==================== phys_reg_free_list_flat
Figure 1. Track usage over the die (phys_reg_free_list_flat).
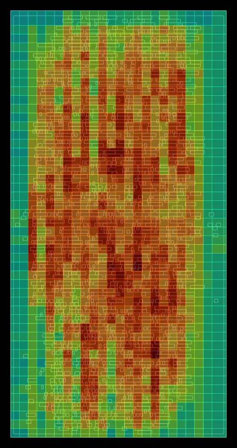

$ cat src/rtl/phys_reg_free_list_pkg.sv
// Shared sizing and tag/pointer types for the physical register free list.
package phys_reg_free_list_pkg;
  localparam int PHY_REGS  = 64;
  localparam int ARCH_REGS = 32;
  localparam int PHY_WIDTH = $clog2(PHY_REGS);

  typedef logic [PHY_WIDTH-1:0] preg_t;
  // Extra MSB is the wrap bit so full and empty are distinguishable.
  typedef logic [PHY_WIDTH:0]   fl_ptr_t;
endpackage

$ cat src/rtl/phys_reg_free_list_if.sv
// Rename/ROB-facing signal bundle of the free list; slave is the list itself.
interface phys_reg_free_list_if;
  import phys_reg_free_list_pkg::*;

  logic    alloc_req;
  logic    alloc_valid;
  preg_t   alloc_preg;
  logic    commit_en;
  logic    free_en;
  preg_t   free_preg;
  logic    flush;
  fl_ptr_t free_count;
  logic    error;

  modport master (
    output alloc_req, commit_en, free_en, free_preg, flush,
    input  alloc_valid, alloc_preg, free_count, error
  );

  modport slave (
    input  alloc_req, commit_en, free_en, free_preg, flush,
    output alloc_valid, alloc_preg, free_count, error
  );
endinterface

$ cat src/rtl/phys_reg_free_list.sv
// Circular free list of physical tags with commit-pointer rewind on flush.
// Optional FREELIST_DOUBLE_FREE_CHECK_EN adds an in-list bitmap that rejects double frees.
module phys_reg_free_list
  import phys_reg_free_list_pkg::*;
(
  input logic                 clk,
  input logic                 rst,
  phys_reg_free_list_if.slave fl
);

  preg_t   mem [PHY_REGS];
  fl_ptr_t head, tail, commit_head, free_count_q;
  logic    error_q;

  fl_ptr_t count, head_nxt, tail_nxt, commit_head_nxt;
  logic    empty, full, grant, dup_free, free_ok, free_err, commit_err;

  assign count = tail - head;
  assign empty = (count == '0);
  assign full  = (count == fl_ptr_t'(PHY_REGS));

  assign fl.alloc_valid = !empty && !fl.flush;
  assign fl.alloc_preg  = mem[head[PHY_WIDTH-1:0]];
  assign fl.free_count  = free_count_q;
  assign fl.error       = error_q;

  assign grant      = fl.alloc_req && fl.alloc_valid;
  assign free_ok    = fl.free_en && !full && !dup_free;
  assign free_err   = fl.free_en && (full || dup_free);
  // Committing with nothing allocated is a protocol error and is not applied.
  assign commit_err = fl.commit_en && (commit_head == head);

  assign commit_head_nxt = commit_head + fl_ptr_t'(fl.commit_en && !commit_err);
  assign head_nxt        = fl.flush ? commit_head_nxt : head + fl_ptr_t'(grant);
  assign tail_nxt        = tail + fl_ptr_t'(free_ok);

`ifdef FREELIST_DOUBLE_FREE_CHECK_EN
  logic [PHY_REGS-1:0] in_list, in_list_nxt;
  fl_ptr_t             spec_cnt;
  preg_t               off;

  assign dup_free = in_list[fl.free_preg] || (fl.free_preg == '0);
  assign spec_cnt = head - commit_head_nxt;

  // On flush every tag between the committed head and the live head goes back in the list.
  always_comb begin
    in_list_nxt = in_list;
    off         = '0;
    if (grant)   in_list_nxt[fl.alloc_preg] = 1'b0;
    if (free_ok) in_list_nxt[fl.free_preg]  = 1'b1;
    if (fl.flush) begin
      for (int i = 0; i < PHY_REGS; i++) begin
        off = preg_t'(i) - commit_head_nxt[PHY_WIDTH-1:0];
        if ({1'b0, off} < spec_cnt) in_list_nxt[mem[i]] = 1'b1;
      end
    end
  end

  always_ff @(posedge clk) begin
    if (rst) in_list <= {{(PHY_REGS-ARCH_REGS){1'b1}}, {ARCH_REGS{1'b0}}};
    else     in_list <= in_list_nxt;
  end
`else
  assign dup_free = 1'b0;
`endif

  always_ff @(posedge clk) begin
    if (rst) begin
      for (int i = 0; i < PHY_REGS; i++)
        mem[i] <= (i < PHY_REGS-ARCH_REGS) ? preg_t'(ARCH_REGS+i) : '0;
      head         <= '0;
      commit_head  <= '0;
      tail         <= fl_ptr_t'(PHY_REGS-ARCH_REGS);
      free_count_q <= fl_ptr_t'(PHY_REGS-ARCH_REGS);
      error_q      <= 1'b0;
    end else begin
      if (free_ok) mem[tail[PHY_WIDTH-1:0]] <= fl.free_preg;
      head         <= head_nxt;
      commit_head  <= commit_head_nxt;
      tail         <= tail_nxt;
      free_count_q <= tail_nxt - head_nxt;
      if (free_err || commit_err) error_q <= 1'b1;
    end
  end

endmodule

$ cat src/flat_wrapper.sv
// flat-port wrapper written by rule: the top's interface ports become plain ports
module phys_reg_free_list_flat import phys_reg_free_list_pkg::*;
  (clk, rst, fl_alloc_req, fl_commit_en, fl_free_en, fl_free_preg, fl_flush, fl_alloc_valid, fl_alloc_preg, fl_free_count, fl_error);
  phys_reg_free_list_if fl_i ();
  input logic clk;
  input logic rst;
  input wire logic [$bits(fl_i.alloc_req)-1:0] fl_alloc_req;
  input wire logic [$bits(fl_i.commit_en)-1:0] fl_commit_en;
  input wire logic [$bits(fl_i.free_en)-1:0] fl_free_en;
  input wire logic [$bits(fl_i.free_preg)-1:0] fl_free_preg;
  input wire logic [$bits(fl_i.flush)-1:0] fl_flush;
  output wire logic [$bits(fl_i.alloc_valid)-1:0] fl_alloc_valid;
  output wire logic [$bits(fl_i.alloc_preg)-1:0] fl_alloc_preg;
  output wire logic [$bits(fl_i.free_count)-1:0] fl_free_count;
  output wire logic [$bits(fl_i.error)-1:0] fl_error;
  assign fl_i.alloc_req = fl_alloc_req;
  assign fl_i.commit_en = fl_commit_en;
  assign fl_i.free_en = fl_free_en;
  assign fl_i.free_preg = fl_free_preg;
  assign fl_i.flush = fl_flush;
  assign fl_alloc_valid = fl_i.alloc_valid;
  assign fl_alloc_preg = fl_i.alloc_preg;
  assign fl_free_count = fl_i.free_count;
  assign fl_error = fl_i.error;
  phys_reg_free_list u_core (.clk(clk), .rst(rst), .fl(fl_i));
endmodule
$ cat config.mk
export PLATFORM = sky130hd
export DESIGN_NAME = phys_reg_free_list_flat
export DESIGN_NICKNAME = d
export VERILOG_FILES = /design/src/rtl/phys_reg_free_list_pkg.sv /design/src/rtl/phys_reg_free_list_if.sv /design/src/rtl/phys_reg_free_list.sv /design/src/flat_wrapper.sv
export SDC_FILE = /design/constraint.sdc
export NUM_CORES = 1
export LEC_CHECK = 0
export CAP_MARGIN = 20
export CELL_PAD_IN_SITES_DETAIL_PLACEMENT = 1
export CELL_PAD_IN_SITES_GLOBAL_PLACEMENT = 1
export CORE_ASPECT_RATIO = 2
export CORE_MARGIN = 2
export CORE_UTILIZATION = 36
export DETAILED_ROUTE_END_ITERATION = 10
export PLACE_DENSITY = 0.62
export SLEW_MARGIN = 20
export SYNTH_ARGS = -nofsm -noshare
export SYNTH_HDL_FRONTEND = slang
export SYNTH_SLANG_ARGS = --single-unit
$ cat constraint.sdc
create_clock -name clk -period 7.1 [get_ports clk]
set_input_delay 1.42 -clock clk [delete_from_list [all_inputs] [get_ports clk]]
set_output_delay 1.42 -clock clk [all_outputs]
set_load 0.05 [all_outputs]
==================== gray_binary_conv_pipe
--- config.mk ---
export PLATFORM = sky130hd
export DESIGN_NAME = gray_binary_conv_pipe
export DESIGN_NICKNAME = d
export VERILOG_FILES = /design/src/rtl/gray_binary_conv_pipe.sv
export SDC_FILE = /design/constraint.sdc
export NUM_CORES = 1
export LEC_CHECK = 0
export CAP_MARGIN = 0
export CORE_MARGIN = 2
export CORE_UTILIZATION = 45
export CTS_BUF_LIST = sky130_fd_sc_hd__clkbuf_8
export DETAILED_ROUTE_END_ITERATION = 16
export PLACE_DENSITY = 0.74
export SYNTH_ARGS = -nofsm -noshare
export SYNTH_HDL_FRONTEND = slang
export SYNTH_SLANG_ARGS = --single-unit
--- constraint.sdc ---
create_clock -name clk -period 1.7 [get_ports clk]
set_clock_uncertainty 0.15 [all_clocks]
set_input_delay 0.34 -clock clk [delete_from_list [all_inputs] [get_ports clk]]
set_output_delay 0.34 -clock clk [all_outputs]
set_load 0.02 [all_outputs]
--- src/rtl/gray_binary_conv_pipe.sv ---
// ---------------------------------------------------------------------------
// gray_binary_conv_pipe
//
// Pipelined, bidirectional Gray/binary converter with valid/ready handshake.
// Each beat picks its own direction through in_mode:
//   in_mode = 0 : Gray-to-binary. The serial XOR chain is cut into `stages`
//                 MSB-first segments of ceil(data_width/stages) bits. Each
//                 stage register resolves one segment.
//   in_mode = 1 : binary-to-Gray. The result is finished in stage 0 and then
//                 carried unchanged to the output.
// The latency is `stages` cycles. The whole pipe freezes when the output is
// valid and not accepted.
//
// Ports
//   clk        rising-edge clock
//   rst        asynchronous, active-high reset
//   in_valid   input beat valid
//   in_ready   pipe can take a beat (= out_ready | ~out_valid)
//   in_mode    0 = Gray->binary, 1 = binary->Gray
//   d_in       word to convert
//   tag_in     sideband returned unchanged with the beat
//   out_valid  output beat valid
//   out_ready  consumer accepts the output beat
//   d_out      converted word
//   tag_out    tag of the beat on d_out
//   mode_out   mode of the beat on d_out
// ---------------------------------------------------------------------------
module gray_binary_conv_pipe #(
   parameter int data_width = 4,
   parameter int stages     = 2,
   parameter int tag_width  = 4
) (
   input  logic                  clk,
   input  logic                  rst,
   input  logic                  in_valid,
   output logic                  in_ready,
   input  logic                  in_mode,
   input  logic [data_width-1:0] d_in,
   input  logic [tag_width-1:0]  tag_in,
   output logic                  out_valid,
   input  logic                  out_ready,
   output logic [data_width-1:0] d_out,
   output logic [tag_width-1:0]  tag_out,
   output logic                  mode_out
);

   // Bits resolved per stage. When the split is uneven, the last segment is
   // short. If stages does not divide the width evenly enough, the last
   // segment can also be empty.
   localparam int seg_w = (data_width + stages - 1) / stages;

   logic [data_width-1:0] word_p [stages];
   logic [tag_width-1:0]  tag_p  [stages];
   logic                  mode_p [stages];
   logic                  vld_p  [stages];
   logic                  en;

   // Resolve segment k of a partly decoded Gray word. Bits above the segment
   // are already binary. Bits below it are still raw Gray. The MSB-first walk
   // means r[i+1] is already resolved when bit i is computed.
   function automatic logic [data_width-1:0] g2b_seg(
      input logic [data_width-1:0] w,
      input int                    k
   );
      logic [data_width-1:0] r;
      int                    hi;
      int                    lo;
      r  = w;
      hi = data_width - 1 - k * seg_w;
      lo = data_width - (k + 1) * seg_w;
      for (int i = data_width - 2; i >= 0; i--) begin
         if (i <= hi && i >= lo) r[i] = r[i+1] ^ w[i];
      end
      return r;
   endfunction

   function automatic logic [data_width-1:0] b2g(input logic [data_width-1:0] w);
      return w ^ (w >> 1);
   endfunction

   // The handshake is combinational. It never looks at in_valid.
   assign en        = out_ready | ~out_valid;
   assign in_ready  = en;
   assign out_valid = vld_p[stages-1];
   assign d_out     = word_p[stages-1];
   assign tag_out   = tag_p[stages-1];
   assign mode_out  = mode_p[stages-1];

   // Reset clears data as well as valids, so the outputs read 0 during and
   // after reset. While en is low, every stage holds its contents, bubbles
   // included.
   always_ff @(posedge clk or posedge rst) begin
      if (rst) begin
         for (int k = 0; k < stages; k++) begin
            vld_p[k]  <= 1'b0;
            word_p[k] <= '0;
            tag_p[k]  <= '0;
            mode_p[k] <= 1'b0;
         end
      end else if (en) begin
         // stage 0: accept, finish binary->Gray or resolve Gray segment 0
         vld_p[0]  <= in_valid;
         word_p[0] <= in_mode ? b2g(d_in) : g2b_seg(d_in, 0);
         mode_p[0] <= in_mode;
         tag_p[0]  <= tag_in;
         // stage k: resolve Gray segment k, or carry a finished Gray word
         for (int k = 1; k < stages; k++) begin
            vld_p[k]  <= vld_p[k-1];
            word_p[k] <= mode_p[k-1] ? word_p[k-1] : g2b_seg(word_p[k-1], k);
            mode_p[k] <= mode_p[k-1];
            tag_p[k]  <= tag_p[k-1];
         end
      end
   end

endmodule

==================== tcu_core_req_regs
[src/rtl/tcu_core_req_regs.sv]
// rtl/tcu_core_req_regs.sv - CORE_REQ / CORE_REQ_INT register slave with round-robin priv/core port arbitration
module tcu_core_req_regs #(
    parameter int                           TCU_REG_DATA_SIZE    = 64,
    parameter int                           TCU_REG_ADDR_SIZE    = 32,
    parameter int                           TCU_REG_BSEL_SIZE    = TCU_REG_DATA_SIZE / 8,
    parameter logic [TCU_REG_ADDR_SIZE-1:0] REGADDR_CORE_REQ     = 32'h0000_3000,
    parameter logic [TCU_REG_ADDR_SIZE-1:0] REGADDR_CORE_REQ_INT = 32'h0000_3108
) (
    input  logic                         clk_i,
    input  logic                         reset_n_i,

    input  logic                         priv_reg_en_i,
    input  logic [TCU_REG_BSEL_SIZE-1:0] priv_reg_wben_i,
    input  logic [TCU_REG_ADDR_SIZE-1:0] priv_reg_addr_i,
    input  logic [TCU_REG_DATA_SIZE-1:0] priv_reg_wdata_i,
    output logic [TCU_REG_DATA_SIZE-1:0] priv_reg_rdata_o,
    output logic                         priv_reg_stall_o,

    input  logic                         core_reg_en_i,
    input  logic [TCU_REG_BSEL_SIZE-1:0] core_reg_wben_i,
    input  logic [TCU_REG_ADDR_SIZE-1:0] core_reg_addr_i,
    input  logic [TCU_REG_DATA_SIZE-1:0] core_reg_wdata_i,
    output logic [TCU_REG_DATA_SIZE-1:0] core_reg_rdata_o,
    output logic                         core_reg_stall_o,

    output logic                         core_irq_o
);

    logic [1:0]                   rst_sync_q;
    logic                         rst_n;
    logic                         rr_q;
    logic [TCU_REG_DATA_SIZE-1:0] req_q;
    logic [TCU_REG_DATA_SIZE-1:0] int_q;
    logic                         irq_q;

    logic                         grant_priv;
    logic                         grant_core;
    logic                         acc_en;
    logic [TCU_REG_BSEL_SIZE-1:0] acc_wben;
    logic [TCU_REG_ADDR_SIZE-1:0] acc_addr;
    logic [TCU_REG_DATA_SIZE-1:0] acc_wdata;
    logic                         acc_read;
    logic                         hit_req;
    logic                         hit_int;
    logic [TCU_REG_DATA_SIZE-1:0] rd_val;

    // Assert asynchronously, release two edges after reset_n_i rises.
    always_ff @(posedge clk_i or negedge reset_n_i) begin
        if (!reset_n_i) begin
            rst_sync_q <= 2'b00;
        end else begin
            rst_sync_q <= {rst_sync_q[0], 1'b1};
        end
    end

    assign rst_n = rst_sync_q[1];

    // rr_q=0 favours priv on contention; a lone requester always wins.
    assign grant_priv = rst_n & priv_reg_en_i & (~core_reg_en_i | ~rr_q);
    assign grant_core = rst_n & core_reg_en_i & (~priv_reg_en_i | rr_q);

    assign priv_reg_stall_o = rst_n & priv_reg_en_i & ~grant_priv;
    assign core_reg_stall_o = rst_n & core_reg_en_i & ~grant_core;

    always_comb begin
        acc_en    = grant_priv | grant_core;
        acc_wben  = priv_reg_wben_i;
        acc_addr  = priv_reg_addr_i;
        acc_wdata = priv_reg_wdata_i;
        if (grant_core) begin
            acc_wben  = core_reg_wben_i;
            acc_addr  = core_reg_addr_i;
            acc_wdata = core_reg_wdata_i;
        end
    end

    assign acc_read = acc_en & (acc_wben == '0);
    assign hit_req  = (acc_addr == REGADDR_CORE_REQ);
    assign hit_int  = (acc_addr == REGADDR_CORE_REQ_INT);

    always_comb begin
        rd_val = '0;
        if (hit_req) begin
            rd_val = req_q;
        end else if (hit_int) begin
            rd_val = int_q;
        end
    end

    always_ff @(posedge clk_i or negedge rst_n) begin
        if (!rst_n) begin
            req_q <= '0;
            int_q <= '0;
        end else if (acc_en && !acc_read) begin
            for (int b = 0; b < TCU_REG_BSEL_SIZE; b++) begin
                if (acc_wben[b] && hit_req) begin
                    req_q[b*8 +: 8] <= acc_wdata[b*8 +: 8];
                end
                if (acc_wben[b] && hit_int) begin
                    int_q[b*8 +: 8] <= acc_wdata[b*8 +: 8];
                end
            end
        end
    end

    always_ff @(posedge clk_i or negedge rst_n) begin
        if (!rst_n) begin
            priv_reg_rdata_o <= '0;
            core_reg_rdata_o <= '0;
            rr_q             <= 1'b0;
            irq_q            <= 1'b0;
        end else begin
            if (grant_priv && acc_read) begin
                priv_reg_rdata_o <= rd_val;
            end
            if (grant_core && acc_read) begin
                core_reg_rdata_o <= rd_val;
            end
            if (grant_priv) begin
                rr_q <= 1'b1;
            end else if (grant_core) begin
                rr_q <= 1'b0;
            end
            irq_q <= int_q[0];
        end
    end

    assign core_irq_o = irq_q;

endmodule

[config.mk]
export PLATFORM = sky130hd
export DESIGN_NAME = tcu_core_req_regs
export DESIGN_NICKNAME = d
export VERILOG_FILES = /design/src/rtl/tcu_core_req_regs.sv
export SDC_FILE = /design/constraint.sdc
export NUM_CORES = 1
export LEC_CHECK = 0
export CAP_MARGIN = 20
export CORE_MARGIN = 10
export CORE_UTILIZATION = 40
export DETAILED_ROUTE_END_ITERATION = 10
export PLACE_DENSITY = 0.79
export SYNTH_ARGS = -nofsm -noshare
export SYNTH_HDL_FRONTEND = slang
export SYNTH_SLANG_ARGS = --single-unit
[constraint.sdc]
create_clock -name clk_i -period 10.15 [get_ports clk_i]
set_input_delay 1.015 -clock clk_i [delete_from_list [all_inputs] [get_ports clk_i]]
set_output_delay 1.015 -clock clk_i [all_outputs]
set_load 0.05 [all_outputs]
==================== button_conditioner_flat
===== config.mk =====
export PLATFORM = sky130hd
export DESIGN_NAME = button_conditioner_flat
export DESIGN_NICKNAME = d
export VERILOG_FILES = /design/src/rtl/button_conditioner_if.sv /design/src/rtl/button_conditioner.sv /design/src/flat_wrapper.sv
export SDC_FILE = /design/constraint.sdc
export NUM_CORES = 1
export LEC_CHECK = 0
export CORE_MARGIN = 2
export CORE_UTILIZATION = 54
export DETAILED_ROUTE_END_ITERATION = 8
export MAX_ROUTING_LAYER = met4
export PLACE_DENSITY = 0.7
export SLEW_MARGIN = 20
export SYNTH_ARGS = -nofsm -noshare
export SYNTH_HDL_FRONTEND = slang
export SYNTH_SLANG_ARGS = --single-unit

===== constraint.sdc =====
create_clock -name clk -period 13.97 [get_ports clk]
set_input_delay 2.794 -clock clk [delete_from_list [all_inputs] [get_ports clk]]
set_output_delay 2.794 -clock clk [all_outputs]
set_load 0.01 [all_outputs]

===== src/rtl/button_conditioner_if.sv =====
// Button bundle between the raw board buttons and the conditioner.
// The master drives raw buttons; the slave returns clean level and pulse.
interface button_conditioner_if;
    logic [3:0] btn_in;
    logic [3:0] btn_level;
    logic [3:0] btn_pulse;

    modport master (
        output btn_in,
        input  btn_level,
        input  btn_pulse
    );

    modport slave (
        input  btn_in,
        output btn_level,
        output btn_pulse
    );
endinterface


===== src/rtl/button_conditioner.sv =====
// Push-button conditioner: sync, debounce, press pulse and auto-repeat.
// Four independent channels, {btnD, btnR, btnL, btnU} on bits [3:0].
module button_conditioner #(
    parameter int unsigned DEBOUNCE_CYCLES = 1000000,
    parameter int unsigned REPEAT_DELAY    = 50000000,
    parameter int unsigned REPEAT_RATE     = 10000000,
    parameter logic [3:0]  REPEAT_MASK     = 4'b1001
) (
    input logic                  clk,
    input logic                  rst,
    button_conditioner_if.slave  bus
);

    typedef enum logic [2:0] {
        IDLE,
        ARM,
        HELD,
        REPEAT,
        DISARM
    } state_t;

    localparam logic [31:0] DB_LAST  = 32'(DEBOUNCE_CYCLES - 1);
    localparam logic [31:0] RD_LAST  = 32'(REPEAT_DELAY - 1);
    localparam logic [31:0] RR_LAST  = 32'(REPEAT_RATE - 1);
    localparam logic [31:0] CNT_MAX  = '1;

    logic [3:0] level_w;
    logic [3:0] pulse_w;

    for (genvar i = 0; i < 4; i++) begin : g_ch
        localparam logic RPT_EN = REPEAT_MASK[i];

        logic [1:0]  sync_q;
        logic        sync;
        state_t      state;
        logic [31:0] cnt;
        logic        level_q;
        logic        pulse_q;

        assign sync = sync_q[1];

        always_ff @(posedge clk or posedge rst) begin
            if (rst) begin
                sync_q  <= 2'b00;
                state   <= IDLE;
                cnt     <= '0;
                level_q <= 1'b0;
                pulse_q <= 1'b0;
            end else begin
                sync_q  <= {sync_q[0], bus.btn_in[i]};
                pulse_q <= 1'b0;
                cnt     <= cnt + 32'd1;
                unique case (state)
                    IDLE: begin
                        if (sync) begin
                            state <= ARM;
                            cnt   <= '0;
                        end
                    end
                    ARM: begin
                        if (!sync) begin
                            state <= IDLE;
                            cnt   <= '0;
                        end else if (cnt == DB_LAST) begin
                            state   <= HELD;
                            cnt     <= '0;
                            level_q <= 1'b1;
                            pulse_q <= 1'b1;
                        end
                    end
                    HELD: begin
                        if (!sync) begin
                            state <= DISARM;
                            cnt   <= '0;
                        end else if (RPT_EN && cnt == RD_LAST) begin
                            state   <= REPEAT;
                            cnt     <= '0;
                            pulse_q <= 1'b1;
                        end else if (!RPT_EN && cnt == CNT_MAX) begin
                            // long holds on non-repeat keys must not wrap
                            cnt <= cnt;
                        end
                    end
                    REPEAT: begin
                        if (!sync) begin
                            state <= DISARM;
                            cnt   <= '0;
                        end else if (cnt == RR_LAST) begin
                            cnt     <= '0;
                            pulse_q <= 1'b1;
                        end
                    end
                    DISARM: begin
                        if (sync) begin
                            state <= HELD;
                            cnt   <= '0;
                        end else if (cnt == DB_LAST) begin
                            state   <= IDLE;
                            cnt     <= '0;
                            level_q <= 1'b0;
                        end
                    end
                    default: begin
                        state   <= IDLE;
                        cnt     <= '0;
                        level_q <= 1'b0;
                    end
                endcase
            end
        end

        assign level_w[i] = level_q;
        assign pulse_w[i] = pulse_q;
    end

    assign bus.btn_level = level_w;
    assign bus.btn_pulse = pulse_w;

endmodule


===== src/flat_wrapper.sv =====
// flat-port wrapper written by rule: the top's interface ports become plain ports
module button_conditioner_flat 
#(
    parameter int unsigned DEBOUNCE_CYCLES = 1000000,
    parameter int unsigned REPEAT_DELAY    = 50000000,
    parameter int unsigned REPEAT_RATE     = 10000000,
    parameter logic [3:0]  REPEAT_MASK     = 4'b1001
)
  (clk, rst, bus_btn_in, bus_btn_level, bus_btn_pulse);
  button_conditioner_if bus_i ();
  input logic clk;
  input logic rst;
  input wire logic [$bits(bus_i.btn_in)-1:0] bus_btn_in;
  output wire logic [$bits(bus_i.btn_level)-1:0] bus_btn_level;
  output wire logic [$bits(bus_i.btn_pulse)-1:0] bus_btn_pulse;
  assign bus_i.btn_in = bus_btn_in;
  assign bus_btn_level = bus_i.btn_level;
  assign bus_btn_pulse = bus_i.btn_pulse;
  button_conditioner #(.DEBOUNCE_CYCLES(DEBOUNCE_CYCLES), .REPEAT_DELAY(REPEAT_DELAY), .REPEAT_RATE(REPEAT_RATE), .REPEAT_MASK(REPEAT_MASK)) u_core (.clk(clk), .rst(rst), .bus(bus_i));
endmodule

Figure 2. Track usage over the die (gray_binary_conv_pipe).
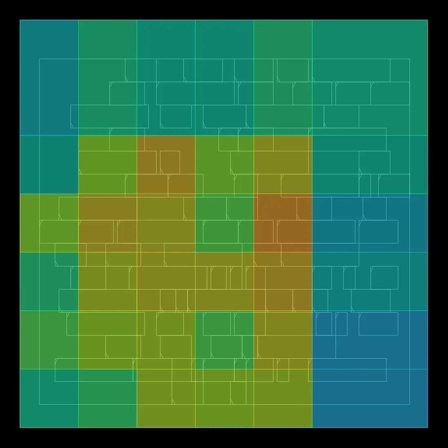
Total GRT Usage: 13.05%
met2 usage: 21.60%

Figure 3. M1 wires (gray_binary_conv_pipe).
Scale bar: 10 um. Supply wires on this layer in grey.
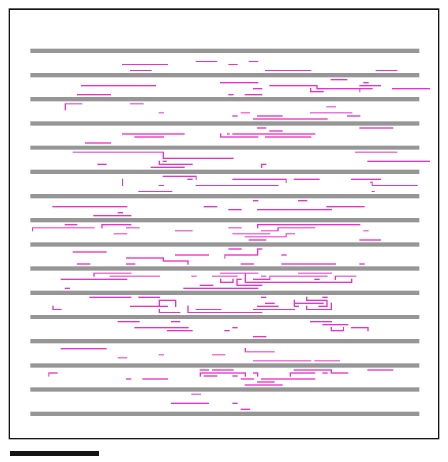
The layer holds 41% of the routed length. The longest straight run is 12.0 um.
DR vias: 532
met1 Usage GRT: 15.11%
final WL: 1.281 mm

==> run summary, gray_binary_conv_pipe <==
Critical Path Fanout Max -> 25
Num Clock Sinks -> 20
Crit path arrival time -> 1.60 ns
Yosys top cell by instances -> dfrtp_1
Grt peak-use layer -> met2
Slew Limit Fails -> 0
Resize count post-CTS -> 5
Chip Area, Yosys -> 875.8 sq um
Post-route minimum period -> 1.617 ns
Drt pass-1 iters -> 2
Nets@finish -> 100
Pre-CTS setup slack -> -0.3433 ns
TritonCTS clock tree -> done
DR WL met3 -> 53 um
RSZ-0062 raised after global routing -> false
Min-delay worst type -> input pin to async pin
Hold slack -> 0.2666 ns
Die Width -> 48.12 um
Async S/R FF share, synth -> 100.0%
Cycle use final -> 95.10%
Status -> completed
Syn avg cell area -> 12.88 sq um
Worst Path Class, Setup -> input pin to flop
CP Capture Type -> flop
Worst R2R End -> word_p[7]$_DFFE_PP0P_
Num ports -> 24
Chip height -> 48.12 um
Setup WS post-layout -> 0.08332 ns
TNS Setup -> 0 ns
Non-filler cells, final -> 110
==> gray_binary_conv_pipe: where the power goes <==
group | leakage (nW) | internal [mW] | switching, mW | total, mW
registers | 0.230 | 0.560 | 0.0447 | 0.605
clock network | 0.0216 | 0.157 | 0.136 | 0.293
logic | 0.282 | 0.183 | 0.157 | 0.340
==> gray_binary_conv_pipe: final cells by class <==
cell class                      instances  area, sq um  area share, %
Sequential cell                        20        500.5          44.59
Multi-Input combinational cell         36        284.0          25.31
Timing Repair Buffer                   25        261.5          23.30
Clock buffer                            3        41.29          3.679
Tap cell                               25        31.28          2.787
Inverter                                1        3.754         0.3344
Figure 4. The metal 3 layer (phys_reg_free_list_flat).
Scale bar: 50 um. Cells faint in the background.
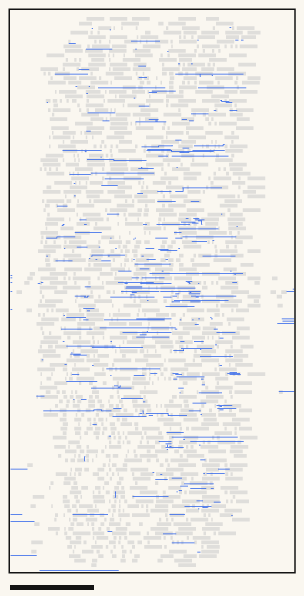
The wires run mostly horizontal. The longest straight run is 55.7 um. 160 nets have wire on it.
GRT met3 Usage: 2.013%
DR vias: 12918
final WL: 69.75 mm

## Picture notes: Figure 1
met2 usage: 46.18%
met1 Usage GRT: 25.67%
fin util: 39.88%

==> run summary, phys_reg_free_list_flat <==
Initial antenna violation count -> 1
Clk buf depth -> 3
Slew Limit Fails -> 0
Status -> completed
TritonCTS clock tree -> done
RSZ-0062 raised after global routing -> false
Post-CTS setup buffer count -> 0
Metal1 wirelength -> 23.17 mm
Hold slack -> 0.5564 ns
Ys flop type -> edfxtp_1
Worst Hold Path EP -> u_core.fl.error$_SDFFE_PP0P_
PD cells -> 283.9 nW/um^2
CP Capture Type -> primary output
Min-delay worst type -> flop to flop
Yosys cell count -> 1437
Pin count of the biggest net entering global routing -> 185
CP max stage delay -> 0.84 ns
==> phys_reg_free_list_flat: final cells by class <==
cell class,count,area (sq um),area share (%)
tap,676,845.8,3.891
clock buffer,48,1010,4.645
sequential,413,12120,55.76
multi-input combinational,864,7013,32.26
inverter,9,33.78,0.1554
timing repair buffer,64,600.6,2.763
clock inverter,13,113.9,0.5238
==> phys_reg_free_list_flat: power breakdown <==
part	switching (mW)	leakage, nW	internal, mW
registers	0.0850	3.83	2.74
logic	0.826	2.04	0.524
clock network	0.922	0.545	1.07
total	1.83	6.41	4.34
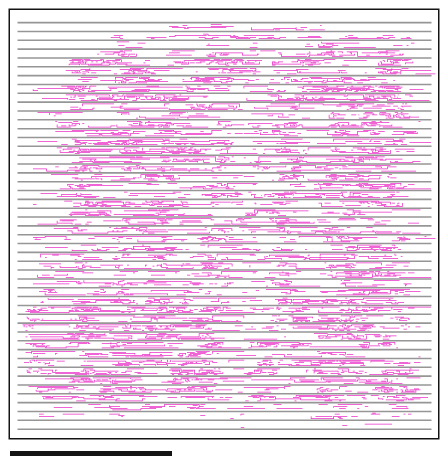
Figure 5: button_conditioner_flat, M1 wires.
Scale bar: 50 um. Supply wires on this layer in grey.
The layer holds 47% of the routed length. The longest straight run is 28.5 um. The layer carries 9170 um of wire. 899 nets have wire on it.
final WL: 19.38 mm
DR vias: 7332
met1 Usage GRT: 32.62%

Figure 6. Track usage over the die (button_conditioner_flat).
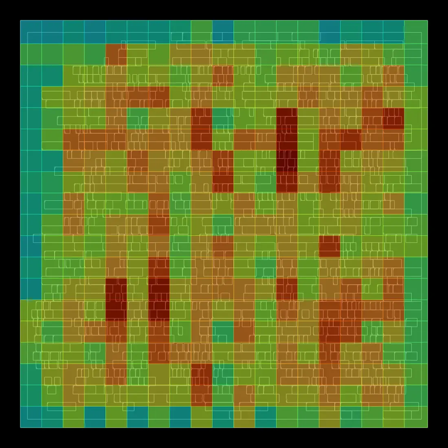
GRT met3 Usage: 4.552%
Total GRT Usage: 24.18%
fin util: 60.77%

==> run summary, button_conditioner_flat <==
Nets@finish -> 954
Syn nets -> 968
Largest cells by area after synthesis -> dfrtp_1, a21oi_1, xor2_1
Met2 WL post-DR -> 9.321 mm
Post-CTS setup buffer count -> 0
Worst R2R End -> u_core.g_ch[2].cnt[27]$_DFFE_PP0P_
Comb_multi_in -> 720
1st-iter DRT viols -> 608
Detailed Place HPWL -> 12.55 mm
Clk. pwr -> 538 uW
# H-tree levels -> 4
Status -> completed
Chip Area, Yosys -> 8808 sq um
Crit path arrival time -> 4.73 ns
Placed cell areas -> 9009 sq um
Relative max-transition margin -> 31.40%
-- button_conditioner_flat: cells by family after synthesis --
family / share of synthesized area [%]
buffers and inverters: 4.361
AND-OR/OR-AND: 14.43
AND/OR/NAND/NOR: 29.16
multiplexers: 0.7955
adder cells (fa/ha/maj): 0.5682
XOR/XNOR: 6.364
flip-flops: 44.32
-- button_conditioner_flat: stage by stage --
stage | setup WS (ns) | instances | utilization [%]
global route | 9.362 | 1171 | 60.77
CTS | 9.551 | 1170 | 60.74
finish | 9.667 | 1171 | 60.77
detailed placement | 9.100 | 1140 | 56.51
global placement | 9.123 | 1140 | 56.51
floorplan | 6.969 | 958 | -
Figure 7. M1 wires (tcu_core_req_regs).
Scale bar: 50 um. Supply wires on this layer in grey.
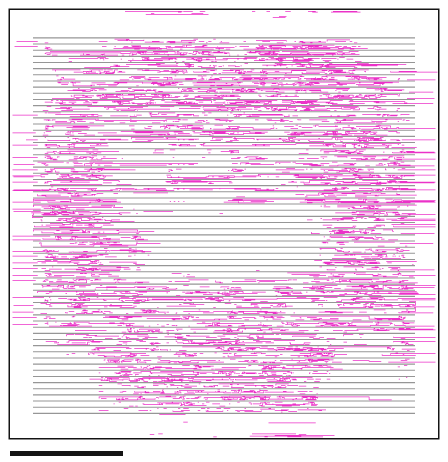
The layer carries 15300 um of wire. The wires run mostly horizontal. The longest straight run is 47.4 um. 1452 nets have wire on it.

==> run summary, tcu_core_req_regs <==
Hold Crit Start -> rst_sync_q[0]$_DFF_PN0_
IR drop worst, VDD -> 0.09561 mV
Sequential share of the synthesized area -> 56.87%
Num ports -> 343
Drt pass-1 iters -> 5
Status -> completed
Seq/total area -> 40.46%
Seq. pwr -> 1.04 mW
Crit path DRT -> 10.55 ns
Met2 WL post-DR -> 19.18 mm
NonClk Buf Share -> 21.96%
CP max-delay cell -> or2_4
Non-clk bufs -> 355
Clock buffer count from CTS -> 27
Psw -> 497.2 uW
Core area -> 28010 sq um
Tool warnings -> 26
Clock slew at reported path FFs -> 0.06 ns
Inverters -> 0
TNS Setup -> 0 ns
P_comb -> 192 uW
Dpl cells -> 1715
# H-tree levels -> 1
Detail Route Antenna Nets -> 0
Nets@finish -> 1578
Async S/R FF share, synth -> 100.0%
Fin util -> 57.44%
Syn-to-layout area delta -> 40.64%
Critical Path Fanout Max -> 76
## tcu_core_req_regs: path summary, 6_finish.rpt
check / cells past startpoint / slack (ns) / endpoint
max: 6 / 6.00 / req_q[62]$_DFFE_PN0P_
min: 0 / 0.36 / rst_sync_q[1]$_DFF_PN0_
max reg2reg: 7 / 6.25 / req_q[62]$_DFFE_PN0P_
min reg2reg: 0 / 0.36 / rst_sync_q[1]$_DFF_PN0_
max in group asynchronous: 2 / 7.58 / priv_reg_rdata_o[0]$_DFFE_PN0P_
min in group asynchronous: 0 / 0.43 / req_q[28]$_DFFE_PN0P_

==================== bitstream_pc_ctrl_flat
Figure 8. A small window of the routed layout (bitstream_pc_ctrl_flat).
Scale bar: 10 um. Window x 71 to 111, y 10 to 50 um. Cells in grey, sequential cells in the stronger grey; small squares are vias.
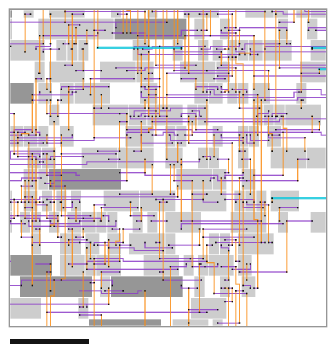

## src/rtl/bitstream_pc_ctrl_pkg.sv

```systemverilog
// Shared encodings for the bitstream bit-pointer controller: command modes and FSM states.
package bs_pc_pkg;

  typedef enum logic [1:0] {
    MODE_ADV   = 2'd0,
    MODE_ALIGN = 2'd1,
    MODE_LOAD  = 2'd2,
    MODE_NOP   = 2'd3
  } cmd_mode_e;

  typedef enum logic [1:0] {
    ST_RUN   = 2'd0,
    ST_STALL = 2'd1,
    ST_FLUSH = 2'd2
  } state_e;

  localparam int STALL_CNT_W = 16;

endpackage

```

## src/rtl/bitstream_pc_ctrl_if.sv

```systemverilog
// Command, buffer-write and status bundle between the parser front end and the pointer controller.
interface bitstream_pc_ctrl_if #(
  parameter int PC_W     = 32,
  parameter int LEN_W    = 5,
  parameter int NSRC     = 4,
  parameter int BUF_BITS = 256
);
  import bs_pc_pkg::*;

  localparam int AV_W  = $clog2(BUF_BITS + 1);
  localparam int SRC_W = $clog2(NSRC);

  logic                   cmd_valid;
  logic                   cmd_ready;
  cmd_mode_e              cmd_mode;
  logic [SRC_W-1:0]       cmd_src;
  logic [NSRC*LEN_W-1:0]  src_len;
  logic [PC_W-1:0]        load_pc;
  logic                   wr_valid;
  logic                   wr_ready;
  logic [PC_W-1:0]        pc;
  logic [AV_W-1:0]        avail_bits;
  logic                   flush;
  logic [STALL_CNT_W-1:0] stall_cnt;

  modport master (
    output cmd_valid, cmd_mode, cmd_src, src_len, load_pc, wr_valid,
    input  cmd_ready, wr_ready, pc, avail_bits, flush, stall_cnt
  );

  modport slave (
    input  cmd_valid, cmd_mode, cmd_src, src_len, load_pc, wr_valid,
    output cmd_ready, wr_ready, pc, avail_bits, flush, stall_cnt
  );

endinterface

```

## src/rtl/bitstream_pc_ctrl_len_sel.sv

```systemverilog
// Required-length selector: how many bits the current command wants to consume.
module bs_pc_len_sel
  import bs_pc_pkg::*;
#(
  parameter int LEN_W = 5,
  parameter int NSRC  = 4,
  parameter int SRC_W = $clog2(NSRC)
) (
  input  cmd_mode_e             i_cmd_mode,
  input  logic [SRC_W-1:0]      i_cmd_src,
  input  logic [NSRC*LEN_W-1:0] i_src_len,
  input  logic [2:0]            i_pc_lo,
  output logic [LEN_W-1:0]      o_len
);

  // Distance to the next byte boundary; wraps to 0 when already aligned.
  logic [2:0] w_align;
  assign w_align = 3'd0 - i_pc_lo;

  always_comb begin
    // NOTE: every always_comb output gets a default first so no path leaves it unassigned (no latch).
    o_len = '0;
    case (i_cmd_mode)
      MODE_ADV:   o_len = i_src_len[int'(i_cmd_src)*LEN_W +: LEN_W];
      MODE_ALIGN: o_len = LEN_W'(w_align);
      default:    o_len = '0;
    endcase
  end

endmodule

```

## src/rtl/bitstream_pc_ctrl.sv

```systemverilog
// Bitstream bit-pointer controller: advances/aligns/loads the pointer and tracks buffered bits.
module bitstream_pc_ctrl
  import bs_pc_pkg::*;
#(
  parameter int PC_W     = 32,
  parameter int LEN_W    = 5,
  parameter int NSRC     = 4,
  parameter int WORD_W   = 32,
  parameter int BUF_BITS = 256
) (
  input  logic                clk,
  input  logic                reset,
  bitstream_pc_ctrl_if.slave  bus
);

  localparam int AV_W = $clog2(BUF_BITS + 1);

  // One extra bit so avail + WORD_W never overflows during the headroom test.
  typedef logic [AV_W:0] av_ext_t;

  state_e                 r_state;
  logic [PC_W-1:0]        r_pc;
  logic [AV_W-1:0]        r_avail;
  logic                   r_flush;
  logic [STALL_CNT_W-1:0] r_stall_cnt;

  logic [LEN_W-1:0] w_len;
  logic             w_is_load;
  logic             w_cmd_ready;
  logic             w_wr_ready;
  logic             w_cmd_acc;
  logic             w_wr_acc;
  logic             w_consumes;
  av_ext_t          w_avail_ext;
  av_ext_t          w_avail_nxt;

  bs_pc_len_sel #(
    .LEN_W (LEN_W),
    .NSRC  (NSRC)
  ) u_len_sel (
    .i_cmd_mode (bus.cmd_mode),
    .i_cmd_src  (bus.cmd_src),
    .i_src_len  (bus.src_len),
    .i_pc_lo    (r_pc[2:0]),
    .o_len      (w_len)
  );

  assign w_is_load   = (bus.cmd_mode == MODE_LOAD);
  assign w_avail_ext = av_ext_t'(r_avail);

  assign w_cmd_ready = (r_state != ST_FLUSH) &&
                       (w_is_load || ({{LEN_W{1'b0}}, r_avail} >= {{AV_W{1'b0}}, w_len}));
  assign w_wr_ready  = (r_state != ST_FLUSH) &&
                       ((w_avail_ext + av_ext_t'(WORD_W)) <= av_ext_t'(BUF_BITS));

  assign w_cmd_acc  = bus.cmd_valid && w_cmd_ready;
  assign w_wr_acc   = bus.wr_valid && w_wr_ready;
  assign w_consumes = w_cmd_acc && ((bus.cmd_mode == MODE_ADV) || (bus.cmd_mode == MODE_ALIGN));

  assign w_avail_nxt = w_avail_ext
                     - (w_consumes ? av_ext_t'(w_len)  : '0)
                     + (w_wr_acc   ? av_ext_t'(WORD_W) : '0);

  // NOTE: state uses non-blocking assignments so every register samples pre-edge values;
  // later assignments in the block (the LOAD override) take precedence.
  always_ff @(posedge clk or posedge reset) begin
    if (reset) begin
      r_state     <= ST_RUN;
      r_pc        <= '0;
      r_avail     <= '0;
      r_flush     <= 1'b0;
      r_stall_cnt <= '0;
    end else begin
      r_flush <= 1'b0;
      r_avail <= AV_W'(w_avail_nxt);

      if (w_consumes)
        r_pc <= r_pc + PC_W'(w_len);

      if ((r_state == ST_STALL) && (r_stall_cnt != '1))
        r_stall_cnt <= r_stall_cnt + 1'b1;

      case (r_state)
        ST_RUN:   if (bus.cmd_valid && !w_cmd_ready) r_state <= ST_STALL;
        ST_STALL: if (!bus.cmd_valid || w_cmd_ready) r_state <= ST_RUN;
        ST_FLUSH: r_state <= ST_RUN;
        default:  r_state <= ST_RUN;
      endcase

      // A LOAD restarts the stream: pointer, buffer and stall statistics all start over.
      if (w_cmd_acc && w_is_load) begin
        r_pc        <= bus.load_pc;
        r_avail     <= '0;
        r_stall_cnt <= '0;
        r_flush     <= 1'b1;
        r_state     <= ST_FLUSH;
      end
    end
  end

  assign bus.cmd_ready  = w_cmd_ready;
  assign bus.wr_ready   = w_wr_ready;
  assign bus.pc         = r_pc;
  assign bus.avail_bits = r_avail;
  assign bus.flush      = r_flush;
  assign bus.stall_cnt  = r_stall_cnt;

endmodule

```

## src/flat_wrapper.sv

```systemverilog
// flat-port wrapper written by rule: the top's interface ports become plain ports
module bitstream_pc_ctrl_flat import bs_pc_pkg::*;
#(
  parameter int PC_W     = 32,
  parameter int LEN_W    = 5,
  parameter int NSRC     = 4,
  parameter int WORD_W   = 32,
  parameter int BUF_BITS = 256
)
  (clk, reset, bus_cmd_valid, bus_cmd_mode, bus_cmd_src, bus_src_len, bus_load_pc, bus_wr_valid, bus_cmd_ready, bus_wr_ready, bus_pc, bus_avail_bits, bus_flush, bus_stall_cnt);
  bitstream_pc_ctrl_if #(.PC_W(PC_W), .LEN_W(LEN_W), .NSRC(NSRC), .BUF_BITS(BUF_BITS)) bus_i ();
  input  logic clk;
  input  logic reset;
  input wire logic [$bits(bus_i.cmd_valid)-1:0] bus_cmd_valid;
  input wire logic [$bits(bus_i.cmd_mode)-1:0] bus_cmd_mode;
  input wire logic [$bits(bus_i.cmd_src)-1:0] bus_cmd_src;
  input wire logic [$bits(bus_i.src_len)-1:0] bus_src_len;
  input wire logic [$bits(bus_i.load_pc)-1:0] bus_load_pc;
  input wire logic [$bits(bus_i.wr_valid)-1:0] bus_wr_valid;
  output wire logic [$bits(bus_i.cmd_ready)-1:0] bus_cmd_ready;
  output wire logic [$bits(bus_i.wr_ready)-1:0] bus_wr_ready;
  output wire logic [$bits(bus_i.pc)-1:0] bus_pc;
  output wire logic [$bits(bus_i.avail_bits)-1:0] bus_avail_bits;
  output wire logic [$bits(bus_i.flush)-1:0] bus_flush;
  output wire logic [$bits(bus_i.stall_cnt)-1:0] bus_stall_cnt;
  assign bus_i.cmd_valid = bus_cmd_valid;
  assign bus_i.cmd_mode = bus_cmd_mode;
  assign bus_i.cmd_src = bus_cmd_src;
  assign bus_i.src_len = bus_src_len;
  assign bus_i.load_pc = bus_load_pc;
  assign bus_i.wr_valid = bus_wr_valid;
  assign bus_cmd_ready = bus_i.cmd_ready;
  assign bus_wr_ready = bus_i.wr_ready;
  assign bus_pc = bus_i.pc;
  assign bus_avail_bits = bus_i.avail_bits;
  assign bus_flush = bus_i.flush;
  assign bus_stall_cnt = bus_i.stall_cnt;
  bitstream_pc_ctrl #(.PC_W(PC_W), .LEN_W(LEN_W), .NSRC(NSRC), .WORD_W(WORD_W), .BUF_BITS(BUF_BITS)) u_core (.clk(clk), .reset(reset), .bus(bus_i));
endmodule
```

## config.mk

```make
export PLATFORM = sky130hd
export DESIGN_NAME = bitstream_pc_ctrl_flat
export DESIGN_NICKNAME = d
export VERILOG_FILES = /design/src/rtl/bitstream_pc_ctrl_pkg.sv /design/src/rtl/bitstream_pc_ctrl_if.sv /design/src/rtl/bitstream_pc_ctrl_len_sel.sv /design/src/rtl/bitstream_pc_ctrl.sv /design/src/flat_wrapper.sv
export SDC_FILE = /design/constraint.sdc
export NUM_CORES = 1
export LEC_CHECK = 0
export ABC_AREA = 1
export ABC_CLOCK_PERIOD_IN_PS = 10900
export CORE_MARGIN = 2
export CORE_UTILIZATION = 38
export DETAILED_ROUTE_END_ITERATION = 10
export GPL_TIMING_DRIVEN = 0
export PLACE_DENSITY = 0.7
export SLEW_MARGIN = 25
export SYNTH_ARGS = -nofsm -noshare
export SYNTH_HDL_FRONTEND = slang
export SYNTH_SLANG_ARGS = --single-unit
```

## constraint.sdc

```tcl
create_clock -name clk -period 10.9 [get_ports clk]
set_input_delay 1.635 -clock clk [delete_from_list [all_inputs] [get_ports clk]]
set_output_delay 1.635 -clock clk [all_outputs]
set_load 0.02 [all_outputs]
```

==================== riscv_mem_arbiter_flat
**src/rtl/riscv_mem_arbiter_if.sv**
```systemverilog
// ---------------------------------------------------------------------------
// riscv_mem_arbiter_if
// Bundles the three buses seen by the memory arbiter:
//   if_*      instruction-fetch request/response (pipeline IF stage)
//   ma_*      data request/response (pipeline MA stage)
//   mem_*     the single shared memory bus
//   bus_error pulses with an ack that was produced by a bus timeout
// Modports:
//   master - the arbiter: it masters the shared memory bus and answers the
//            two pipeline requesters
//   slave  - the environment: pipeline stages plus the memory itself
// ---------------------------------------------------------------------------
interface riscv_mem_arbiter_if #(
  parameter int XLEN = 32
);
  logic              if_req;
  logic [XLEN-1:0]   if_addr;
  logic [XLEN-1:0]   if_rdata;
  logic              if_ack;

  logic              ma_req;
  logic              ma_we;
  logic [XLEN-1:0]   ma_addr;
  logic [XLEN-1:0]   ma_wdata;
  logic [XLEN/8-1:0] ma_wstrb;
  logic [XLEN-1:0]   ma_rdata;
  logic              ma_ack;

  logic              mem_req;
  logic              mem_we;
  logic [XLEN-1:0]   mem_addr;
  logic [XLEN-1:0]   mem_wdata;
  logic [XLEN/8-1:0] mem_wstrb;
  logic [XLEN-1:0]   mem_rdata;
  logic              mem_ack;

  logic              bus_error;

  modport master (
    input  if_req, if_addr,
    output if_rdata, if_ack,
    input  ma_req, ma_we, ma_addr, ma_wdata, ma_wstrb,
    output ma_rdata, ma_ack,
    output mem_req, mem_we, mem_addr, mem_wdata, mem_wstrb,
    input  mem_rdata, mem_ack,
    output bus_error
  );

  modport slave (
    output if_req, if_addr,
    input  if_rdata, if_ack,
    output ma_req, ma_we, ma_addr, ma_wdata, ma_wstrb,
    input  ma_rdata, ma_ack,
    input  mem_req, mem_we, mem_addr, mem_wdata, mem_wstrb,
    output mem_rdata, mem_ack,
    input  bus_error
  );
endinterface

```
**src/rtl/riscv_mem_arbiter.sv**
```systemverilog
// ---------------------------------------------------------------------------
// riscv_mem_arbiter
// Shares one single-port memory bus between the fetch (IF) and memory-access
// (MA) stages. One transaction at a time; MA wins ties unless fetch has been
// passed over STARVE times in a row while waiting. A busy transaction that
// sees no mem_ack for TIMEOUT cycles is aborted with bus_error so neither
// stage can stall forever.
// Ports:
//   clk  - rising-edge clock
//   rst  - synchronous, active-high reset
//   bus  - riscv_mem_arbiter_if.master (if_*, ma_*, mem_*, bus_error)
//
// state   | meaning
// --------+-----------------------------------------------------------
// IDLE    | no transaction; grant decision taken at the next edge
// IF_BUSY | fetch transaction on the bus, waiting for mem_ack/timeout
// MA_BUSY | data transaction on the bus, waiting for mem_ack/timeout
// ---------------------------------------------------------------------------
module riscv_mem_arbiter #(
  parameter int XLEN    = 32,
  parameter int STARVE  = 4,
  parameter int TIMEOUT = 255
) (
  input  logic                 clk,
  input  logic                 rst,
  riscv_mem_arbiter_if.master  bus
);

  localparam int SW = $clog2(STARVE + 1);
  localparam int TW = $clog2(TIMEOUT + 1);
  localparam int BW = XLEN / 8;

  localparam logic [SW-1:0] STARVE_MAX = SW'(STARVE);
  localparam logic [TW-1:0] TMO_LAST   = TW'(TIMEOUT - 1);

  typedef enum logic [1:0] {
    IDLE    = 2'd0,
    IF_BUSY = 2'd1,
    MA_BUSY = 2'd2
  } state_e;

  state_e          state_q, state_d;

  logic            mem_req_q,   mem_req_d;
  logic            mem_we_q,    mem_we_d;
  logic [XLEN-1:0] mem_addr_q,  mem_addr_d;
  logic [XLEN-1:0] mem_wdata_q, mem_wdata_d;
  logic [BW-1:0]   mem_wstrb_q, mem_wstrb_d;
  logic [SW-1:0]   starve_cnt_q, starve_cnt_d;
  logic [TW-1:0]   tmo_cnt_q,   tmo_cnt_d;

  logic            grant_ma;
  logic            grant_if;
  logic            busy;
  logic            abort;
  logic            xfer_done;

  logic            if_ack;
  logic            ma_ack;
  logic [XLEN-1:0] if_rdata;
  logic [XLEN-1:0] ma_rdata;
  logic            bus_error;

  // Grant and completion qualifiers shared by the FSM and the datapath.
  // MA keeps priority until fetch has lost STARVE consecutive decisions.
  always_comb begin
    grant_ma  = bus.ma_req && (!bus.if_req || (starve_cnt_q < STARVE_MAX));
    grant_if  = bus.if_req && !grant_ma;
    busy      = (state_q != IDLE);
    // A real mem_ack in the last allowed cycle beats the timeout.
    abort     = busy && !bus.mem_ack && (tmo_cnt_q == TMO_LAST);
    xfer_done = busy && (bus.mem_ack || abort);
  end

  // ---------------------------------------------------------------------
  // FSM: state register
  // ---------------------------------------------------------------------
  always_ff @(posedge clk) begin
    if (rst) begin
      state_q <= IDLE;
    end else begin
      state_q <= state_d;
    end
  end

  // ---------------------------------------------------------------------
  // FSM: next-state logic
  // ---------------------------------------------------------------------
  always_comb begin
    state_d = state_q;
    case (state_q)
      IDLE: begin
        if (grant_ma) begin
          state_d = MA_BUSY;
        end else if (grant_if) begin
          state_d = IF_BUSY;
        end
      end
      IF_BUSY, MA_BUSY: begin
        if (xfer_done) begin
          state_d = IDLE;
        end
      end
      default: state_d = IDLE;
    endcase
  end

  // ---------------------------------------------------------------------
  // FSM: outputs. Acks and read data are combinational from mem_ack so a
  // zero-wait memory completes in the first busy cycle. Read data is forced
  // to zero outside a real completion, including an aborted one.
  // ---------------------------------------------------------------------
  always_comb begin
    if_ack    = 1'b0;
    ma_ack    = 1'b0;
    if_rdata  = '0;
    ma_rdata  = '0;
    bus_error = 1'b0;
    case (state_q)
      IF_BUSY: begin
        if_ack    = xfer_done;
        bus_error = abort;
        if (bus.mem_ack) begin
          if_rdata = bus.mem_rdata;
        end
      end
      MA_BUSY: begin
        ma_ack    = xfer_done;
        bus_error = abort;
        if (bus.mem_ack) begin
          ma_rdata = bus.mem_rdata;
        end
      end
      default: begin
        if_ack = 1'b0;
      end
    endcase
  end

  // ---------------------------------------------------------------------
  // Bus register, starvation and timeout counters: next values
  // ---------------------------------------------------------------------
  always_comb begin
    mem_req_d    = mem_req_q;
    mem_we_d     = mem_we_q;
    mem_addr_d   = mem_addr_q;
    mem_wdata_d  = mem_wdata_q;
    mem_wstrb_d  = mem_wstrb_q;
    starve_cnt_d = starve_cnt_q;
    tmo_cnt_d    = tmo_cnt_q;
    case (state_q)
      IDLE: begin
        mem_req_d = 1'b0;
        if (grant_ma) begin
          mem_req_d   = 1'b1;
          mem_we_d    = bus.ma_we;
          mem_addr_d  = bus.ma_addr;
          mem_wdata_d = bus.ma_wdata;
          mem_wstrb_d = bus.ma_wstrb;
          tmo_cnt_d   = '0;
          // Only MA wins over a waiting fetch count toward starvation.
          if (bus.if_req) begin
            if (starve_cnt_q < STARVE_MAX) begin
              starve_cnt_d = starve_cnt_q + SW'(1);
            end
          end else begin
            starve_cnt_d = '0;
          end
        end else if (grant_if) begin
          mem_req_d    = 1'b1;
          mem_we_d     = 1'b0;
          mem_addr_d   = bus.if_addr;
          mem_wstrb_d  = '0;
          tmo_cnt_d    = '0;
          starve_cnt_d = '0;
        end
      end
      IF_BUSY, MA_BUSY: begin
        if (xfer_done) begin
          mem_req_d = 1'b0;
        end else begin
          tmo_cnt_d = tmo_cnt_q + TW'(1);
        end
      end
      default: begin
        mem_req_d = 1'b0;
      end
    endcase
  end

  // ---------------------------------------------------------------------
  // Bus register, starvation and timeout counters: flops
  // ---------------------------------------------------------------------
  always_ff @(posedge clk) begin
    if (rst) begin
      mem_req_q    <= 1'b0;
      mem_we_q     <= 1'b0;
      mem_addr_q   <= '0;
      mem_wdata_q  <= '0;
      mem_wstrb_q  <= '0;
      starve_cnt_q <= '0;
      tmo_cnt_q    <= '0;
    end else begin
      mem_req_q    <= mem_req_d;
      mem_we_q     <= mem_we_d;
      mem_addr_q   <= mem_addr_d;
      mem_wdata_q  <= mem_wdata_d;
      mem_wstrb_q  <= mem_wstrb_d;
      starve_cnt_q <= starve_cnt_d;
      tmo_cnt_q    <= tmo_cnt_d;
    end
  end

  assign bus.mem_req   = mem_req_q;
  assign bus.mem_we    = mem_we_q;
  assign bus.mem_addr  = mem_addr_q;
  assign bus.mem_wdata = mem_wdata_q;
  assign bus.mem_wstrb = mem_wstrb_q;

  assign bus.if_ack    = if_ack;
  assign bus.if_rdata  = if_rdata;
  assign bus.ma_ack    = ma_ack;
  assign bus.ma_rdata  = ma_rdata;
  assign bus.bus_error = bus_error;

endmodule

```
**src/flat_wrapper.sv**
```systemverilog
// flat-port wrapper written by rule: the top's interface ports become plain ports
module riscv_mem_arbiter_flat 
#(
  parameter int XLEN    = 32,
  parameter int STARVE  = 4,
  parameter int TIMEOUT = 255
)
  (clk, rst, bus_if_req, bus_if_addr, bus_if_rdata, bus_if_ack, bus_ma_req, bus_ma_we, bus_ma_addr, bus_ma_wdata, bus_ma_wstrb, bus_ma_rdata, bus_ma_ack, bus_mem_req, bus_mem_we, bus_mem_addr, bus_mem_wdata, bus_mem_wstrb, bus_mem_rdata, bus_mem_ack, bus_bus_error);
  riscv_mem_arbiter_if #(.XLEN(XLEN)) bus_i ();
  input  logic clk;
  input  logic rst;
  input wire logic [$bits(bus_i.if_req)-1:0] bus_if_req;
  input wire logic [$bits(bus_i.if_addr)-1:0] bus_if_addr;
  output wire logic [$bits(bus_i.if_rdata)-1:0] bus_if_rdata;
  output wire logic [$bits(bus_i.if_ack)-1:0] bus_if_ack;
  input wire logic [$bits(bus_i.ma_req)-1:0] bus_ma_req;
  input wire logic [$bits(bus_i.ma_we)-1:0] bus_ma_we;
  input wire logic [$bits(bus_i.ma_addr)-1:0] bus_ma_addr;
  input wire logic [$bits(bus_i.ma_wdata)-1:0] bus_ma_wdata;
  input wire logic [$bits(bus_i.ma_wstrb)-1:0] bus_ma_wstrb;
  output wire logic [$bits(bus_i.ma_rdata)-1:0] bus_ma_rdata;
  output wire logic [$bits(bus_i.ma_ack)-1:0] bus_ma_ack;
  output wire logic [$bits(bus_i.mem_req)-1:0] bus_mem_req;
  output wire logic [$bits(bus_i.mem_we)-1:0] bus_mem_we;
  output wire logic [$bits(bus_i.mem_addr)-1:0] bus_mem_addr;
  output wire logic [$bits(bus_i.mem_wdata)-1:0] bus_mem_wdata;
  output wire logic [$bits(bus_i.mem_wstrb)-1:0] bus_mem_wstrb;
  input wire logic [$bits(bus_i.mem_rdata)-1:0] bus_mem_rdata;
  input wire logic [$bits(bus_i.mem_ack)-1:0] bus_mem_ack;
  output wire logic [$bits(bus_i.bus_error)-1:0] bus_bus_error;
  assign bus_i.if_req = bus_if_req;
  assign bus_i.if_addr = bus_if_addr;
  assign bus_if_rdata = bus_i.if_rdata;
  assign bus_if_ack = bus_i.if_ack;
  assign bus_i.ma_req = bus_ma_req;
  assign bus_i.ma_we = bus_ma_we;
  assign bus_i.ma_addr = bus_ma_addr;
  assign bus_i.ma_wdata = bus_ma_wdata;
  assign bus_i.ma_wstrb = bus_ma_wstrb;
  assign bus_ma_rdata = bus_i.ma_rdata;
  assign bus_ma_ack = bus_i.ma_ack;
  assign bus_mem_req = bus_i.mem_req;
  assign bus_mem_we = bus_i.mem_we;
  assign bus_mem_addr = bus_i.mem_addr;
  assign bus_mem_wdata = bus_i.mem_wdata;
  assign bus_mem_wstrb = bus_i.mem_wstrb;
  assign bus_i.mem_rdata = bus_mem_rdata;
  assign bus_i.mem_ack = bus_mem_ack;
  assign bus_bus_error = bus_i.bus_error;
  riscv_mem_arbiter #(.XLEN(XLEN), .STARVE(STARVE), .TIMEOUT(TIMEOUT)) u_core (.clk(clk), .rst(rst), .bus(bus_i));
endmodule
```
**config.mk**
```make
export PLATFORM = sky130hd
export DESIGN_NAME = riscv_mem_arbiter_flat
export DESIGN_NICKNAME = d
export VERILOG_FILES = /design/src/rtl/riscv_mem_arbiter_if.sv /design/src/rtl/riscv_mem_arbiter.sv /design/src/flat_wrapper.sv
export SDC_FILE = /design/constraint.sdc
export NUM_CORES = 1
export LEC_CHECK = 0
export ABC_CLOCK_PERIOD_IN_PS = 3200
export CORE_MARGIN = 2
export CORE_UTILIZATION = 38
export DETAILED_ROUTE_END_ITERATION = 8
export PLACE_DENSITY = 0.88
export SLEW_MARGIN = 0
export SYNTH_ARGS = -nofsm -noshare
export SYNTH_HDL_FRONTEND = slang
export SYNTH_SLANG_ARGS = --single-unit
```
**constraint.sdc**
```tcl
create_clock -name clk -period 3.2 [get_ports clk]
set_input_delay 0.32 -clock clk [delete_from_list [all_inputs] [get_ports clk]]
set_output_delay 0.32 -clock clk [all_outputs]
set_load 0.005 [all_outputs]
```
==================== aes_axis_latency_bridge
$ cat src/rtl/aes_axis_pkg.sv
// Shared definitions for the AES AXI-Stream latency bridge.
//   - Default block width and core latency.
//   - Packing of the sideband word {valid, tuser, tlast} carried beside the core.
//   - clog2 helper for counter and pointer widths.
package aes_axis_pkg;

    localparam int unsigned AES_BLOCK_W     = 128;
    localparam int unsigned DEFAULT_LATENCY = 21;
    localparam int unsigned DEFAULT_USER_W  = 8;

    // Sideband word layout, LSB first: tlast, tuser, then valid on top.
    localparam int unsigned SB_LAST_BIT = 0;
    localparam int unsigned SB_USER_LSB = 1;

    function automatic int unsigned sb_width(input int unsigned user_w);
        return user_w + 2;
    endfunction

    function automatic int unsigned sb_valid_bit(input int unsigned user_w);
        return user_w + 1;
    endfunction

    function automatic int unsigned clog2(input int unsigned value);
        int unsigned result;
        result = 0;
        while ((64'(1) << result) < 64'(value)) begin
            result = result + 1;
        end
        return result;
    endfunction

endpackage

$ cat src/rtl/aes_axis_sync_fifo.sv
// Synchronous FIFO with output taken straight from the storage registers.
// Ports:
//   i_clk, i_rst        clock, synchronous active-high reset
//   i_push, i_wdata     write request and data (ignored when full unless popping)
//   i_pop               read request (ignored when empty)
//   o_rdata             head entry, valid while !o_empty
//   o_full, o_empty     occupancy flags
//   o_count             occupancy, 0..DEPTH
module aes_axis_sync_fifo
    import aes_axis_pkg::*;
#(
    parameter int unsigned WIDTH = 8,
    parameter int unsigned DEPTH = 4
) (
    input  logic                     i_clk,
    input  logic                     i_rst,
    input  logic                     i_push,
    input  logic [WIDTH-1:0]         i_wdata,
    input  logic                     i_pop,
    output logic [WIDTH-1:0]         o_rdata,
    output logic                     o_full,
    output logic                     o_empty,
    output logic [clog2(DEPTH):0]    o_count
);

    localparam int unsigned AW = clog2(DEPTH);
    localparam logic [AW:0] CNT_FULL = (AW + 1)'(DEPTH);

    logic [WIDTH-1:0] r_mem [DEPTH];
    logic [AW-1:0]    r_wr_ptr;
    logic [AW-1:0]    r_rd_ptr;
    logic [AW:0]      r_count;
    logic             w_do_push;
    logic             w_do_pop;

    assign o_full  = (r_count == CNT_FULL);
    assign o_empty = (r_count == '0);
    assign o_count = r_count;
    assign o_rdata = r_mem[r_rd_ptr];

    // A pop in the same cycle frees the slot, so push-while-full is fine then.
    assign w_do_pop  = i_pop && !o_empty;
    assign w_do_push = i_push && (!o_full || w_do_pop);

    always_ff @(posedge i_clk) begin
        if (w_do_push) begin
            r_mem[r_wr_ptr] <= i_wdata;
        end
    end

    always_ff @(posedge i_clk) begin
        if (i_rst) begin
            r_wr_ptr <= '0;
            r_rd_ptr <= '0;
            r_count  <= '0;
        end else begin
            if (w_do_push) begin
                r_wr_ptr <= r_wr_ptr + AW'(1);
            end
            if (w_do_pop) begin
                r_rd_ptr <= r_rd_ptr + AW'(1);
            end
            unique case ({w_do_push, w_do_pop})
                2'b10:   r_count <= r_count + (AW + 1)'(1);
                2'b01:   r_count <= r_count - (AW + 1)'(1);
                default: r_count <= r_count;
            endcase
        end
    end

endmodule

$ cat src/rtl/aes_axis_latency_bridge.sv
// AXI-Stream adapter around a fixed-latency, non-stallable AES core.
// tlast/tuser ride a sideband delay line matched to the core latency; results land
// in an output FIFO and a credit counter bounds admission so the FIFO never overflows.
// Ports:
//   aclk, areset                       clock, synchronous active-high reset
//   key_valid                          key schedule ready, gates admission
//   s_axis_t{data,user,last,valid,ready}   input stream
//   core_in_valid/data                 feed to core (combinational pass-through)
//   core_out_valid/data                core result
//   m_axis_t{data,user,last,valid,ready}   output stream
//   busy                               any block in flight or buffered
//   sync_err                           sticky core/sideband misalignment or overflow
module aes_axis_latency_bridge
    import aes_axis_pkg::*;
#(
    parameter int unsigned DATA_WIDTH = AES_BLOCK_W,
    parameter int unsigned USER_WIDTH = DEFAULT_USER_W,
    parameter int unsigned LATENCY    = DEFAULT_LATENCY,
    parameter int unsigned FIFO_DEPTH = 32
) (
    input  logic                  aclk,
    input  logic                  areset,
    input  logic                  key_valid,
    input  logic [DATA_WIDTH-1:0] s_axis_tdata,
    input  logic [USER_WIDTH-1:0] s_axis_tuser,
    input  logic                  s_axis_tlast,
    input  logic                  s_axis_tvalid,
    output logic                  s_axis_tready,
    output logic                  core_in_valid,
    output logic [DATA_WIDTH-1:0] core_in_data,
    input  logic                  core_out_valid,
    input  logic [DATA_WIDTH-1:0] core_out_data,
    output logic [DATA_WIDTH-1:0] m_axis_tdata,
    output logic [USER_WIDTH-1:0] m_axis_tuser,
    output logic                  m_axis_tlast,
    output logic                  m_axis_tvalid,
    input  logic                  m_axis_tready,
    output logic                  busy,
    output logic                  sync_err
);

    localparam int unsigned CNT_W    = clog2(FIFO_DEPTH) + 1;
    localparam int unsigned SB_W     = sb_width(USER_WIDTH);
    localparam int unsigned SB_VALID = sb_valid_bit(USER_WIDTH);
    localparam int unsigned FIFO_W   = DATA_WIDTH + USER_WIDTH + 1;
    localparam logic [CNT_W-1:0] CNT_FULL = CNT_W'(FIFO_DEPTH);
    localparam logic [CNT_W-1:0] CNT_ONE  = CNT_W'(1);

    logic [CNT_W-1:0]  r_credits;
    logic              r_sync_err;
    logic [SB_W-1:0]   r_sb [LATENCY];

    logic              w_accept;
    logic              w_pop;
    logic              w_push;
    logic              w_mismatch;
    logic              w_overflow;
    logic [SB_W-1:0]   w_sb_in;
    logic [SB_W-1:0]   w_tail;
    logic              w_tail_valid;
    logic [FIFO_W-1:0] w_fifo_wdata;
    logic [FIFO_W-1:0] w_fifo_rdata;
    logic              w_fifo_full;
    logic              w_fifo_empty;
    logic [CNT_W-1:0]  w_fifo_count;

    // Admission and core feed.
    assign s_axis_tready = key_valid && (r_credits < CNT_FULL) && !areset;
    assign w_accept      = s_axis_tvalid && s_axis_tready;
    assign core_in_valid = w_accept;
    assign core_in_data  = s_axis_tdata;

    // Sideband line: bubbles carry valid=0 and tlast=0.
    always_comb begin
        w_sb_in                            = '0;
        w_sb_in[SB_VALID]                  = w_accept;
        w_sb_in[SB_USER_LSB +: USER_WIDTH] = s_axis_tuser;
        w_sb_in[SB_LAST_BIT]               = s_axis_tlast & w_accept;
    end

    always_ff @(posedge aclk) begin
        if (areset) begin
            for (int k = 0; k < LATENCY; k++) begin
                r_sb[k] <= '0;
            end
        end else begin
            r_sb[0] <= w_sb_in;
            for (int k = 1; k < LATENCY; k++) begin
                r_sb[k] <= r_sb[k-1];
            end
        end
    end

    // Tail alignment: only a matched pair enters the FIFO.
    assign w_tail       = r_sb[LATENCY-1];
    assign w_tail_valid = w_tail[SB_VALID];
    assign w_push       = core_out_valid && w_tail_valid;
    assign w_mismatch   = core_out_valid != w_tail_valid;
    assign w_overflow   = w_push && w_fifo_full && !w_pop;
    assign w_fifo_wdata = {core_out_data, w_tail[SB_USER_LSB +: USER_WIDTH], w_tail[SB_LAST_BIT]};

    aes_axis_sync_fifo #(
        .WIDTH (FIFO_W),
        .DEPTH (FIFO_DEPTH)
    ) u_out_fifo (
        .i_clk   (aclk),
        .i_rst   (areset),
        .i_push  (w_push),
        .i_wdata (w_fifo_wdata),
        .i_pop   (w_pop),
        .o_rdata (w_fifo_rdata),
        .o_full  (w_fifo_full),
        .o_empty (w_fifo_empty),
        .o_count (w_fifo_count)
    );

    assign m_axis_tvalid = !w_fifo_empty && !areset;
    assign w_pop         = m_axis_tvalid && m_axis_tready;
    assign m_axis_tdata  = w_fifo_rdata[FIFO_W-1 -: DATA_WIDTH];
    assign m_axis_tuser  = w_fifo_rdata[1 +: USER_WIDTH];
    assign m_axis_tlast  = w_fifo_rdata[0];

    // Credits cover every block between acceptance and output handshake.
    always_ff @(posedge aclk) begin
        if (areset) begin
            r_credits  <= '0;
            r_sync_err <= 1'b0;
        end else begin
            unique case ({w_accept, w_pop})
                2'b10:   r_credits <= r_credits + CNT_ONE;
                2'b01:   r_credits <= r_credits - CNT_ONE;
                default: r_credits <= r_credits;
            endcase
            r_sync_err <= r_sync_err | w_mismatch | w_overflow;
        end
    end

    assign busy     = (r_credits != '0) && !areset;
    assign sync_err = r_sync_err && !areset;

    // Buffered blocks are always a subset of credited blocks.
    a_fifo_within_credits: assert property (
        @(posedge aclk) disable iff (areset) w_fifo_count <= r_credits);

endmodule

$ cat config.mk
export PLATFORM = sky130hd
export DESIGN_NAME = aes_axis_latency_bridge
export DESIGN_NICKNAME = d
export VERILOG_FILES = /design/src/rtl/aes_axis_pkg.sv /design/src/rtl/aes_axis_sync_fifo.sv /design/src/rtl/aes_axis_latency_bridge.sv
export SDC_FILE = /design/constraint.sdc
export NUM_CORES = 2
export LEC_CHECK = 0
export CORE_AREA = 4 4 710 712
export DETAILED_ROUTE_END_ITERATION = 8
export DIE_AREA = 0 0 714 716
export GPL_TIMING_DRIVEN = 0
export PLACE_DENSITY = 0.58
export SYNTH_ARGS = -nofsm -noshare
export SYNTH_HDL_FRONTEND = slang
export SYNTH_MEMORY_MAX_BITS = 65536
export SYNTH_SLANG_ARGS = --single-unit
$ cat constraint.sdc
create_clock -name aclk -period 9.05 [get_ports aclk]
set_clock_uncertainty 0.1 [all_clocks]
set_input_delay 1.81 -clock aclk [delete_from_list [all_inputs] [get_ports aclk]]
set_output_delay 1.81 -clock aclk [all_outputs]
set_load 0.02 [all_outputs]
Figure 9. The metal 3 layer (aes_axis_latency_bridge).
Scale bar: 200 um. Cells faint in the background.
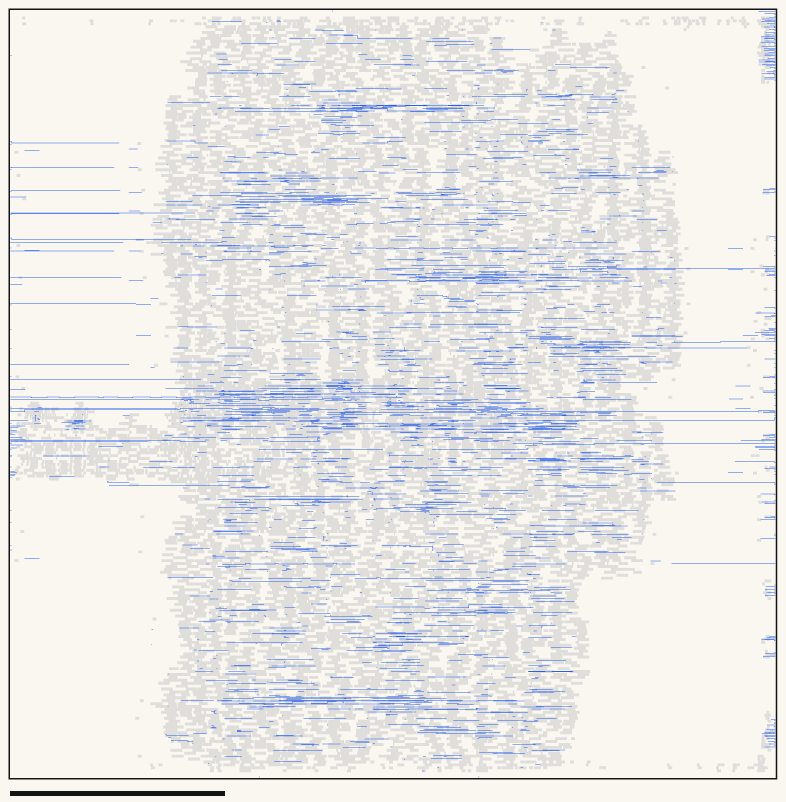
The wires run mostly horizontal. 1076 nets have wire on it. The longest straight run is 235 um. The layer holds 8.1% of the routed length. The layer carries 38.7 mm of wire.

==> run summary, aes_axis_latency_bridge <==
Status -> completed
Max reg flops -> 4384
Flops after synth -> 4622
CP cell instances -> clkbuf_1, clkbuf_1, clkbuf_2, clkbuf_1, mux2_2, clkdlybuf4s50_1
Final WL -> 480.4 mm
Register with the most flip-flops -> u_out_fifo.r_mem
DR WL met3 -> 38.68 mm
Setup WS post-layout -> 1.527 ns
Largest Pwr Group -> registers
Syn-to-layout area delta -> 18.80%
Most frequent cells in the layout -> edfxtp_1, mux4_2, clkbuf_16
Final hold violations -> 0
Met2 usage -> 30.87%
Clock slew at reported path FFs -> 0.06 ns
Leading area contributor after synthesis -> edfxtp_1
Worst hold path depth -> 1
Seq cells -> 4622
Detail Route Antenna Nets -> 0
Adder Area Share -> 0.09791%
Pin count of the biggest net entering global routing -> 33
Top class by area -> sequential cells
Logic area -> 35080 sq um
Metal1 wirelength -> 186.6 mm
Pleak -> 61.24 nW
N_diodes -> 36
TritonCTS clock tree -> done
Worst r2r path cells -> 10
1st-iter DRT viols -> 9912
## aes_axis_latency_bridge: final timing paths
path | startpoint | end | slack, ns
worst max-delay path | flop | m_axis_tdata[107] | 1.53
worst min-delay path | r_sb[1][72]$_SDFF_PP0_ | r_sb[2][2]$_SDFF_PP0_ | 0.31
worst max register to register | r_sb[2][49]$_SDFF_PP0_ | u_out_fifo.r_mem[24][48]$_DFFE_PP_ | 4.29
worst min register to register | r_sb[1][72]$_SDFF_PP0_ | r_sb[2][2]$_SDFF_PP0_ | 0.31
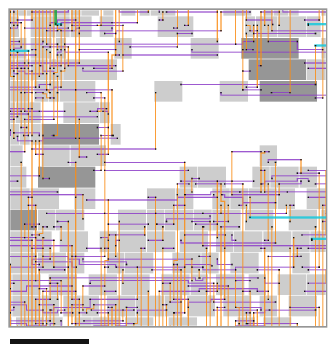
Figure 10: riscv_mem_arbiter_flat, a small window of the routed layout.
Scale bar: 10 um. Window x 60 to 100, y 7 to 47 um. Cells in grey, sequential cells in the stronger grey; small squares are vias.
met3: drawn in cyan. met4: drawn in green. met1: drawn in purple. met2: drawn in orange.
Most frequent: clkdlybuf4s50_1 (46), and3_1 (27), dfxtp_1 (5). 107 logic cells have their middle in the window. Sequential cells in the window: 5. Netlist names of flops here include u_core.bus.mem_wdata (2), u_core.state_q (2).

Figure 11. Track usage over the die (riscv_mem_arbiter_flat).
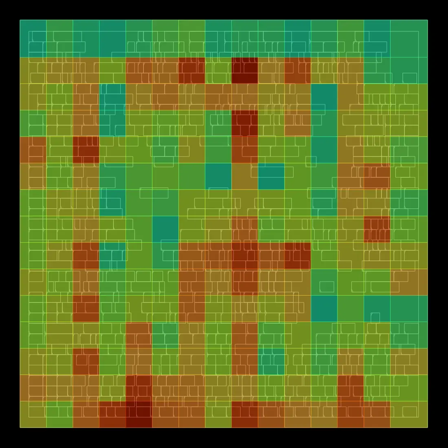
fin util: 68.20%
Total GRT Usage: 24.19%
met1 Usage GRT: 28.84%

==> run summary, riscv_mem_arbiter_flat <==
# hold bufs at CTS -> 0
Largest cells by area after synthesis -> dfxtp_1, and3_1, mux2i_1
Num Clock Sinks -> 83
FF/Latch Area -> 1662 sq um
Area fraction in mux cells -> 8.050%
Post-synth top cells -> dfxtp_1, nand2_1, and3_1
Final hold violations -> 0
Post-route minimum period -> 2.852 ns
Late-Pin Clk Latency -> 0.34 ns
Detail Route Antenna Nets -> 0
Vias in the first global route -> 4353
Top class by area -> buffers
Relative max-transition margin -> 30.01%
Status -> completed
Num rows -> 37
Flops after synth -> 83
Worst Setup SP -> u_core.state_q[0]$_SDFFE_PP0P_
Crit path capture -> bus_if_ack
Worst Hold Path EP -> u_core.bus.mem_wdata[22]$_SDFFE_PP0P_
Worst r2r path cells -> 6
Max-cap violation count -> 0
Dpl cells -> 855
CP max stage delay -> 0.51 ns
GR Overflow Total -> 0
Seq/total area -> 23.81%
Chip Area, Yosys -> 3979 sq um
GRT met3 Usage -> 7.296%
Clk tree area frac -> 2.869%
RSZ-0062 raised after global routing -> false
Inverters -> 6
==> riscv_mem_arbiter_flat: registers in the layout (all words and copies together), names as in the netlist <==
| name | count |
|---|---|
| u_core.bus.mem_addr | 32 |
| u_core.bus.mem_wdata | 32 |
| u_core.tmo_cnt_q | 8 |
| u_core.bus.mem_wstrb | 4 |
| u_core.starve_cnt_q | 3 |
| u_core.state_q | 2 |
| u_core.bus.mem_req | 1 |
| u_core.bus.mem_we | 1 |
==> riscv_mem_arbiter_flat: power breakdown <==
part / switching [mW] / internal [mW]
Sequential: 0.0756 / 1.17
Clock: 0.375 / 0.382
Combinational: 0.520 / 0.622
Figure 12. The metal 3 layer (bitstream_pc_ctrl_flat).
Scale bar: 20 um. Cells faint in the background.
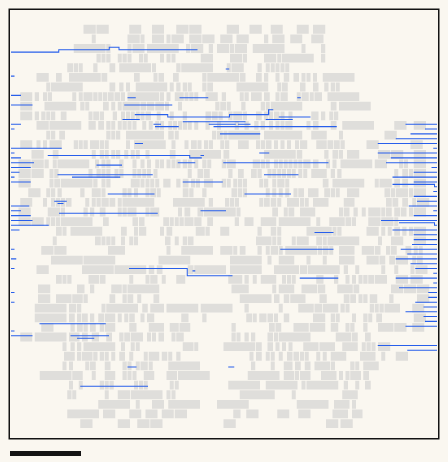
The longest straight run is 40.0 um. The layer holds 6.3% of the routed length. 107 nets have wire on it. The layer carries 992 um of wire. The wires run mostly horizontal.

About Figure 8:
met1: drawn in purple. met2: drawn in orange. met3: drawn in cyan.
Netlist names of flops here include u_core.bus.avail_bits (5). Sequential cells in the window: 5. 124 logic cells have their middle in the window. Most frequent: inv_1 (25), nand2_1 (24), ha_1 (20).

==> run summary, bitstream_pc_ctrl_flat <==
Fp util -> 39.16%
Actual slew at the worst max-slew pin -> 0.4505 ns
Initial antenna violation count -> 0
Critical Path Fanout Max -> 6
Relative max-transition margin -> 69.65%
Worst Setup SP -> bus_cmd_src[1]
Distinct lib cells -> 30
IR drop worst, VDD -> 0.1091 mV
Combinational share of power -> 54.3%
Adder Area Share -> 8.700%
Reg-to-reg slack, setup -> 6.83 ns
# hold bufs at CTS -> 0
Largest Pwr Group -> combinational logic
Synthesized area -> 5206 sq um
Tool warnings -> 32
Non-clk bufs -> 141
Cycle use final -> 56.93%
TNS Setup -> 0 ns
Max-cap violation count -> 0
Clk buf depth -> 2
Comb area leader -> simple AND/OR/NAND/NOR gates
Worst R2R End -> u_core.bus.avail_bits[7]$_DFF_PP0_
Critical Path Start Type -> input pin
Setup WS post-layout -> 4.695 ns
Status -> completed
bitstream_pc_ctrl_flat: cells in the mapped netlist (all sizes together):
cell,number,area [sq um]
inv,86,322.8
a21oi,16,80.08
buf,22,140.1
nand3b,9,67.56
xnor2,4,35.03
dfrtp,60,1501
nor2,76,287.8
o21ai,22,128.9
nor4,1,6.260
or2,10,62.56
xor2,15,131.4
nand2,348,1319
clkinv,1,5.000
ha,33,412.9
nand4,18,125.1
nand3,96,490.5
o21a,2,15.01
nor3,6,35.03
fa,2,40.04


## Gallery

M1 wires.
Plate I
Scale bar: 20 um. Supply wires on this layer in grey.
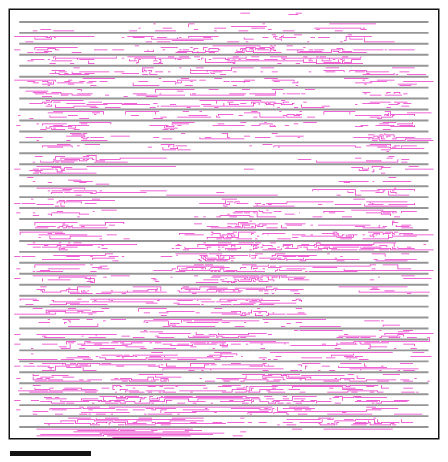
Plate II
Scale bar: 50 um. Supply wires on this layer in grey.
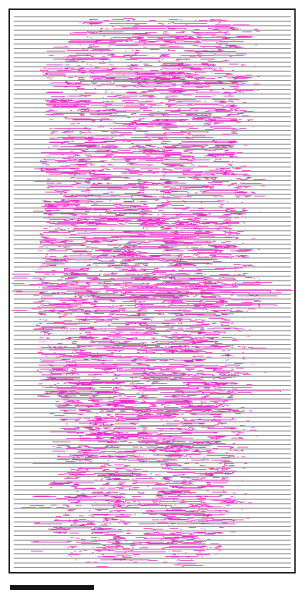
Plate III
Scale bar: 200 um. Supply wires on this layer in grey.
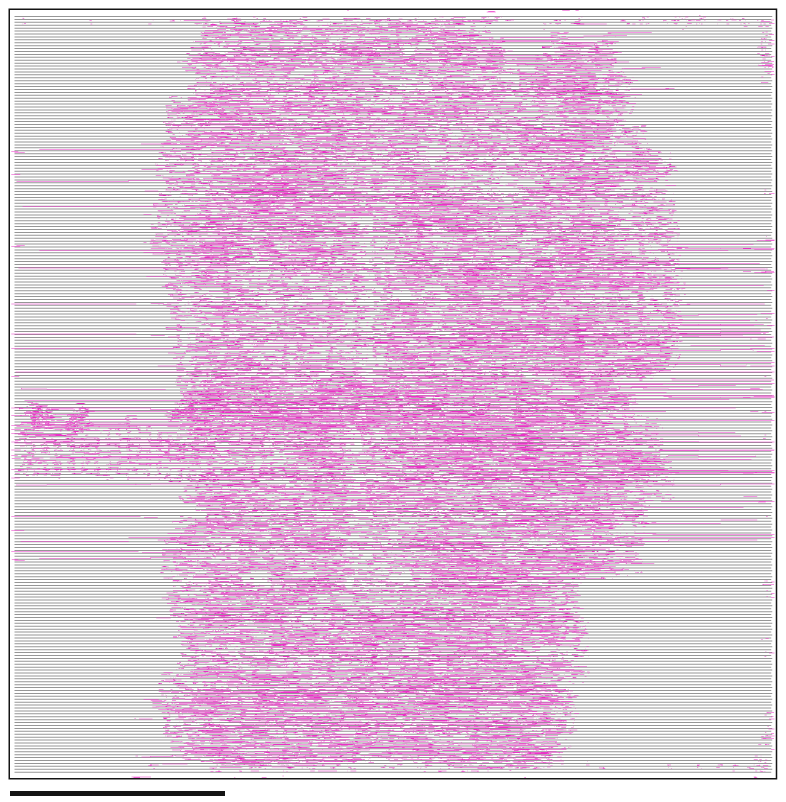
Plate IV
Scale bar: 20 um. Supply wires on this layer in grey.
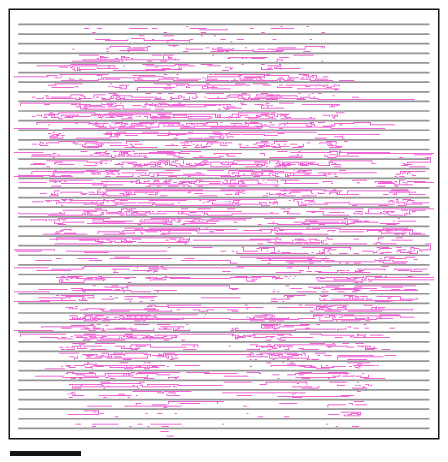
bitstream_pc_ctrl_flat is Plate IV.
riscv_mem_arbiter_flat is Plate I.
phys_reg_free_list_flat is Plate II.
aes_axis_latency_bridge is Plate III.
- largest die: Plate III
- smallest die: Plate I

Key to Plate III:
The longest straight run is 170 um. The layer carries 187 mm of wire. The wires run mostly horizontal. The layer holds 39% of the routed length. 8213 nets have wire on it.


==> screenshots <==
Track usage over the die.
image #1
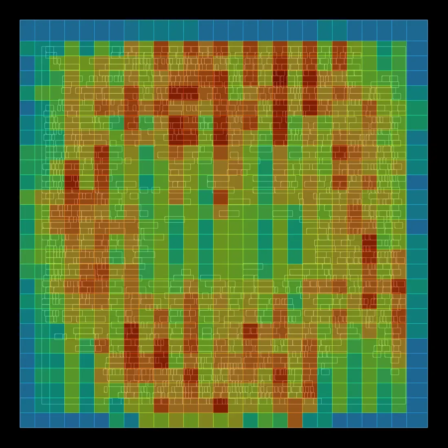
image #2
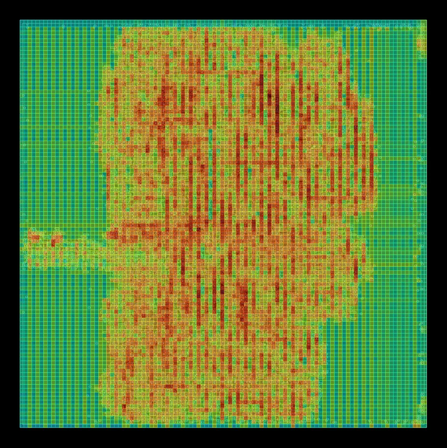
image #3
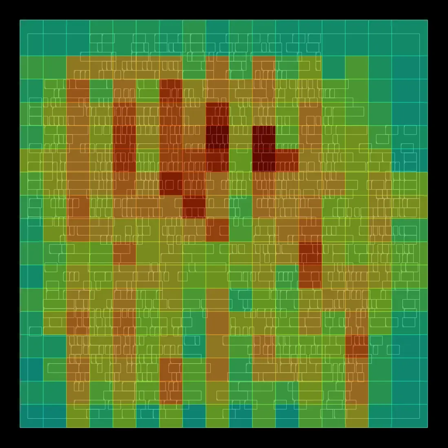
The one with the most wire per cell is image #2.
Image #2 comes from aes_axis_latency_bridge.
Image #3 comes from bitstream_pc_ctrl_flat.
Image #1 comes from tcu_core_req_regs.

Power is estimated from default activity; no workload was simulated.
